# matmul_sched

**matmul_sched: floorplan with the power grid**

Bar = 100 µm. Pins as bars on the die edge. Tap cells in gray.
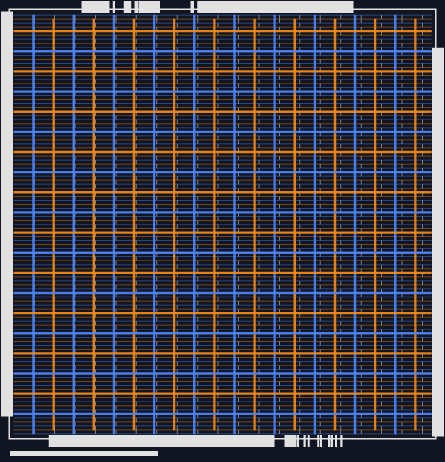

[config.mk]
export PLATFORM = sky130hd
export DESIGN_NAME = matmul_sched
export DESIGN_NICKNAME = d
export VERILOG_FILES = /design/src/rtl/matmul_pkg.sv /design/src/rtl/matmul_sched_rr_arbiter.sv /design/src/rtl/matmul_sched.sv
export SDC_FILE = /design/constraint.sdc
export NUM_CORES = 1
export LEC_CHECK = 0
export ABC_AREA = 1
export CORE_AREA = 2 2 285 287
export DETAILED_ROUTE_END_ITERATION = 8
export DIE_AREA = 0 0 287 289
export SLEW_MARGIN = 20
export SYNTH_ARGS = -nofsm -noshare
export SYNTH_HDL_FRONTEND = slang
export SYNTH_HIERARCHICAL = 1
export SYNTH_SLANG_ARGS = --single-unit
[constraint.sdc]
create_clock -name clk -period 2.05 [get_ports clk]
set_clock_uncertainty 0.2 [all_clocks]
set_input_delay 0.41 -clock clk [delete_from_list [all_inputs] [get_ports clk]]
set_output_delay 0.41 -clock clk [all_outputs]
set_load 0.02 [all_outputs]
[src/rtl/matmul_pkg.sv]
// Shared types and constants for the 3x3 matrix-multiply scheduler.
// Matrices are row-major: element (r,c) sits at index r*MAT_DIM+c.
package matmul_pkg;

    localparam int MAT_DIM   = 3;
    localparam int MAT_ELEMS = 9;

    typedef logic [MAT_ELEMS-1:0][7:0]  mat_in_t;
    typedef logic [MAT_ELEMS-1:0][15:0] mat_out_t;

    typedef enum logic [1:0] {
        IDLE  = 2'd0,
        ISSUE = 2'd1,
        WAIT  = 2'd2,
        RESP  = 2'd3
    } sched_state_t;

endpackage

[src/rtl/matmul_sched_rr_arbiter.sv]
// Combinational round-robin arbiter: grants the first request at or after
// the pointer, wrapping around to index 0.
module rr_arbiter #(
    parameter int N  = 2,
    parameter int IW = (N > 1) ? $clog2(N) : 1
) (
    input  logic [N-1:0]  req_i,
    input  logic [IW-1:0] ptr_i,
    output logic [N-1:0]  gnt_o,
    output logic [IW-1:0] gnt_idx_o
);

    logic          found;
    logic [IW-1:0] idx;

    always_comb begin
        gnt_o     = '0;
        gnt_idx_o = '0;
        found     = 1'b0;
        idx       = ptr_i;
        for (int k = 0; k < N; k++) begin
            if (!found && req_i[idx]) begin
                found      = 1'b1;
                gnt_idx_o  = idx;
                gnt_o[idx] = 1'b1;
            end
            idx = (idx == IW'(N - 1)) ? '0 : idx + IW'(1);
        end
    end

endmodule

[src/rtl/matmul_sched.sv]
// Round-robin scheduler sharing a single 3x3 matmul engine among NUM_REQ
// requesters, with a watchdog that aborts jobs the engine never completes.
module matmul_sched
    import matmul_pkg::*;
#(
    parameter int NUM_REQ     = 2,
    parameter int ID_W        = 3,
    parameter int TIMEOUT_CYC = 64
) (
    input  logic                   clk,
    input  logic                   reset,
    input  logic [NUM_REQ-1:0]     req_valid,
    output logic [NUM_REQ-1:0]     req_ready,
    input  mat_in_t [NUM_REQ-1:0]  req_matrix_a,
    input  mat_in_t [NUM_REQ-1:0]  req_matrix_b,
    output logic                   rsp_valid,
    input  logic                   rsp_ready,
    output logic [ID_W-1:0]        rsp_id,
    output mat_out_t               rsp_result,
    output logic                   rsp_err,
    output logic                   eng_start,
    output mat_in_t                eng_matrix_a,
    output mat_in_t                eng_matrix_b,
    input  mat_out_t               eng_result,
    input  logic                   eng_done,
    output logic                   busy
);

    localparam int PTR_W = (NUM_REQ > 1) ? $clog2(NUM_REQ) : 1;
    localparam int WD_W  = $clog2(TIMEOUT_CYC + 1);
    localparam logic [WD_W-1:0]  WD_LAST  = WD_W'(TIMEOUT_CYC - 1);
    localparam logic [PTR_W-1:0] PTR_LAST = PTR_W'(NUM_REQ - 1);

    sched_state_t     state_q, state_d;
    logic [PTR_W-1:0] ptr_q,   ptr_d;
    logic [WD_W-1:0]  wdog_q,  wdog_d;
    logic [ID_W-1:0]  id_q,    id_d;
    mat_in_t          a_q,     a_d;
    mat_in_t          b_q,     b_d;
    mat_out_t         res_q,   res_d;
    logic             err_q,   err_d;

    logic [NUM_REQ-1:0] gnt;
    logic [PTR_W-1:0]   gnt_idx;

    rr_arbiter #(
        .N  (NUM_REQ),
        .IW (PTR_W)
    ) u_arb (
        .req_i     (req_valid),
        .ptr_i     (ptr_q),
        .gnt_o     (gnt),
        .gnt_idx_o (gnt_idx)
    );

    always_comb begin
        state_d   = state_q;
        ptr_d     = ptr_q;
        wdog_d    = wdog_q;
        id_d      = id_q;
        a_d       = a_q;
        b_d       = b_q;
        res_d     = res_q;
        err_d     = err_q;
        req_ready = '0;

        unique case (state_q)
            IDLE: begin
                if (|req_valid) begin
                    // Ready is masked during reset so no requester sees an accept that never lands.
                    req_ready = reset ? '0 : gnt;
                    a_d       = req_matrix_a[gnt_idx];
                    b_d       = req_matrix_b[gnt_idx];
                    id_d      = ID_W'(gnt_idx);
                    ptr_d     = (gnt_idx == PTR_LAST) ? '0 : gnt_idx + PTR_W'(1);
                    state_d   = ISSUE;
                end
            end
            ISSUE: begin
                wdog_d  = '0;
                state_d = WAIT;
            end
            WAIT: begin
                // A completing engine takes precedence over a simultaneous timeout.
                if (eng_done) begin
                    res_d   = eng_result;
                    err_d   = 1'b0;
                    state_d = RESP;
                end else if (wdog_q == WD_LAST) begin
                    res_d   = '0;
                    err_d   = 1'b1;
                    state_d = RESP;
                end else begin
                    wdog_d = wdog_q + WD_W'(1);
                end
            end
            RESP: begin
                if (rsp_ready) begin
                    state_d = IDLE;
                end
            end
            default: state_d = IDLE;
        endcase
    end

    always_ff @(posedge clk) begin
        if (reset) begin
            state_q <= IDLE;
            ptr_q   <= '0;
            wdog_q  <= '0;
            id_q    <= '0;
            a_q     <= '0;
            b_q     <= '0;
            res_q   <= '0;
            err_q   <= 1'b0;
        end else begin
            state_q <= state_d;
            ptr_q   <= ptr_d;
            wdog_q  <= wdog_d;
            id_q    <= id_d;
            a_q     <= a_d;
            b_q     <= b_d;
            res_q   <= res_d;
            err_q   <= err_d;
        end
    end

    assign eng_start    = (state_q == ISSUE);
    assign rsp_valid    = (state_q == RESP);
    assign busy         = (state_q != IDLE);
    assign rsp_id       = id_q;
    assign rsp_result   = res_q;
    assign rsp_err      = err_q;
    assign eng_matrix_a = a_q;
    assign eng_matrix_b = b_q;

endmodule

# note_sequencer

**src/rtl/note_sequencer.sv**
```systemverilog
// note_sequencer
//   Step sequencer driving the synth voice. A host-loaded table of oscillator
//   counts plus a rest mask is stepped through at a programmable tempo. The
//   output trig is a level gate; osc_count carries the note of the current step.
//
// Ports
//   clk        system clock (20.48 MHz)
//   arst_n     asynchronous reset, active low
//   cfg_we     host write strobe
//   cfg_addr   0..STEPS-1 note table, 32 rest mask, 33 sequence length
//   cfg_wdata  host write data
//   run        1 = play, 0 = stop and rewind to step 0
//   tempo_div  clk cycles per step (values below 2 act as 2)
//   gate_len   clk cycles trig stays high per note (capped at step period - 1)
//   trig       gate to the synth
//   osc_count  oscillator count of the current note
//   step_idx   index of the current step
//   step_wrap  one-cycle pulse when the last step ends
//   playing    high whenever the sequencer is not idle
//
// state | meaning
// IDLE  | stopped, step_idx held at 0, trig low
// START | first cycle of a step: sample timing and table entry
// GATE  | remaining T-1 cycles of the step; trig released after G cycles

module note_sequencer #(
  parameter int STEPS  = 16,
  parameter int TIME_W = 24,
  localparam int IDX_W = $clog2(STEPS)
) (
  input  logic              clk,
  input  logic              arst_n,
  input  logic              cfg_we,
  input  logic [5:0]        cfg_addr,
  input  logic [31:0]       cfg_wdata,
  input  logic              run,
  input  logic [TIME_W-1:0] tempo_div,
  input  logic [TIME_W-1:0] gate_len,
  output logic              trig,
  output logic [31:0]       osc_count,
  output logic [IDX_W-1:0]  step_idx,
  output logic              step_wrap,
  output logic              playing
);

  typedef enum logic [1:0] {IDLE, START, GATE} state_t;

  state_t            state;
  logic [31:0]       note_tab [STEPS];
  logic [STEPS-1:0]  rest_mask;
  logic [5:0]        len_q;
  logic [TIME_W-1:0] cnt;
  logic [TIME_W-1:0] g_cnt;
  logic [TIME_W-1:0] t_eff;
  logic [TIME_W-1:0] g_eff;
  logic              last_step;
  logic              unused_wdata;

  // Only the low STEPS bits of the data word matter for the rest mask.
  assign unused_wdata = ^cfg_wdata;

  always_comb begin
    t_eff = (tempo_div < TIME_W'(2)) ? TIME_W'(2) : tempo_div;
    g_eff = (gate_len > (t_eff - TIME_W'(1))) ? (t_eff - TIME_W'(1)) : gate_len;
    // ">=" rather than "==" so a length shrunk below the current step still wraps.
    last_step = ((6'(step_idx) + 6'd1) >= len_q);
  end

  always_ff @(posedge clk or negedge arst_n) begin
    if (!arst_n) begin
      for (int i = 0; i < STEPS; i++) note_tab[i] <= '0;
      rest_mask <= '0;
      len_q     <= 6'(STEPS);
    end else if (cfg_we) begin
      if (cfg_addr < 6'(STEPS)) begin
        note_tab[cfg_addr[IDX_W-1:0]] <= cfg_wdata;
      end else if (cfg_addr == 6'd32) begin
        rest_mask <= cfg_wdata[STEPS-1:0];
      end else if (cfg_addr == 6'd33) begin
        if (cfg_wdata[5:0] == 6'd0)            len_q <= 6'd1;
        else if (cfg_wdata[5:0] > 6'(STEPS))   len_q <= 6'(STEPS);
        else                                   len_q <= cfg_wdata[5:0];
      end
    end
  end

  always_ff @(posedge clk or negedge arst_n) begin
    if (!arst_n) begin
      state     <= IDLE;
      trig      <= 1'b0;
      osc_count <= '0;
      step_idx  <= '0;
      step_wrap <= 1'b0;
      playing   <= 1'b0;
      cnt       <= '0;
      g_cnt     <= '0;
    end else begin
      step_wrap <= 1'b0;
      if (!run) begin
        // Stop takes priority over any step end in the same cycle.
        state    <= IDLE;
        trig     <= 1'b0;
        step_idx <= '0;
        playing  <= 1'b0;
      end else begin
        case (state)
          IDLE: begin
            state   <= START;
            playing <= 1'b1;
          end
          START: begin
            // cnt counts the GATE cycles left; the step ends when it would hit 0.
            cnt   <= t_eff - TIME_W'(1);
            g_cnt <= g_eff;
            if (!rest_mask[step_idx] && (g_eff != '0)) begin
              osc_count <= note_tab[step_idx];
              trig      <= 1'b1;
            end
            state <= GATE;
          end
          GATE: begin
            cnt <= cnt - TIME_W'(1);
            if (g_cnt != '0) g_cnt <= g_cnt - TIME_W'(1);
            if (g_cnt == TIME_W'(1)) trig <= 1'b0;
            if (cnt == TIME_W'(1)) begin
              trig  <= 1'b0;
              state <= START;
              if (last_step) begin
                step_idx  <= '0;
                step_wrap <= 1'b1;
              end else begin
                step_idx <= step_idx + IDX_W'(1);
              end
            end
          end
          default: state <= IDLE;
        endcase
      end
    end
  end

endmodule
```
**config.mk**
```make
export PLATFORM = sky130hd
export DESIGN_NAME = note_sequencer
export DESIGN_NICKNAME = d
export VERILOG_FILES = /design/src/rtl/note_sequencer.sv
export SDC_FILE = /design/constraint.sdc
export NUM_CORES = 1
export LEC_CHECK = 0
export CAP_MARGIN = 20
export CORE_UTILIZATION = 45
export DETAILED_ROUTE_END_ITERATION = 8
export PLACE_DENSITY = 0.7
export SYNTH_ARGS = -nofsm -noshare
export SYNTH_HDL_FRONTEND = slang
export SYNTH_SLANG_ARGS = --single-unit
```
**constraint.sdc**
```tcl
create_clock -name clk -period 6.3 [get_ports clk]
set_clock_uncertainty 0.05 [all_clocks]
set_input_delay 0.63 -clock clk [delete_from_list [all_inputs] [get_ports clk]]
set_output_delay 0.63 -clock clk [all_outputs]
set_load 0.1 [all_outputs]
```
# pll_dyn_phase_ctrl

[config.mk]
export PLATFORM = sky130hd
export DESIGN_NAME = pll_dyn_phase_ctrl
export DESIGN_NICKNAME = d
export VERILOG_FILES = /design/src/rtl/pll_dyn_phase_ctrl.sv
export SDC_FILE = /design/constraint.sdc
export NUM_CORES = 1
export LEC_CHECK = 0
export ABC_AREA = 1
export CELL_PAD_IN_SITES_DETAIL_PLACEMENT = 1
export CELL_PAD_IN_SITES_GLOBAL_PLACEMENT = 1
export CORE_UTILIZATION = 43
export CTS_CLUSTER_SIZE = 10
export DETAILED_ROUTE_END_ITERATION = 8
export PLACE_DENSITY_LB_ADDON = 0.12
export SLEW_MARGIN = 20
export SYNTH_ARGS = -nofsm -noshare
export SYNTH_HDL_FRONTEND = slang
export SYNTH_SLANG_ARGS = --single-unit
[constraint.sdc]
create_clock -name clkin -period 3.25 [get_ports clkin]
set_input_delay 0.975 -clock clkin [delete_from_list [all_inputs] [get_ports clkin]]
set_output_delay 0.975 -clock clkin [all_outputs]
set_load 0.02 [all_outputs]
[src/rtl/pll_dyn_phase_ctrl.sv]
// Retune sequencer for the dynamic phase/duty/fine-delay controls of NUM_CH rPLLs.
// Phase is walked one LSB per step along the shortest path, with a settle wait and lock supervision.
module pll_dyn_phase_ctrl #(
   parameter int NUM_CH        = 2,
   parameter int CH_W          = 3,
   parameter int SETTLE_CYCLES = 16,
   parameter int LOCK_FILTER   = 8
) (
   input  logic                clkin,
   input  logic                resetn,
   input  logic                req_valid,
   output logic                req_ready,
   input  logic [CH_W-1:0]     req_ch,
   input  logic [3:0]          req_psda,
   input  logic [3:0]          req_duty,
   input  logic [3:0]          req_fdly,
   input  logic [NUM_CH-1:0]   pll_lock,
   output logic [4*NUM_CH-1:0] psda_o,
   output logic [4*NUM_CH-1:0] dutyda_o,
   output logic [4*NUM_CH-1:0] fdly_o,
   output logic [NUM_CH-1:0]   locked_o,
   output logic                busy,
   output logic                done,
   output logic                err
);

   localparam int LCNT_W = $clog2(LOCK_FILTER + 1);
   localparam int SCNT_W = $clog2(SETTLE_CYCLES + 1);

   typedef enum logic [2:0] {
      S_IDLE, S_CHECK, S_STEP, S_SETTLE, S_DUTY, S_DONE, S_ERR
   } state_t;

   state_t state, state_nxt;

   logic [NUM_CH-1:0] lock_meta, lock_sync;
   logic [LCNT_W-1:0] lock_cnt [NUM_CH];

   logic [3:0]        psda_q [NUM_CH];
   logic [3:0]        duty_q [NUM_CH];
   logic [3:0]        fdly_q [NUM_CH];

   logic [CH_W-1:0]   ch_q;
   logic [3:0]        tgt_q, rduty_q, rfdly_q;
   logic              dir_up_q;
   logic [SCNT_W-1:0] settle_cnt;

   logic              ch_ok, cur_locked, cur_sync;
   logic [3:0]        cur_psda, diff;

   // Lock path: two-flop synchroniser, then a saturating run-length counter per channel.
   always_ff @(posedge clkin or negedge resetn) begin
      if (!resetn) begin
         lock_meta <= '0;
         lock_sync <= '0;
         for (int i = 0; i < NUM_CH; i++) lock_cnt[i] <= '0;
      end else begin
         // NOTE: non-blocking assignments here are what make lock_meta -> lock_sync two real flops.
         lock_meta <= pll_lock;
         lock_sync <= lock_meta;
         for (int i = 0; i < NUM_CH; i++) begin
            if (!lock_sync[i])
               lock_cnt[i] <= '0;
            else if (lock_cnt[i] != LCNT_W'(LOCK_FILTER))
               lock_cnt[i] <= lock_cnt[i] + LCNT_W'(1);
         end
      end
   end

   // Gating with lock_sync makes locked_o fall in the very cycle the synchronised bit drops.
   always_comb begin
      for (int i = 0; i < NUM_CH; i++)
         locked_o[i] = lock_sync[i] && (lock_cnt[i] == LCNT_W'(LOCK_FILTER));
   end

   // Selected-channel view; an out-of-range channel simply leaves ch_ok low.
   always_comb begin
      // NOTE: every output of this block gets a default first so no path can infer a latch.
      ch_ok      = 1'b0;
      cur_locked = 1'b0;
      cur_sync   = 1'b0;
      cur_psda   = '0;
      for (int i = 0; i < NUM_CH; i++) begin
         if (ch_q == CH_W'(i)) begin
            ch_ok      = 1'b1;
            cur_locked = locked_o[i];
            cur_sync   = lock_sync[i];
            cur_psda   = psda_q[i];
         end
      end
   end

   assign diff = tgt_q - cur_psda;

   always_ff @(posedge clkin or negedge resetn) begin
      if (!resetn) state <= S_IDLE;
      else         state <= state_nxt;
   end

   always_comb begin
      state_nxt = state;
      unique case (state)
         S_IDLE:   if (req_valid) state_nxt = S_CHECK;
         S_CHECK: begin
            if (!ch_ok || !cur_locked) state_nxt = S_ERR;
            else if (diff == 4'd0)     state_nxt = S_DUTY;
            else                       state_nxt = S_STEP;
         end
         S_STEP:   state_nxt = S_SETTLE;
         S_SETTLE: begin
            if (!cur_sync)                        state_nxt = S_ERR;
            else if (settle_cnt == SCNT_W'(1))    state_nxt = (cur_psda == tgt_q) ? S_DUTY : S_STEP;
         end
         S_DUTY:   state_nxt = S_DONE;
         S_DONE:   state_nxt = S_IDLE;
         S_ERR:    state_nxt = S_IDLE;
         default:  state_nxt = S_IDLE;
      endcase
   end

   // Datapath: request capture, per-channel code registers, settle timer and the pulse outputs.
   always_ff @(posedge clkin or negedge resetn) begin
      if (!resetn) begin
         // NOTE: the code arrays are a handful of flops driving the PLLs, so they take a real reset value.
         for (int i = 0; i < NUM_CH; i++) begin
            psda_q[i] <= 4'b0000;
            duty_q[i] <= 4'b1000;
            fdly_q[i] <= 4'b0000;
         end
         ch_q       <= '0;
         tgt_q      <= '0;
         rduty_q    <= '0;
         rfdly_q    <= '0;
         dir_up_q   <= 1'b0;
         settle_cnt <= '0;
         done       <= 1'b0;
         err        <= 1'b0;
      end else begin
         done <= (state == S_DONE);
         err  <= (state == S_ERR);
         case (state)
            S_IDLE: if (req_valid) begin
               ch_q    <= req_ch;
               tgt_q   <= req_psda;
               rduty_q <= req_duty;
               rfdly_q <= req_fdly;
            end
            S_CHECK:  dir_up_q <= (diff <= 4'd8);
            S_STEP: begin
               for (int i = 0; i < NUM_CH; i++)
                  if (ch_q == CH_W'(i))
                     psda_q[i] <= dir_up_q ? psda_q[i] + 4'd1 : psda_q[i] - 4'd1;
               settle_cnt <= SCNT_W'(SETTLE_CYCLES);
            end
            S_SETTLE: settle_cnt <= settle_cnt - SCNT_W'(1);
            S_DUTY: begin
               for (int i = 0; i < NUM_CH; i++)
                  if (ch_q == CH_W'(i)) begin
                     duty_q[i] <= rduty_q;
                     fdly_q[i] <= rfdly_q;
                  end
            end
            default: ;
         endcase
      end
   end

   always_comb begin
      for (int i = 0; i < NUM_CH; i++) begin
         psda_o[4*i +: 4]   = psda_q[i];
         dutyda_o[4*i +: 4] = duty_q[i];
         fdly_o[4*i +: 4]   = fdly_q[i];
      end
   end

   assign req_ready = (state == S_IDLE);
   assign busy      = (state != S_IDLE);

endmodule

**pll_dyn_phase_ctrl: placed standard cells**

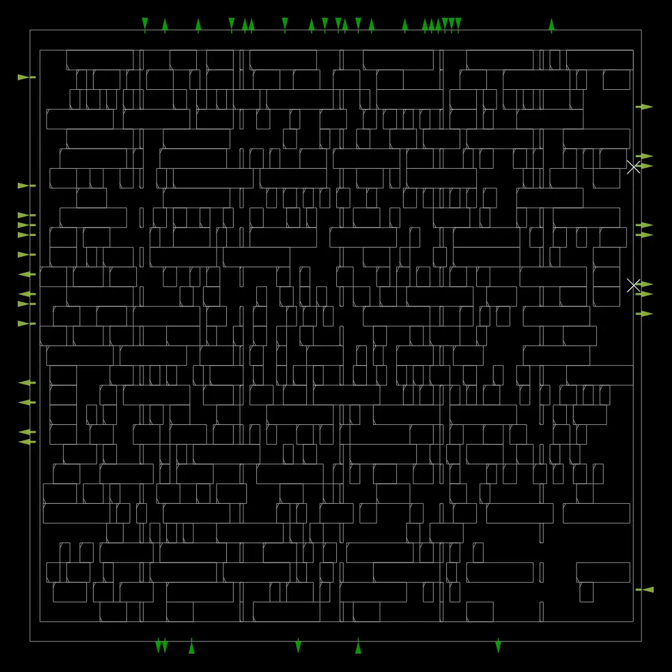
Core Util, Final: 0.5711
FFs & Latches: 62
fillcell total: 747
total core area: 6459 µm²
sequential cell area share: 0.4213

==> results.py, pll_dyn_phase_ctrl <==
# Physical implementation metrics
metrics = {
    "clocking": {
        "cts_buffers": 9,
        "cts_setup_buffers": 0,
    },
    "pwr": {
        "power.switching_uw": 1408,
        "ir_worst_vdd_v": 0.0004628,
    },
    "floorplan": {
        "die_height_um": 84.39,
    },
    "sta": {
        "fin_tns_setup_ns": 0,
        "min_period_over_period": 0.8871,
    },
    "place": {
        "dp_slack_ns": 0.7333,
    },
    "worst_hold_path": {
        "hp-class": "flop to flop",
    },
    "routing": {
        "drc": 4,
        "first_iter_violations": 70,
        "highest_layer": "met4",
    },
    "synthesis": {
        "yosys_area_um2": 2919,
        "yosys-top-cells-count": "60 x dfrtp_1, 51 x nand2_1, 37 x inv_1",
        "edf_count": 0,
        "logic_family": "simple AND/OR/NAND/NOR gates",
    },
    "critical_path": {
        "cpPeakStageDelay_ns": 0.60,
        "path_class": "flop to output port",
    },
    "run_status": {
        "status": "complete, but fails checks",
        "failed_checks": "DRC",
    },
    "cells_and_area": {
        "nNetsFinal": 401,
    },
}
==> pll_dyn_phase_ctrl: worst max-delay path, delay by kind of cell (launching register included) <==
kind / cells / cell delay [ns]
buffers and inverters: 3 / 0.81
flip-flops: 1 / 0.43
AND/OR/NAND/NOR: 1 / 0.20
adder cells (fa/ha/maj): 1 / 0.14
==> pll_dyn_phase_ctrl: layout make-up <==
cell class	count	area, µm²
clock buffers	10	127.6
clock inverters	6	62.56
fillers	747	2770
inverters	41	153.9
multi-input cells	202	1189
flip-flops and latches	62	1554
well taps	77	96.34
repair buffers	50	505.5
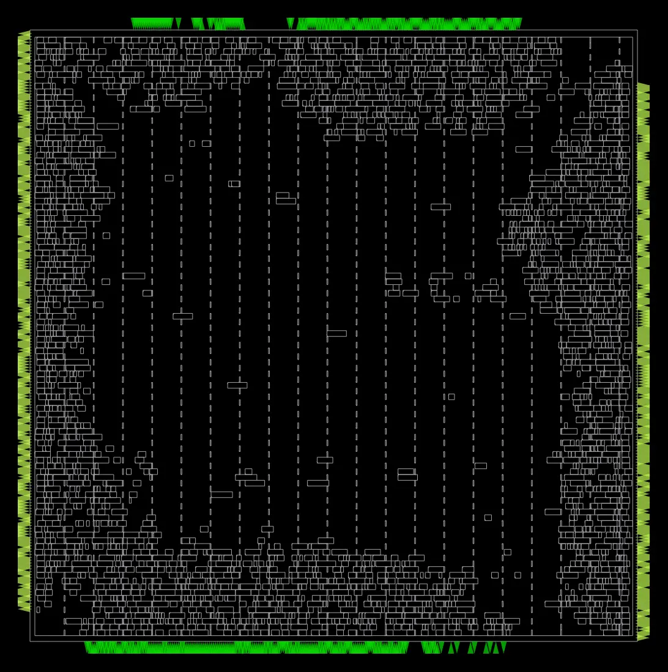
**Above:** matmul_sched (placed standard cells).
Tap Count: 1060
FP Rows: 104
total core area: 79900 µm²
FFs & Latches: 300

About 'floorplan with the power grid' of matmul_sched:
[orange] VDD
[blue] VSS
rows: 104
met1 rails: 105
met4 straps: 20
signal pins: 735
tap cells: 1060
worst vdd rail ir drop: 0.0006457 V
DIE WIDTH: 287 µm

==> results.py, matmul_sched <==
# Physical implementation metrics
metrics = {
    "grt": {
        "busiest_layer": "met2",
        "antenna_found_initial": 4,
        "grt_pass1_wl_um": 81590,
    },
    "synthesis": {
        "syn_area_per_cell_um2": 7.495,
        "yosys_area_um2": 11400,
        "ys_types": 26,
    },
    "clocking": {
        "cts.sinks": 300,
        "cts_tree": "built",
    },
    "pwr": {
        "p_leak_uw": 0.009404,
        "pg_seq_uw": 7460,
        "top_power_group": "combinational cells",
    },
    "routing": {
        "highest_layer": "met4",
        "wl_met3_um": 4990,
        "detailedRoute.firstPassIterationCount": 4,
    },
    "cells_and_area": {
        "clock_cell_area_share": 0.05302,
        "dominant_cells": "non-clock buffers",
        "buffer_area_frac": 0.3877,
        "seq_share": 0.2644,
    },
    "sta": {
        "setup_viol": 2,
        "min_period_over_period": 1.080,
        "finalHoldViolations": 0,
        "holdWs_ns": 0.2194,
        "setup_ws_ns": -0.1632,
    },
    "run_status": {
        "failed_checks": "setup timing",
        "status": "complete, but fails checks",
    },
    "critical_path": {
        "path_buffers": 3,
        "crit_path_start_kind": "flop",
    },
    "place": {
        "port_buffers": 732,
    },
    "worst_hold_path": {
        "min_path_cells": 3,
    },
}
-- matmul_sched: per-stage QoR --
step	util	cell area [µm²]	TNS [ns]	worst slack, ns	total power [µW]
after global routing	0.2844	22720	-3.617	-0.2626	26710
after global placement	0.2563	20480	-75.30	-0.5729	17320
final	0.2844	22720	-0.3007	-0.1632	25310
after floorplan	-	11400	0	0.1226	11910
after detailed placement	0.2563	20480	-79.62	-0.6034	17310
after CTS	0.2775	22170	-3.358	-0.1763	25320
**note_sequencer: placed standard cells**

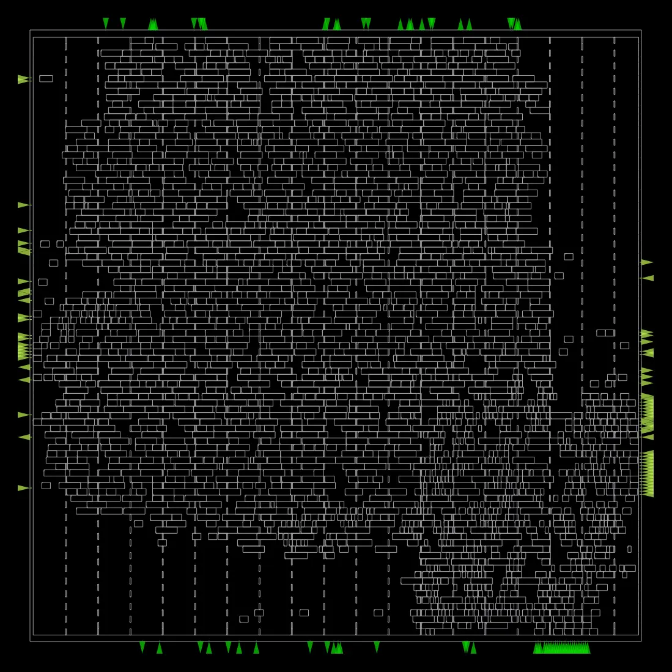
Core Util, Final: 0.5275
FP Rows: 94
Finished Layout Cells: 3212
FFs & Latches: 623
sequential cell area share: 0.4468

==> results.py, note_sequencer <==
# Physical implementation metrics
metrics = {
    "cells_and_area": {
        "clock_cell_area_share": 0.06025,
    },
    "clocking": {
        "cts.sinks": 623,
        "hold_buffers": 0,
        "cts_tree": "built",
    },
    "run": {
        "drv_cap": 0,
    },
    "pwr": {
        "top_power_group": "registers",
        "seq_power_share": 0.458,
        "swShare": 0.2946,
        "cellPowerDensity_nw_per_um2": 323.3,
        "ir_worst_vdd_v": 0.0002599,
    },
    "critical_path": {
        "crit_family": "simple AND/OR/NAND/NOR gates",
        "crit_path_start_kind": "input port",
        "r2r_start": "g_cnt[0]",
        "path_max_fanout": 10,
    },
    "synthesis": {
        "area_leaders": "dfrtp_1 51%, mux2_2 21%, mux4_2 10%, ha_1 1.6%, mux2_4 1.5%",
        "edf_count": 0,
        "yosysTopAreaCell": "dfrtp_1",
        "fp_nets": 2321,
        "syn_area_per_cell_um2": 13.83,
    },
    "sta": {
        "post-route-min-period_ns": 5.882,
    },
    "run_status": {
        "status": "finished clean",
    },
    "routing": {
        "detailedRoute.firstPassIterationCount": 5,
    },
    "floorplan": {
        "die-area_um2": 68410,
    },
}
-- note_sequencer: routing by layer --
metal | up-vias | track usage | wire length (µm)
met4 | 2 | 0.08091 | 2159
met5 | - | 0 | 13
met3 | 153 | 0.03668 | 4067
met2 | 541 | 0.3810 | 37860
met1 | 10146 | 0.3220 | 33940
li1 | 8396 | - | -
-- note_sequencer: kinds of logic after synthesis --
group           count (synthesis)  share of synthesized area
mux                           757                     0.3340
flops                         623                     0.5143
simple gates                  342                    0.05721
compound gates                220                    0.04685
buf+inv                       190                    0.02542
fa+ha+maj                      39                    0.01610
xor+xnor                       21                   0.006067

==> notes/layouts.md <==
Pictures saved along the way, in no particular order.

Signal wires by layer.
picture 1
Bar = 100 µm. Two of the layers only.
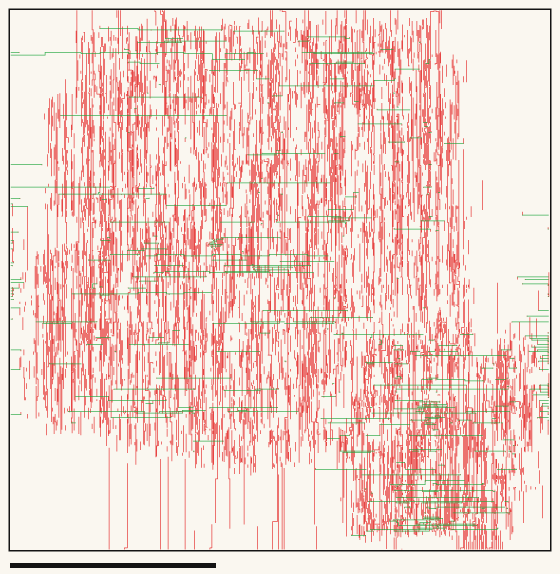
picture 2
Bar = 100 µm. Two of the layers only.
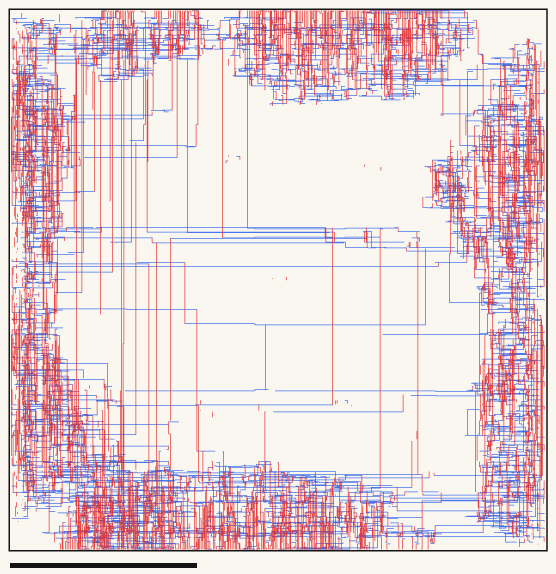
picture 3
Bar = 20 µm. Two of the layers only.
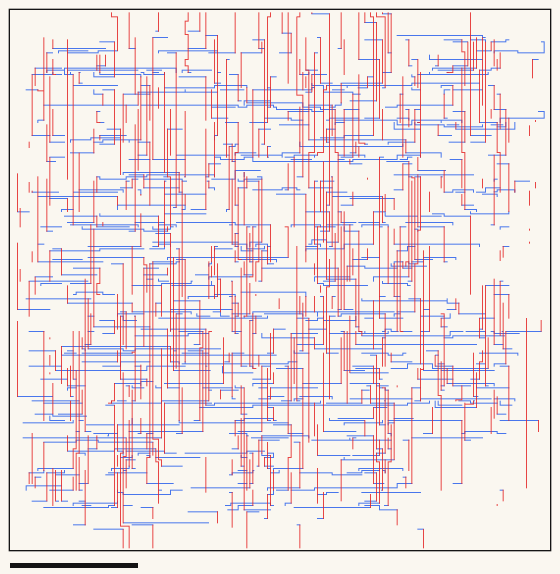
picture 2 -> matmul_sched
picture 1 -> note_sequencer
picture 3 -> pll_dyn_phase_ctrl

Key to picture 3:
[red] met2 | wire length: 3330 µm
[blue] met1 | wire length: 2960 µm


# chunk_cmd_arbiter_flat

**chunk_cmd_arbiter_flat: signal wires by layer**

Bar = 20 µm. Two of the layers only.
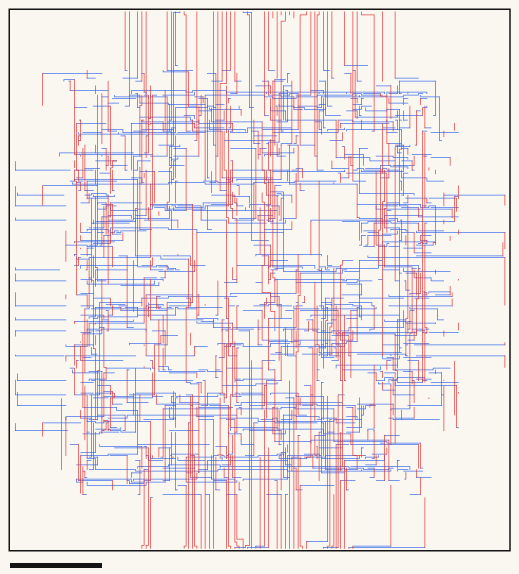

File: config.mk
export PLATFORM = sky130hd
export DESIGN_NAME = chunk_cmd_arbiter_flat
export DESIGN_NICKNAME = d
export VERILOG_FILES = /design/src/rtl/chunk_cmd_arbiter_if.sv /design/src/rtl/chunk_cmd_arbiter.sv /design/src/flat_wrapper.sv
export SDC_FILE = /design/constraint.sdc
export NUM_CORES = 1
export LEC_CHECK = 0
export CELL_PAD_IN_SITES_DETAIL_PLACEMENT = 1
export CELL_PAD_IN_SITES_GLOBAL_PLACEMENT = 1
export CORE_ASPECT_RATIO = 1.1
export CORE_MARGIN = 10
export CORE_UTILIZATION = 27
export DETAILED_ROUTE_END_ITERATION = 12
export GPL_ROUTABILITY_DRIVEN = 0
export HOLD_SLACK_MARGIN = 0.02
export PLACE_DENSITY_LB_ADDON = 0.1
export SLEW_MARGIN = 20
export SYNTH_ARGS = -nofsm -noshare
export SYNTH_HDL_FRONTEND = slang
export SYNTH_SLANG_ARGS = --single-unit
File: constraint.sdc
create_clock -name i_clk -period 2.3 [get_ports i_clk]
set_input_delay 0.23 -clock i_clk [delete_from_list [all_inputs] [get_ports i_clk]]
set_output_delay 0.23 -clock i_clk [all_outputs]
set_load 0.05 [all_outputs]
File: src/rtl/chunk_cmd_arbiter_if.sv
// Chunk-command bus between N address loopers and the shared
// memory-request port. The master side is the requester/downstream
// environment; the slave side is the arbiter.
interface chunk_cmd_arbiter_if #(
    parameter int N     = 2,
    parameter int GBW   = 32,
    parameter int C_BW  = 6,
    parameter int V_BW1 = 5
);
    localparam int NBW = $clog2(N);

    // Upstream: one beat lane per requester
    logic [N-1:0]            i_cmd_rdy;
    logic [N-1:0]            i_cmd_ack;
    logic [N-1:0][1:0]       i_cmd_type;
    logic [N-1:0]            i_cmd_islast;
    logic [N-1:0][GBW-1:0]   i_cmd_addr;
    logic [N-1:0][C_BW-1:0]  i_cmd_addrofs;
    logic [N-1:0][V_BW1-1:0] i_cmd_len;

    // Downstream: single registered command port
    logic                    o_cmd_rdy;
    logic                    o_cmd_ack;
    logic [1:0]              o_cmd_type;
    logic                    o_cmd_islast;
    logic [GBW-1:0]          o_cmd_addr;
    logic [C_BW-1:0]         o_cmd_addrofs;
    logic [V_BW1-1:0]        o_cmd_len;
    logic [NBW-1:0]          o_cmd_src;

    modport master (
        output i_cmd_rdy, i_cmd_type, i_cmd_islast, i_cmd_addr,
               i_cmd_addrofs, i_cmd_len, o_cmd_ack,
        input  i_cmd_ack, o_cmd_rdy, o_cmd_type, o_cmd_islast,
               o_cmd_addr, o_cmd_addrofs, o_cmd_len, o_cmd_src
    );

    modport slave (
        input  i_cmd_rdy, i_cmd_type, i_cmd_islast, i_cmd_addr,
               i_cmd_addrofs, i_cmd_len, o_cmd_ack,
        output i_cmd_ack, o_cmd_rdy, o_cmd_type, o_cmd_islast,
               o_cmd_addr, o_cmd_addrofs, o_cmd_len, o_cmd_src
    );
endinterface

File: src/rtl/chunk_cmd_arbiter.sv
// Round-robin burst arbiter: N chunk-address loopers share one
// registered downstream command port. A requester that gets a beat
// accepted keeps the port until its islast beat goes through, so the
// commands of one cache line stay contiguous.
module chunk_cmd_arbiter #(
    parameter int N     = 2,
    parameter int GBW   = 32,
    parameter int CSIZE = 64,
    parameter int VSIZE = 16
) (
    input  logic               i_clk,
    input  logic               i_rst,
    chunk_cmd_arbiter_if.slave cmd
);
    localparam int C_BW  = $clog2(CSIZE);
    localparam int V_BW1 = $clog2(VSIZE + 1);
    localparam int NBW   = $clog2(N);
    localparam int NBW1  = NBW + 1;

    typedef enum logic {IDLE, LOCK} state_t;

    state_t         state_reg, state_next;
    logic [NBW-1:0] rr_ptr_reg, rr_ptr_next;
    logic [NBW-1:0] lock_id_reg, lock_id_next;

    logic           slot_free;
    logic [NBW-1:0] rot_idx [N];
    logic           cand_found;
    logic [NBW-1:0] cand_id;
    logic           grant_valid;
    logic [NBW-1:0] grant_id;
    logic [N-1:0]   ack_vec;

    // Output slot may take a new beat when empty or draining this cycle
    assign slot_free = !cmd.o_cmd_rdy || cmd.o_cmd_ack;

    // Search order: rr_ptr, rr_ptr+1, ... modulo N (works for any N >= 2)
    genvar gi;
    generate
        for (gi = 0; gi < N; gi++) begin : g_rot
            logic [NBW:0] sum;
            logic [NBW:0] wrapped;
            assign sum         = {1'b0, rr_ptr_reg} + NBW1'(gi);
            assign wrapped     = (sum >= NBW1'(N)) ? sum - NBW1'(N) : sum;
            assign rot_idx[gi] = wrapped[NBW-1:0];
        end
    endgenerate

    // First ready requester in round-robin order; scanning downward lets
    // the nearest offset overwrite farther ones
    always_comb begin
        cand_found = 1'b0;
        cand_id    = '0;
        for (int k = N - 1; k >= 0; k--) begin
            if (cmd.i_cmd_rdy[rot_idx[k]]) begin
                cand_found = 1'b1;
                cand_id    = rot_idx[k];
            end
        end
    end

    // Grant decision and next-state logic
    always_comb begin
        state_next   = state_reg;
        rr_ptr_next  = rr_ptr_reg;
        lock_id_next = lock_id_reg;
        grant_valid  = 1'b0;
        grant_id     = '0;
        ack_vec      = '0;

        if (i_rst && slot_free) begin
            case (state_reg)
                IDLE: begin
                    grant_valid = cand_found;
                    grant_id    = cand_id;
                end
                LOCK: begin
                    // Only the burst owner may proceed; a stalled owner idles the port
                    grant_valid = cmd.i_cmd_rdy[lock_id_reg];
                    grant_id    = lock_id_reg;
                end
                default: ;
            endcase
        end

        if (grant_valid) begin
            ack_vec[grant_id] = 1'b1;
            if (cmd.i_cmd_islast[grant_id]) begin
                state_next  = IDLE;
                rr_ptr_next = (grant_id == NBW'(N - 1)) ? '0 : grant_id + 1'b1;
            end else begin
                state_next   = LOCK;
                lock_id_next = grant_id;
            end
        end
    end

    assign cmd.i_cmd_ack = ack_vec;

    // Arbitration state register
    always_ff @(posedge i_clk) begin
        if (!i_rst) begin
            state_reg   <= IDLE;
            rr_ptr_reg  <= '0;
            lock_id_reg <= '0;
        end else begin
            state_reg   <= state_next;
            rr_ptr_reg  <= rr_ptr_next;
            lock_id_reg <= lock_id_next;
        end
    end

    // Output slot: load the granted beat, otherwise hold or drain
    always_ff @(posedge i_clk) begin
        if (!i_rst) begin
            cmd.o_cmd_rdy     <= 1'b0;
            cmd.o_cmd_type    <= '0;
            cmd.o_cmd_islast  <= 1'b0;
            cmd.o_cmd_addr    <= '0;
            cmd.o_cmd_addrofs <= '0;
            cmd.o_cmd_len     <= '0;
            cmd.o_cmd_src     <= '0;
        end else if (grant_valid) begin
            cmd.o_cmd_rdy     <= 1'b1;
            cmd.o_cmd_type    <= cmd.i_cmd_type[grant_id];
            cmd.o_cmd_islast  <= cmd.i_cmd_islast[grant_id];
            cmd.o_cmd_addr    <= cmd.i_cmd_addr[grant_id];
            cmd.o_cmd_addrofs <= cmd.i_cmd_addrofs[grant_id];
            cmd.o_cmd_len     <= cmd.i_cmd_len[grant_id];
            cmd.o_cmd_src     <= grant_id;
        end else if (cmd.o_cmd_ack) begin
            cmd.o_cmd_rdy     <= 1'b0;
        end
    end
endmodule

File: src/flat_wrapper.sv
// flat-port wrapper written by rule: the top's interface ports become plain ports
module chunk_cmd_arbiter_flat 
#(
    parameter int N     = 2,
    parameter int GBW   = 32,
    parameter int CSIZE = 64,
    parameter int VSIZE = 16
)
  (i_clk, i_rst, cmd_i_cmd_rdy, cmd_i_cmd_type, cmd_i_cmd_islast, cmd_i_cmd_addr, cmd_i_cmd_addrofs, cmd_i_cmd_len, cmd_o_cmd_ack, cmd_i_cmd_ack, cmd_o_cmd_rdy, cmd_o_cmd_type, cmd_o_cmd_islast, cmd_o_cmd_addr, cmd_o_cmd_addrofs, cmd_o_cmd_len, cmd_o_cmd_src);
  chunk_cmd_arbiter_if #(.N(N), .GBW(GBW), .C_BW((6)), .V_BW1((5))) cmd_i ();
  input  logic i_clk;
  input  logic i_rst;
  input wire logic [$bits(cmd_i.i_cmd_rdy)-1:0] cmd_i_cmd_rdy;
  input wire logic [$bits(cmd_i.i_cmd_type)-1:0] cmd_i_cmd_type;
  input wire logic [$bits(cmd_i.i_cmd_islast)-1:0] cmd_i_cmd_islast;
  input wire logic [$bits(cmd_i.i_cmd_addr)-1:0] cmd_i_cmd_addr;
  input wire logic [$bits(cmd_i.i_cmd_addrofs)-1:0] cmd_i_cmd_addrofs;
  input wire logic [$bits(cmd_i.i_cmd_len)-1:0] cmd_i_cmd_len;
  input wire logic [$bits(cmd_i.o_cmd_ack)-1:0] cmd_o_cmd_ack;
  output wire logic [$bits(cmd_i.i_cmd_ack)-1:0] cmd_i_cmd_ack;
  output wire logic [$bits(cmd_i.o_cmd_rdy)-1:0] cmd_o_cmd_rdy;
  output wire logic [$bits(cmd_i.o_cmd_type)-1:0] cmd_o_cmd_type;
  output wire logic [$bits(cmd_i.o_cmd_islast)-1:0] cmd_o_cmd_islast;
  output wire logic [$bits(cmd_i.o_cmd_addr)-1:0] cmd_o_cmd_addr;
  output wire logic [$bits(cmd_i.o_cmd_addrofs)-1:0] cmd_o_cmd_addrofs;
  output wire logic [$bits(cmd_i.o_cmd_len)-1:0] cmd_o_cmd_len;
  output wire logic [$bits(cmd_i.o_cmd_src)-1:0] cmd_o_cmd_src;
  assign cmd_i.i_cmd_rdy = cmd_i_cmd_rdy;
  assign cmd_i.i_cmd_type = cmd_i_cmd_type;
  assign cmd_i.i_cmd_islast = cmd_i_cmd_islast;
  assign cmd_i.i_cmd_addr = cmd_i_cmd_addr;
  assign cmd_i.i_cmd_addrofs = cmd_i_cmd_addrofs;
  assign cmd_i.i_cmd_len = cmd_i_cmd_len;
  assign cmd_i.o_cmd_ack = cmd_o_cmd_ack;
  assign cmd_i_cmd_ack = cmd_i.i_cmd_ack;
  assign cmd_o_cmd_rdy = cmd_i.o_cmd_rdy;
  assign cmd_o_cmd_type = cmd_i.o_cmd_type;
  assign cmd_o_cmd_islast = cmd_i.o_cmd_islast;
  assign cmd_o_cmd_addr = cmd_i.o_cmd_addr;
  assign cmd_o_cmd_addrofs = cmd_i.o_cmd_addrofs;
  assign cmd_o_cmd_len = cmd_i.o_cmd_len;
  assign cmd_o_cmd_src = cmd_i.o_cmd_src;
  chunk_cmd_arbiter #(.N(N), .GBW(GBW), .CSIZE(CSIZE), .VSIZE(VSIZE)) u_core (.i_clk(i_clk), .i_rst(i_rst), .cmd(cmd_i));
endmodule
# bsg_acm_client_arbiter

**src/rtl/bsg_acm_pkg.sv**
```systemverilog
// Shared definitions for the ACM engine client side: arbiter state
// encoding, engine word width and the default per-job word counts
// derived from the board size.
package bsg_acm_pkg;

  // Width of every word exchanged with the ACM engine.
  localparam int acm_word_width_lp = 64;

  // Default board is board_width x board_width cells, one bit per cell.
  localparam int acm_board_width_lp = 16;

  // Board cells packed into engine words (rounded up to whole words).
  localparam int acm_cell_words_lp =
    (acm_board_width_lp * acm_board_width_lp + acm_word_width_lp - 1) / acm_word_width_lp;

  // A job carries all cell words plus one frames word; the result is the board.
  localparam int acm_in_words_lp  = acm_cell_words_lp + 1;
  localparam int acm_out_words_lp = acm_cell_words_lp;

  // Arbiter job phases.
  typedef enum logic [1:0] {
    ACM_IDLE = 2'd0,
    ACM_SEND = 2'd1,
    ACM_RECV = 2'd2
  } acm_arb_state_e;

  // Larger of two integers, used for sizing shared counters.
  function automatic int acm_max(input int a, input int b);
    return (a > b) ? a : b;
  endfunction

endpackage

```
**src/rtl/bsg_acm_rr_pick.sv**
```systemverilog
// Combinational round-robin priority selector.
// Searches req_i starting at last_i+1 and wrapping modulo num_p; the first
// set bit wins. found_o is low when no bit of req_i is set, in which case
// winner_o is 0. Used by the ACM client arbiter and reusable elsewhere.
module bsg_acm_rr_pick
  import bsg_acm_pkg::*;
#(
  parameter  int num_p    = 4,
  localparam int idx_w_lp = (num_p > 1) ? $clog2(num_p) : 1
) (
  input  logic [num_p-1:0]    req_i,
  input  logic [idx_w_lp-1:0] last_i,
  output logic [idx_w_lp-1:0] winner_o,
  output logic                found_o
);

  // Scan num_p slots after last_i; last_i itself is visited last.
  always_comb begin
    logic [idx_w_lp-1:0] idx_v;
    winner_o = '0;
    found_o  = 1'b0;
    idx_v    = '0;
    for (int i = 1; i <= num_p; i++) begin
      idx_v = idx_w_lp'((int'(last_i) + i) % num_p);
      if (!found_o && req_i[idx_v]) begin
        found_o  = 1'b1;
        winner_o = idx_v;
      end
    end
  end

endmodule

```
**src/rtl/bsg_acm_client_arbiter.sv**
```systemverilog
// Shares one ACM encryption engine among num_clients_p requesters.
// Round-robin arbitration at job granularity: a granted client streams
// in_words_p words to the engine, then out_words_p result words are routed
// back to that same client before the next grant.
// Optional performance counters are built when BSG_ACM_ARB_PERF_EN is
// defined (jobs_done_o, stall_cycles_o).
//
// Handshake semantics on every channel: a word moves in a cycle where the
// producer's valid and the consumer's ready (or yumi) are both high at the
// rising clock edge. Valid never depends on ready in this block; ready/yumi
// outputs are combinational from state plus the downstream ready/yumi and
// never from the requesting client's own valid.
module bsg_acm_client_arbiter
  import bsg_acm_pkg::*;
#(
  parameter  int num_clients_p = 4,
  parameter  int in_words_p    = acm_in_words_lp,
  parameter  int out_words_p   = acm_out_words_lp,
  localparam int id_w_lp       = $clog2(num_clients_p),
  localparam int cnt_max_lp    = acm_max(in_words_p, out_words_p),
  localparam int cnt_w_lp      = $clog2(cnt_max_lp + 1)
) (
  input  logic                                        clk_i,
  input  logic                                        reset_i,
  input  logic [num_clients_p*acm_word_width_lp-1:0]  client_data_i,
  input  logic [num_clients_p-1:0]                    client_v_i,
  output logic [num_clients_p-1:0]                    client_ready_o,
  output logic [acm_word_width_lp-1:0]                client_data_o,
  output logic [num_clients_p-1:0]                    client_v_o,
  input  logic [num_clients_p-1:0]                    client_yumi_i,
  output logic [acm_word_width_lp-1:0]                engine_data_o,
  output logic                                        engine_v_o,
  input  logic                                        engine_ready_i,
  input  logic [acm_word_width_lp-1:0]                engine_data_i,
  input  logic                                        engine_v_i,
  output logic                                        engine_yumi_o,
  output logic                                        busy_o,
  output logic [id_w_lp-1:0]                          grant_id_o,
  output acm_arb_state_e                              state_o
`ifdef BSG_ACM_ARB_PERF_EN
  ,
  output logic [31:0]                                 jobs_done_o,
  output logic [31:0]                                 stall_cycles_o
`endif
);

  localparam logic [cnt_w_lp-1:0] in_last_lp     = cnt_w_lp'(in_words_p - 1);
  localparam logic [cnt_w_lp-1:0] out_last_lp    = cnt_w_lp'(out_words_p - 1);
  localparam logic [id_w_lp-1:0]  last_init_lp   = id_w_lp'(num_clients_p - 1);

  acm_arb_state_e              state_q, state_d;
  logic [id_w_lp-1:0]          grant_q, grant_d;
  logic [id_w_lp-1:0]          last_grant_q, last_grant_d;
  logic [cnt_w_lp-1:0]         cnt_q, cnt_d;

  logic [acm_word_width_lp-1:0] client_words [num_clients_p];
  logic [id_w_lp-1:0]           pick_id;
  logic                         pick_found;
  logic                         send_hs;
  logic                         recv_hs;

  // Unpack the flat request bus into one word per client.
  for (genvar c = 0; c < num_clients_p; c++) begin : g_slice
    assign client_words[c] = client_data_i[c*acm_word_width_lp +: acm_word_width_lp];
  end

  bsg_acm_rr_pick #(
    .num_p    (num_clients_p)
  ) u_pick (
    .req_i    (client_v_i),
    .last_i   (last_grant_q),
    .winner_o (pick_id),
    .found_o  (pick_found)
  );

  // Route handshakes between the granted client and the engine; everything
  // else is held at zero so non-granted clients never see ready or valid.
  always_comb begin
    client_ready_o = '0;
    client_v_o     = '0;
    client_data_o  = '0;
    engine_data_o  = '0;
    engine_v_o     = 1'b0;
    engine_yumi_o  = 1'b0;
    send_hs        = 1'b0;
    recv_hs        = 1'b0;
    case (state_q)
      ACM_SEND: begin
        engine_v_o              = client_v_i[grant_q];
        engine_data_o           = client_words[grant_q];
        client_ready_o[grant_q] = engine_ready_i;
        send_hs                 = client_v_i[grant_q] & engine_ready_i;
      end
      ACM_RECV: begin
        client_v_o[grant_q] = engine_v_i;
        client_data_o       = engine_data_i;
        engine_yumi_o       = engine_v_i & client_yumi_i[grant_q];
        recv_hs             = engine_v_i & client_yumi_i[grant_q];
      end
      default: begin
      end
    endcase
  end

  // Next-state: grant in IDLE, count words in SEND and RECV, release the
  // grant (and remember it for fairness) after the last result word.
  always_comb begin
    state_d      = state_q;
    grant_d      = grant_q;
    last_grant_d = last_grant_q;
    cnt_d        = cnt_q;
    case (state_q)
      ACM_IDLE: begin
        if (pick_found) begin
          grant_d = pick_id;
          state_d = ACM_SEND;
        end
      end
      ACM_SEND: begin
        if (send_hs) begin
          if (cnt_q == in_last_lp) begin
            cnt_d   = '0;
            state_d = ACM_RECV;
          end else begin
            cnt_d = cnt_q + cnt_w_lp'(1);
          end
        end
      end
      ACM_RECV: begin
        if (recv_hs) begin
          if (cnt_q == out_last_lp) begin
            cnt_d        = '0;
            last_grant_d = grant_q;
            state_d      = ACM_IDLE;
          end else begin
            cnt_d = cnt_q + cnt_w_lp'(1);
          end
        end
      end
      default: begin
        cnt_d   = '0;
        state_d = ACM_IDLE;
      end
    endcase
  end

  // State register; reset aborts any job and gives client 0 top priority.
  always_ff @(posedge clk_i or posedge reset_i) begin
    if (reset_i) begin
      state_q      <= ACM_IDLE;
      grant_q      <= '0;
      last_grant_q <= last_init_lp;
      cnt_q        <= '0;
    end else begin
      state_q      <= state_d;
      grant_q      <= grant_d;
      last_grant_q <= last_grant_d;
      cnt_q        <= cnt_d;
    end
  end

  assign busy_o     = (state_q != ACM_IDLE);
  assign grant_id_o = grant_q;
  assign state_o    = state_q;

`ifdef BSG_ACM_ARB_PERF_EN
  logic [31:0] jobs_done_q, jobs_done_d;
  logic [31:0] stall_q, stall_d;
  logic        job_end;
  logic        stall_cyc;

  assign job_end   = (state_q == ACM_RECV) && recv_hs && (cnt_q == out_last_lp);
  assign stall_cyc = ((state_q == ACM_SEND) && !send_hs) ||
                     ((state_q == ACM_RECV) && !recv_hs);

  // Saturating job and stall counters.
  always_comb begin
    jobs_done_d = jobs_done_q;
    stall_d     = stall_q;
    if (job_end && (jobs_done_q != 32'hFFFF_FFFF)) begin
      jobs_done_d = jobs_done_q + 32'd1;
    end
    if (stall_cyc && (stall_q != 32'hFFFF_FFFF)) begin
      stall_d = stall_q + 32'd1;
    end
  end

  // Performance counter registers, cleared by reset.
  always_ff @(posedge clk_i or posedge reset_i) begin
    if (reset_i) begin
      jobs_done_q <= '0;
      stall_q     <= '0;
    end else begin
      jobs_done_q <= jobs_done_d;
      stall_q     <= stall_d;
    end
  end

  assign jobs_done_o    = jobs_done_q;
  assign stall_cycles_o = stall_q;
`endif

endmodule

```
**config.mk**
```make
export PLATFORM = sky130hd
export DESIGN_NAME = bsg_acm_client_arbiter
export DESIGN_NICKNAME = d
export VERILOG_FILES = /design/src/rtl/bsg_acm_pkg.sv /design/src/rtl/bsg_acm_rr_pick.sv /design/src/rtl/bsg_acm_client_arbiter.sv
export SDC_FILE = /design/constraint.sdc
export NUM_CORES = 1
export LEC_CHECK = 0
export CAP_MARGIN = 0
export CORE_AREA = 2 2 186 188
export DETAILED_ROUTE_END_ITERATION = 12
export DIE_AREA = 0 0 188 190
export SLEW_MARGIN = 20
export SYNTH_ARGS = -nofsm -noshare
export SYNTH_HDL_FRONTEND = slang
export SYNTH_SLANG_ARGS = --single-unit
```
**constraint.sdc**
```tcl
create_clock -name clk_i -period 1.5 [get_ports clk_i]
set_input_delay 0.15 -clock clk_i [delete_from_list [all_inputs] [get_ports clk_i]]
set_output_delay 0.15 -clock clk_i [all_outputs]
set_load 0.05 [all_outputs]
```
# hazard_stall_ctrl

[src/rtl/hazard_stall_ctrl.sv]
// hazard_stall_ctrl: load-use stall and taken-branch flush control for the MIPS IF/ID -> ID/EX boundary.
// Loads are tracked for LOAD_LAT cycles in a shift-register scoreboard; slot 0 is the load currently in EX.
// Optional stall-cycle counter is built only when HAZARD_PERF_CNT_EN is defined; otherwise stall_cycles is 0.
module hazard_stall_ctrl #(
    parameter int REG_W    = 5,
    parameter int LOAD_LAT = 1,
    parameter int PERF_W   = 16
) (
    input  logic              clk,
    input  logic              reset_n,
    input  logic              id_ex_mem_read,
    input  logic [REG_W-1:0]  id_ex_rt,
    input  logic [REG_W-1:0]  if_id_rs,
    input  logic [REG_W-1:0]  if_id_rt,
    input  logic              if_id_uses_rt,
    input  logic              branch_taken,
    output logic              pc_en,
    output logic              ifid_en,
    output logic              stall_ctrl,
    output logic              ifid_flush,
    output logic [PERF_W-1:0] stall_cycles
);

    logic                            v0;
    logic [LOAD_LAT-1:0]             v_all;
    logic [LOAD_LAT-1:0][REG_W-1:0]  r_all;
    logic                            match;

    // A write to register 0 never creates a dependency, so it is not tracked.
    assign v0 = id_ex_mem_read && (id_ex_rt != '0);

    generate
        if (LOAD_LAT > 1) begin : g_sb
            logic [LOAD_LAT-2:0]            pend_v_q;
            logic [LOAD_LAT-2:0][REG_W-1:0] pend_r_q;
            assign v_all = {pend_v_q, v0};
            assign r_all = {pend_r_q, id_ex_rt};
            // Age every tracked load by one slot each cycle; the oldest falls off the end.
            always_ff @(posedge clk or negedge reset_n) begin
                if (!reset_n) begin
                    pend_v_q <= '0;
                    pend_r_q <= '0;
                end else begin
                    pend_v_q <= v_all[LOAD_LAT-2:0];
                    pend_r_q <= r_all[LOAD_LAT-2:0];
                end
            end
        end else begin : g_nosb
            assign v_all = v0;
            assign r_all = id_ex_rt;
        end
    endgenerate

    // A source operand that is still unforwardable from any tracked load forces a stall.
    always_comb begin
        match = 1'b0;
        for (int k = 0; k < LOAD_LAT; k++) begin
            match = match | (v_all[k] &&
                    ((r_all[k] == if_id_rs && if_id_rs != '0) ||
                     (if_id_uses_rt && r_all[k] == if_id_rt && if_id_rt != '0)));
        end
    end

    // Reset holds the front end; a taken branch overrides a stall because the ID instruction is wrong-path.
    always_comb begin
        pc_en      = !reset_n ? 1'b0 : branch_taken ? 1'b1 : !match;
        ifid_en    = pc_en;
        stall_ctrl = !reset_n || branch_taken || match;
        ifid_flush = reset_n && branch_taken;
    end

`ifdef HAZARD_PERF_CNT_EN
    logic [PERF_W-1:0] stall_cycles_q;
    logic [PERF_W-1:0] stall_cycles_d;

    assign stall_cycles_d = (match && !branch_taken && !(&stall_cycles_q)) ? stall_cycles_q + 1'b1
                                                                           : stall_cycles_q;

    // Saturating count of load-use stall cycles.
    always_ff @(posedge clk or negedge reset_n) begin
        if (!reset_n) stall_cycles_q <= '0;
        else          stall_cycles_q <= stall_cycles_d;
    end

    assign stall_cycles = stall_cycles_q;
`else
    assign stall_cycles = '0;
`endif

endmodule
[config.mk]
export PLATFORM = sky130hd
export DESIGN_NAME = hazard_stall_ctrl
export DESIGN_NICKNAME = d
export VERILOG_FILES = /design/src/rtl/hazard_stall_ctrl.sv
export SDC_FILE = /design/constraint.sdc
export NUM_CORES = 1
export LEC_CHECK = 0
export ABC_AREA = 1
export ABC_CLOCK_PERIOD_IN_PS = 1000
export CAP_MARGIN = 20
export CORE_MARGIN = 2
export CORE_UTILIZATION = 28
export DETAILED_ROUTE_END_ITERATION = 8
export PLACE_DENSITY = 0.81
export RECOVER_POWER = 25
export SETUP_SLACK_MARGIN = 0.1
export SLEW_MARGIN = 20
export SYNTH_ARGS = -nofsm -noshare
export SYNTH_HDL_FRONTEND = slang
export SYNTH_SLANG_ARGS = --single-unit
[constraint.sdc]
create_clock -name vclk -period 1
set_input_delay 0.2 -clock vclk [all_inputs]
set_output_delay 0.2 -clock vclk [all_outputs]
set_load 0.05 [all_outputs]
# synaptic_update_ctrl

===== src/rtl/synaptic_ctrl_pkg.sv =====
// Shared types and address-mapping helpers for the synaptic update controller.
// One synaptic word holds POST_NEUR_PARALLEL post neurons; word address = pre*POST_WORDS + w.
package synaptic_ctrl_pkg;

  typedef enum logic [1:0] {
    ST_IDLE = 2'd0,
    ST_RD   = 2'd1,
    ST_WR   = 2'd2,
    ST_FIN  = 2'd3
  } syn_state_e;

  localparam int DEF_INPUT_NEURON       = 784;
  localparam int DEF_OUTPUT_NEURON      = 256;
  localparam int DEF_POST_NEUR_PARALLEL = 4;

  function automatic int post_words(input int output_neuron, input int parallel);
    return output_neuron / parallel;
  endfunction

  // Post-neuron base address of the last word in a row.
  function automatic int last_post_base(input int output_neuron, input int parallel);
    return (post_words(output_neuron, parallel) - 1) * parallel;
  endfunction

  localparam int DEF_POST_WORDS = post_words(DEF_OUTPUT_NEURON, DEF_POST_NEUR_PARALLEL);

endpackage


===== src/rtl/synaptic_addr_gen.sv =====
// Nested pre/word counters for the synaptic sweep. The word address and post-neuron
// base are kept as running registers so no multiplier is needed.
module synaptic_addr_gen
  import synaptic_ctrl_pkg::*;
#(
  parameter int INPUT_NEURON         = 784,
  parameter int OUTPUT_NEURON        = 256,
  parameter int POST_NEUR_PARALLEL   = 4,
  parameter int PRE_NEUR_ADDR_WIDTH  = 10,
  parameter int POST_NEUR_ADDR_WIDTH = 10,
  parameter int SYN_ARRAY_ADDR_WIDTH = 16
) (
  input  logic                            clk,
  input  logic                            rst_n,
  input  logic                            clear,
  input  logic                            advance,
  output logic                            last,
  output logic [PRE_NEUR_ADDR_WIDTH-1:0]  pre_addr,
  output logic [POST_NEUR_ADDR_WIDTH-1:0] post_addr,
  output logic [SYN_ARRAY_ADDR_WIDTH-1:0] word_addr
);

  localparam logic [PRE_NEUR_ADDR_WIDTH-1:0] LAST_PRE =
    PRE_NEUR_ADDR_WIDTH'(INPUT_NEURON - 1);
  localparam logic [POST_NEUR_ADDR_WIDTH-1:0] LAST_POST =
    POST_NEUR_ADDR_WIDTH'(last_post_base(OUTPUT_NEURON, POST_NEUR_PARALLEL));
  localparam logic [POST_NEUR_ADDR_WIDTH-1:0] POST_STEP =
    POST_NEUR_ADDR_WIDTH'(POST_NEUR_PARALLEL);

  logic [PRE_NEUR_ADDR_WIDTH-1:0]  pre_q, pre_d;
  logic [POST_NEUR_ADDR_WIDTH-1:0] post_q, post_d;
  logic [SYN_ARRAY_ADDR_WIDTH-1:0] word_q, word_d;
  logic                            row_end;

  assign row_end = (post_q == LAST_POST);
  assign last    = row_end && (pre_q == LAST_PRE);

  always_comb begin
    pre_d  = pre_q;
    post_d = post_q;
    word_d = word_q;
    if (clear) begin
      pre_d  = '0;
      post_d = '0;
      word_d = '0;
    end else if (advance) begin
      // After the final word everything wraps to zero, ready for the next sweep.
      word_d = last ? '0 : word_q + 1'b1;
      if (row_end) begin
        post_d = '0;
        pre_d  = last ? '0 : pre_q + 1'b1;
      end else begin
        post_d = post_q + POST_STEP;
      end
    end
  end

  always_ff @(posedge clk or negedge rst_n) begin
    if (!rst_n) begin
      pre_q  <= '0;
      post_q <= '0;
      word_q <= '0;
    end else begin
      pre_q  <= pre_d;
      post_q <= post_d;
      word_q <= word_d;
    end
  end

  assign pre_addr  = pre_q;
  assign post_addr = post_q;
  assign word_addr = word_q;

endmodule


===== src/rtl/synaptic_update_ctrl.sv =====
// Sweeps every synaptic/gradient word once per training pass: read, then write back
// with an update-commit strobe. Strobes decode only registered state.
module synaptic_update_ctrl
  import synaptic_ctrl_pkg::*;
#(
  parameter int INPUT_NEURON         = 784,
  parameter int OUTPUT_NEURON        = 256,
  parameter int POST_NEUR_PARALLEL   = 4,
  parameter int PRE_NEUR_ADDR_WIDTH  = 10,
  parameter int POST_NEUR_ADDR_WIDTH = 10,
  parameter int SYN_ARRAY_ADDR_WIDTH = 16
) (
  input  logic                            CLK,
  input  logic                            RST_N,
  input  logic                            START,
  input  logic                            ABORT,
  input  logic                            HOLD,
  input  logic                            IS_TRAIN,
  output logic                            BUSY,
  output logic                            DONE,
  output logic                            CTRL_SYNARRAY_CS,
  output logic                            CTRL_SYNARRAY_WE,
  output logic [SYN_ARRAY_ADDR_WIDTH-1:0] CTRL_SYNARRAY_ADDR,
  output logic                            CTRL_GRAD_ARRAY_CS,
  output logic                            CTRL_GRAD_ARRAY_WE,
  output logic [PRE_NEUR_ADDR_WIDTH-1:0]  CTRL_PRE_NEURON_ADDRESS,
  output logic [POST_NEUR_ADDR_WIDTH-1:0] CTRL_POST_NEURON_ADDRESS,
  output logic                            CTRL_TREF_EVENT
);

  syn_state_e state_q, state_d;
  logic       stall_q, stall_d;
  logic       clear;
  logic       advance;
  logic       last;

  synaptic_addr_gen #(
    .INPUT_NEURON        (INPUT_NEURON),
    .OUTPUT_NEURON       (OUTPUT_NEURON),
    .POST_NEUR_PARALLEL  (POST_NEUR_PARALLEL),
    .PRE_NEUR_ADDR_WIDTH (PRE_NEUR_ADDR_WIDTH),
    .POST_NEUR_ADDR_WIDTH(POST_NEUR_ADDR_WIDTH),
    .SYN_ARRAY_ADDR_WIDTH(SYN_ARRAY_ADDR_WIDTH)
  ) u_addr_gen (
    .clk      (CLK),
    .rst_n    (RST_N),
    .clear    (clear),
    .advance  (advance),
    .last     (last),
    .pre_addr (CTRL_PRE_NEURON_ADDRESS),
    .post_addr(CTRL_POST_NEURON_ADDRESS),
    .word_addr(CTRL_SYNARRAY_ADDR)
  );

  always_comb begin
    state_d = state_q;
    stall_d = 1'b0;
    clear   = 1'b0;
    advance = 1'b0;
    case (state_q)
      ST_IDLE: begin
        if (START && IS_TRAIN) begin
          clear   = 1'b1;
          state_d = ST_RD;
        end
      end
      ST_RD: begin
        // ABORT wins over HOLD; a held RD keeps its address with chip selects dropped.
        if (ABORT) begin
          state_d = ST_IDLE;
        end else if (HOLD) begin
          stall_d = 1'b1;
        end else begin
          state_d = ST_WR;
        end
      end
      ST_WR: begin
        advance = 1'b1;
        if (ABORT) begin
          state_d = ST_IDLE;
        end else if (last) begin
          state_d = ST_FIN;
        end else begin
          state_d = ST_RD;
        end
      end
      ST_FIN: begin
        state_d = ST_IDLE;
      end
      default: begin
        state_d = ST_IDLE;
      end
    endcase
  end

  always_ff @(posedge CLK or negedge RST_N) begin
    if (!RST_N) begin
      state_q <= ST_IDLE;
      stall_q <= 1'b0;
    end else begin
      state_q <= state_d;
      stall_q <= stall_d;
    end
  end

  assign BUSY               = (state_q != ST_IDLE);
  assign DONE               = (state_q == ST_FIN);
  assign CTRL_SYNARRAY_CS   = ((state_q == ST_RD) && !stall_q) || (state_q == ST_WR);
  assign CTRL_GRAD_ARRAY_CS = CTRL_SYNARRAY_CS;
  assign CTRL_SYNARRAY_WE   = (state_q == ST_WR);
  assign CTRL_GRAD_ARRAY_WE = (state_q == ST_WR);
  assign CTRL_TREF_EVENT    = (state_q == ST_WR);

endmodule


===== config.mk =====
export PLATFORM = sky130hd
export DESIGN_NAME = synaptic_update_ctrl
export DESIGN_NICKNAME = d
export VERILOG_FILES = /design/src/rtl/synaptic_ctrl_pkg.sv /design/src/rtl/synaptic_addr_gen.sv /design/src/rtl/synaptic_update_ctrl.sv
export SDC_FILE = /design/constraint.sdc
export NUM_CORES = 1
export LEC_CHECK = 0
export CAP_MARGIN = 20
export CORE_ASPECT_RATIO = 0.8
export CORE_MARGIN = 2
export CORE_UTILIZATION = 35
export CTS_CLUSTER_DIAMETER = 200
export CTS_CLUSTER_SIZE = 20
export DETAILED_ROUTE_END_ITERATION = 8
export GPL_TIMING_DRIVEN = 0
export SLEW_MARGIN = 20
export SYNTH_ARGS = -nofsm -noshare
export SYNTH_HDL_FRONTEND = slang
export SYNTH_SLANG_ARGS = --single-unit
export TNS_END_PERCENT = 50

===== constraint.sdc =====
create_clock -name CLK -period 2.5 [get_ports CLK]
set_input_delay 0.625 -clock CLK [delete_from_list [all_inputs] [get_ports CLK]]
set_output_delay 0.625 -clock CLK [all_outputs]
set_load 0.01 [all_outputs]

**hazard_stall_ctrl: cells colored by class**

Bar = 10 µm.
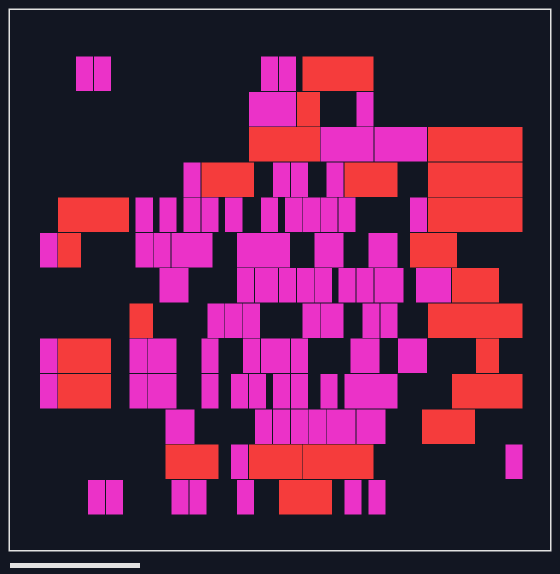
[red] other buffers and delay cells | cells: 23 | share of their area: 43%
[magenta] all other logic | cells: 82 | share of their area: 57%
Finished Cell Area: 689.4 µm²
total core area: 1318 µm²
sequential cell area share: 0

==> results.py, hazard_stall_ctrl <==
# Physical implementation metrics
metrics = {
    "routing": {
        "first_iter_violations": 3,
        "wl_per_cell_um": 6.925,
    },
    "sta": {
        "setup_ws_ns": -0.2550,
        "setup_viol": 3,
        "finalHoldViolations": 0,
    },
    "pwr": {
        "pwr-share-comb": 1.000,
        "total_power_uw": 415.1,
        "seq_power_share": 0,
        "swShare": 0.6363,
        "comb-power_uw": 415,
    },
    "cells_and_area": {
        "design.seq.count": 0,
        "instances_no_fill": 120,
    },
    "floorplan": {
        "fp_util": 0.3010,
    },
    "synthesis": {
        "netlist_area_um2": 396.6,
        "syn_area_per_cell_um2": 4.722,
        "yosys-top-cells-count": "36 x nand2_1, 17 x buf_4, 11 x inv_1",
        "ys_cells": 84,
        "syn_inst": 84,
    },
    "critical_path": {
        "crit_family": "simple AND/OR/NAND/NOR gates",
        "critPathLaunch": "id_ex_rt[1]",
        "crit_path_end_kind": "output port",
        "critPathCapture": "pc_en",
    },
    "grt": {
        "grt-ovfl-total": 0,
        "grt_pass1_vias": 361,
    },
    "run_status": {
        "status": "complete, but fails checks",
        "failed_checks": "setup timing",
    },
    "worst_hold_path": {
        "holdCritStartpoint": "reset_n",
    },
}
[hazard_stall_ctrl: per-layer routing]
layer,global-route usage,up-vias,part of all wire
met2,0.1781,19,0.54
met5,0,-,0
li1,-,252,-
met3,0.008696,0,0.070
met4,0,0,0
met1,0.1013,179,0.39
[hazard_stall_ctrl: cell type report]
cell class / count / area, µm² / area share
multi-input combinational: 66 / 305.3 / 0.4428
timing repair buffer: 23 / 285.3 / 0.4138
inverter: 16 / 80.08 / 0.1162
tap: 15 / 18.77 / 0.02722
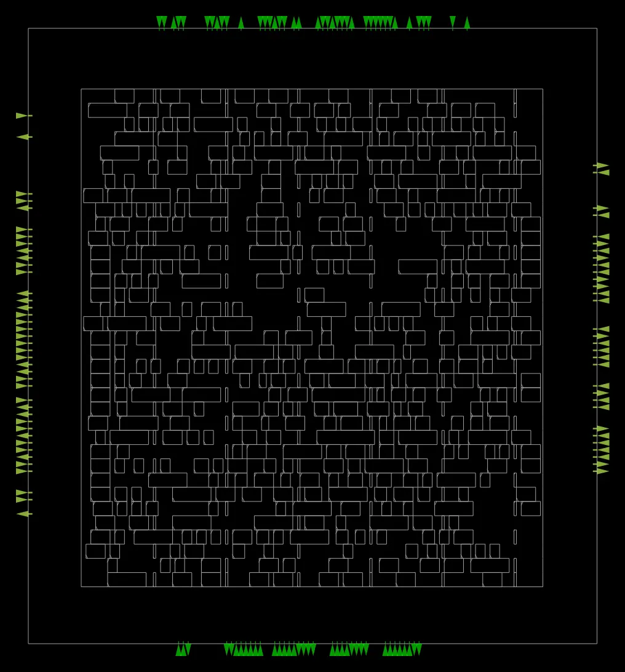
**Above:** chunk_cmd_arbiter_flat (placed standard cells).
FP Rows: 35
Tap Count: 111
sequential cell area share: 0.2470
fillcell total: 1011

**chunk_cmd_arbiter_flat: floorplan with the power grid**

Bar = 20 µm. Pins as bars on the die edge. Tap cells in gray.
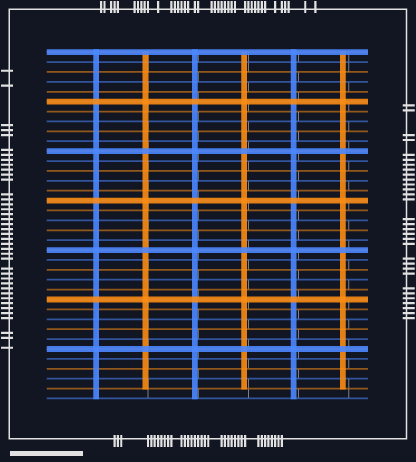
[blue] VSS
[orange] VDD
rows: 35
met5 straps: 7
signal pins: 147
met1 rails: 36
worst vdd rail ir drop: 0.0002885 V
total core area: 8408 µm²

About 'signal wires by layer' of chunk_cmd_arbiter_flat:
[red] met2 | wire length: 5370 µm
[blue] met1 | wire length: 4530 µm
GRT Overall Usage: 0.1663
routed wire length: 10990 µm

==> results.py, chunk_cmd_arbiter_flat <==
# Physical implementation metrics
metrics = {
    "pwr": {
        "total_power_uw": 2762,
    },
    "place": {
        "port_buffers": 146,
        "dpl.hpwl_um": 7957,
    },
    "routing": {
        "drc": 0,
        "detailedRoute.firstPassIterationCount": 4,
    },
    "synthesis": {
        "synth_flops": 51,
        "compound_area_frac": 0.4674,
        "netlist_area_um2": 2342,
        "ys.warnings.count": 0,
    },
    "cells_and_area": {
        "instances_no_fill": 552,
        "diodes": 0,
    },
    "run_status": {
        "status": "finished clean",
    },
    "critical_path": {
        "cpPeakStageDelay_ns": 0.59,
        "rr_endpoint": "u_core.cmd.o_cmd_addr[8]",
        "path_max_fanout": 7,
    },
    "sta": {
        "post-route-min-period_ns": 2.105,
    },
    "clocking": {
        "h-tree-depth": 2,
    },
    "worst_hold_path": {
        "hp-class": "input port to flop",
    },
}
-- chunk_cmd_arbiter_flat: power by group --
part	switching, µW	internal [µW]
Combinational	643	426
Clock	320	353
Sequential	48.3	973
-- chunk_cmd_arbiter_flat: cell type report --
type	count	area share
clock inverters	2	0.008477
well taps	111	0.03361
inverters	3	0.002725
flip-flops and latches	51	0.2470
multi-input cells	212	0.2916
repair buffers	167	0.3966
clock buffers	6	0.01998
**bsg_acm_client_arbiter: cells colored by class**

Bar = 50 µm.
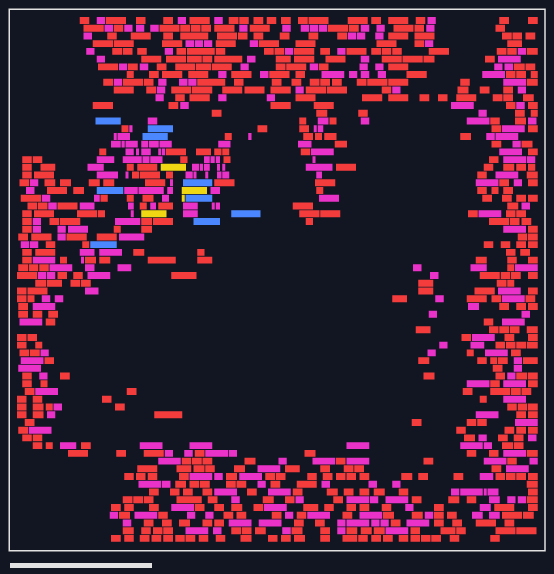
[blue] flip-flops | cells: 9 | share of their area: 2.3%
[magenta] all other logic | cells: 274 | share of their area: 33%
[red] other buffers and delay cells | cells: 557 | share of their area: 64%
[yellow] clock drivers and dummy loads | cells: 4 | share of their area: 0.75%
FP Rows: 68
Core Util, Final: 0.3265

==> results.py, bsg_acm_client_arbiter <==
# Physical implementation metrics
metrics = {
    "routing": {
        "ant_nets": 0,
        "drc": 0,
        "wl_met1_um": 9444,
    },
    "synthesis": {
        "logic_family": "multiplexers",
        "edf_count": 0,
        "syn_area_per_cell_um2": 10.19,
        "fp_nets": 654,
        "async_reset_ff_frac": 1.000,
    },
    "sta": {
        "setup_viol": 145,
        "setup_ws_ns": -0.5042,
    },
    "critical_path": {
        "r2r_cells": 6,
        "critPathLaunch": "grant_id_o[0]",
        "r2r_start": "grant_id_o[0]",
        "arrival_ns": 1.85,
    },
    "run_status": {
        "failed_checks": "setup timing",
        "status": "complete, but fails checks",
    },
    "place": {
        "dpl_cell_area_um2": 9946,
    },
    "pwr": {
        "pwr-share-clk": 0.023,
    },
}
## bsg_acm_client_arbiter: stage by stage
stage,instances,total power (µW),worst slack (ns),hold WS [ns]
after global routing,1300,21420,-0.5709,0.2774
final,1300,20560,-0.5042,0.2146
after floorplan,315,11230,-0.3210,-0.02378
after CTS,1294,20230,-0.5348,0.2447
after global placement,1256,17160,-0.3350,0.4758
after detailed placement,1256,17230,-0.3512,0.4884
**synaptic_update_ctrl: clock distribution**

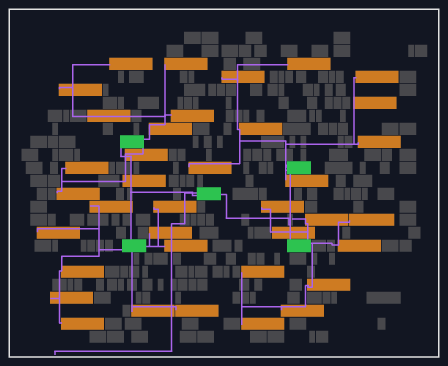
[orange] flip-flops | count: 37
[purple] clock wires | length: 521 µm
[green] cells driving clock nets | count: 5
routed clock nets: 6
flops lie: widely spread
Clock power frac: 0.340
clock group power: 423 µW

**synaptic_update_ctrl: placed standard cells**

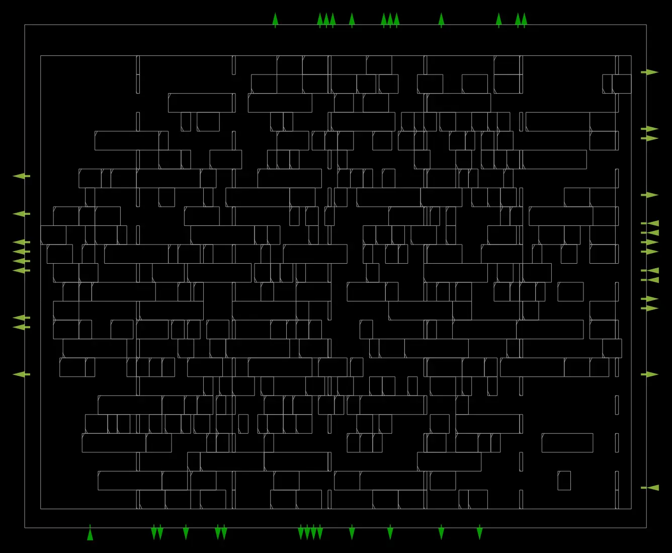
Tap Count: 78
Core Util, Final: 0.4912
total core area: 5555 µm²

==> results.py, synaptic_update_ctrl <==
# Physical implementation metrics
metrics = {
    "synthesis": {
        "ys_sh_xor": 0.02990,
        "yosys_area_um2": 2051,
        "dominantRegCellSynth": "dfrtp_1",
        "ys_cells": 232,
        "edf_count": 0,
        "netlist_area_um2": 2051,
    },
    "critical_path": {
        "path_depth": 5,
        "path_buffers": 4,
        "critPathCapture": "CTRL_TREF_EVENT",
        "path_max_fanout": 11,
    },
    "pwr": {
        "top_power_group": "registers",
        "power.switching_uw": 321.5,
        "swShare": 0.2584,
    },
    "clocking": {
        "hold_buffers": 0,
        "h-tree-depth": 2,
        "cts_tree": "built",
        "root_buffer": "clkbuf_8",
        "cts.sinks": 37,
    },
    "routing": {
        "detailedRoute.firstPassIterationCount": 4,
        "drc": 0,
        "wl_met1_um": 2637,
    },
    "place": {
        "dpl_cell_area_um2": 2628,
        "port_buffers": 46,
        "dp.cells": 358,
    },
    "grt": {
        "grt_pass1_wl_um": 8549,
    },
    "cells_and_area": {
        "lay_top_count": "clkdlybuf4s50_1",
    },
    "run_status": {
        "status": "finished clean",
    },
    "floorplan": {
        "rows": 24,
    },
}
[synaptic_update_ctrl: registers in the layout (all words and copies together), names as in the netlist]
register and flops:
stall_q 1, u_addr_gen.post_addr 8, u_addr_gen.pre_addr 10, u_addr_gen.word_addr 16
state_q 2
[synaptic_update_ctrl: area by class of cell]
cell class	instances	area, µm²	area share
Tap cell	78	97.59	0.03576
Multi-Input combinational cell	177	1031	0.3778
Clock buffer	7	86.33	0.03164
Sequential cell	37	927.1	0.3398
Timing Repair Buffer	47	470.5	0.1724
Buffer	11	78.83	0.02889
Inverter	8	37.54	0.01376


==> notes/layouts.md <==
Pictures saved along the way, in no particular order.

Signal wires by layer.
Plate I
Bar = 10 µm. Two of the layers only.
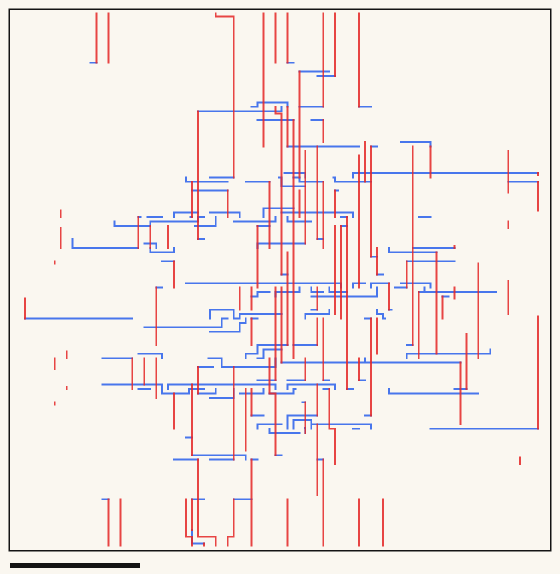
Plate II
Bar = 50 µm. Two of the layers only.
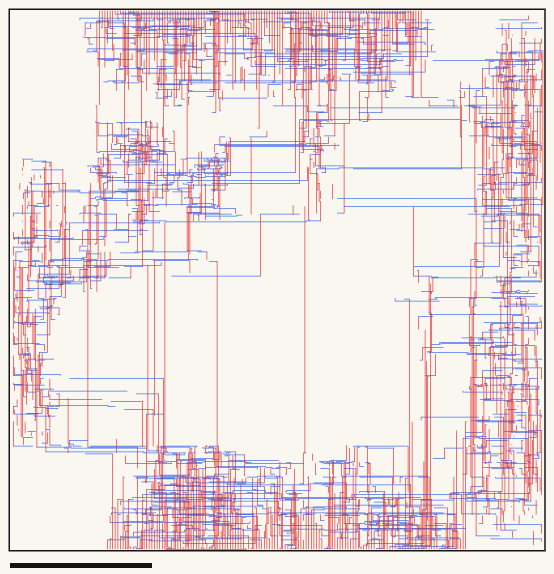
Plate III
Bar = 20 µm. Two of the layers only.
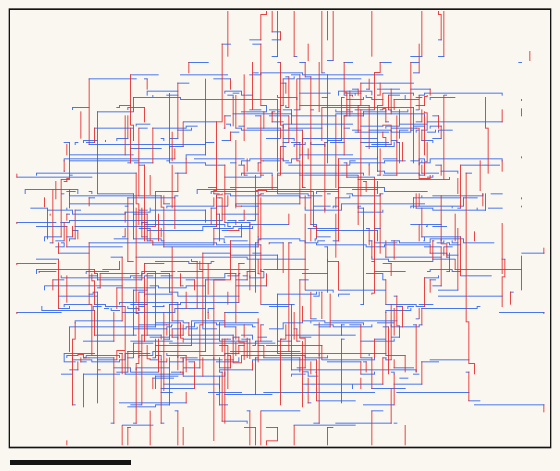
- hazard_stall_ctrl = Plate I
- synaptic_update_ctrl = Plate III
- bsg_acm_client_arbiter = Plate II


==> gallery <==
Cells colored by class.
image #1
Bar = 100 µm.
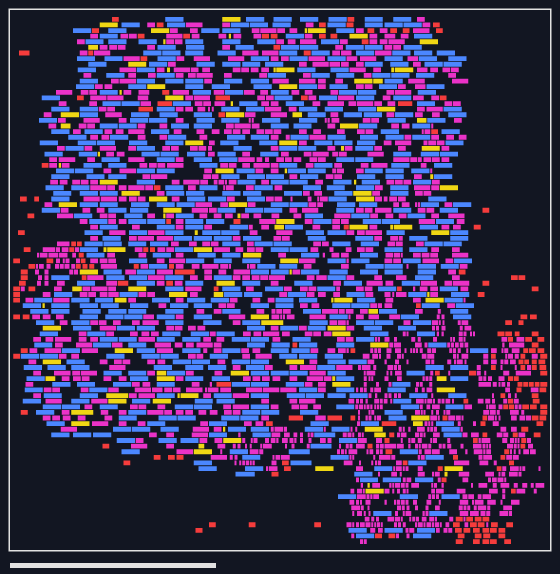
image #2
Bar = 20 µm.
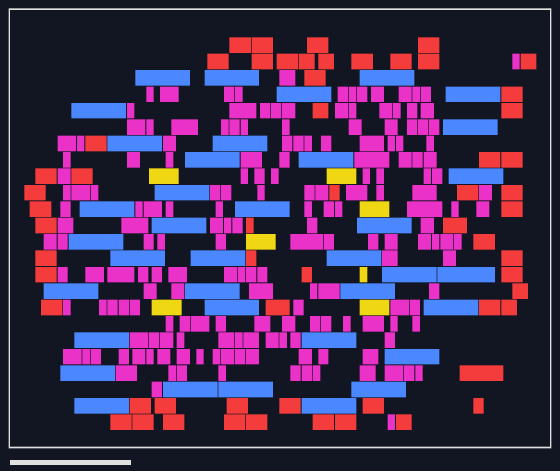
image #3
Bar = 20 µm.
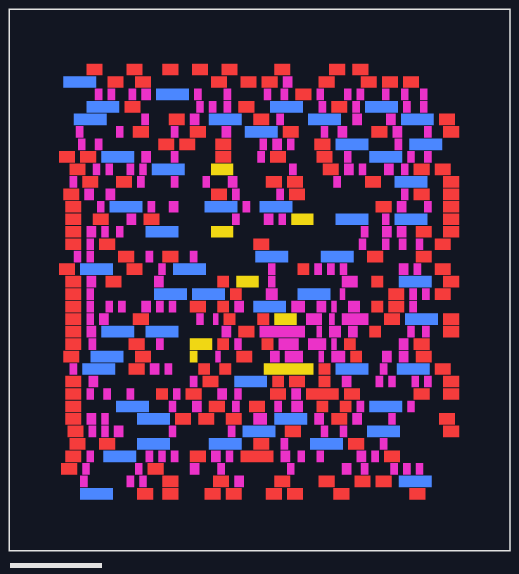
image #4
Bar = 100 µm.
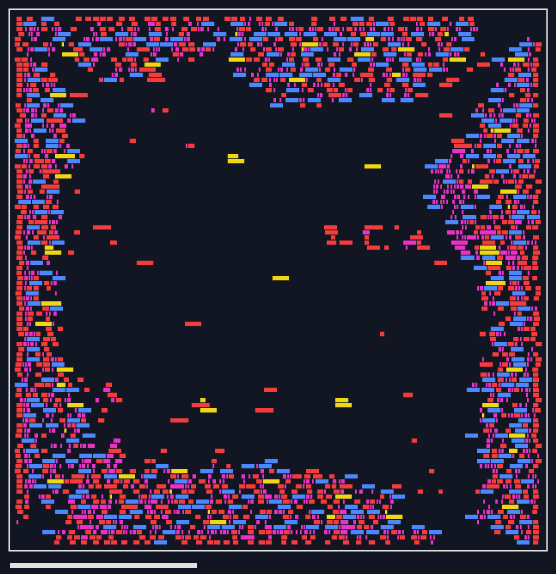
image #5
Bar = 20 µm.
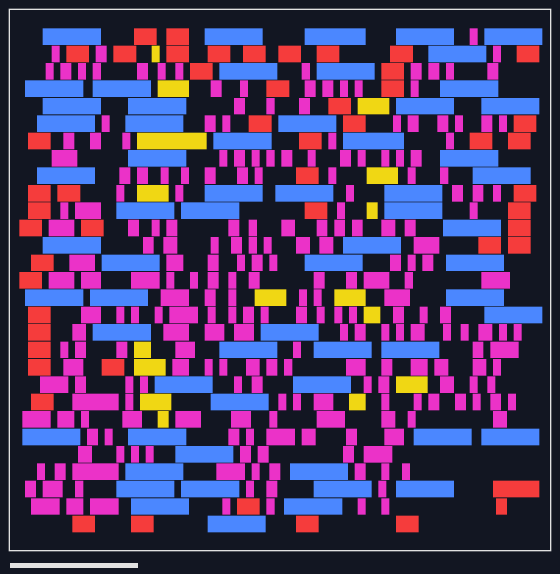
| from | picture |
|---|---|
| chunk_cmd_arbiter_flat | image #3 |
| matmul_sched | image #4 |
| synaptic_update_ctrl | image #2 |
| note_sequencer | image #1 |
| pll_dyn_phase_ctrl | image #5 |

Power and IR drop assume default switching activity.
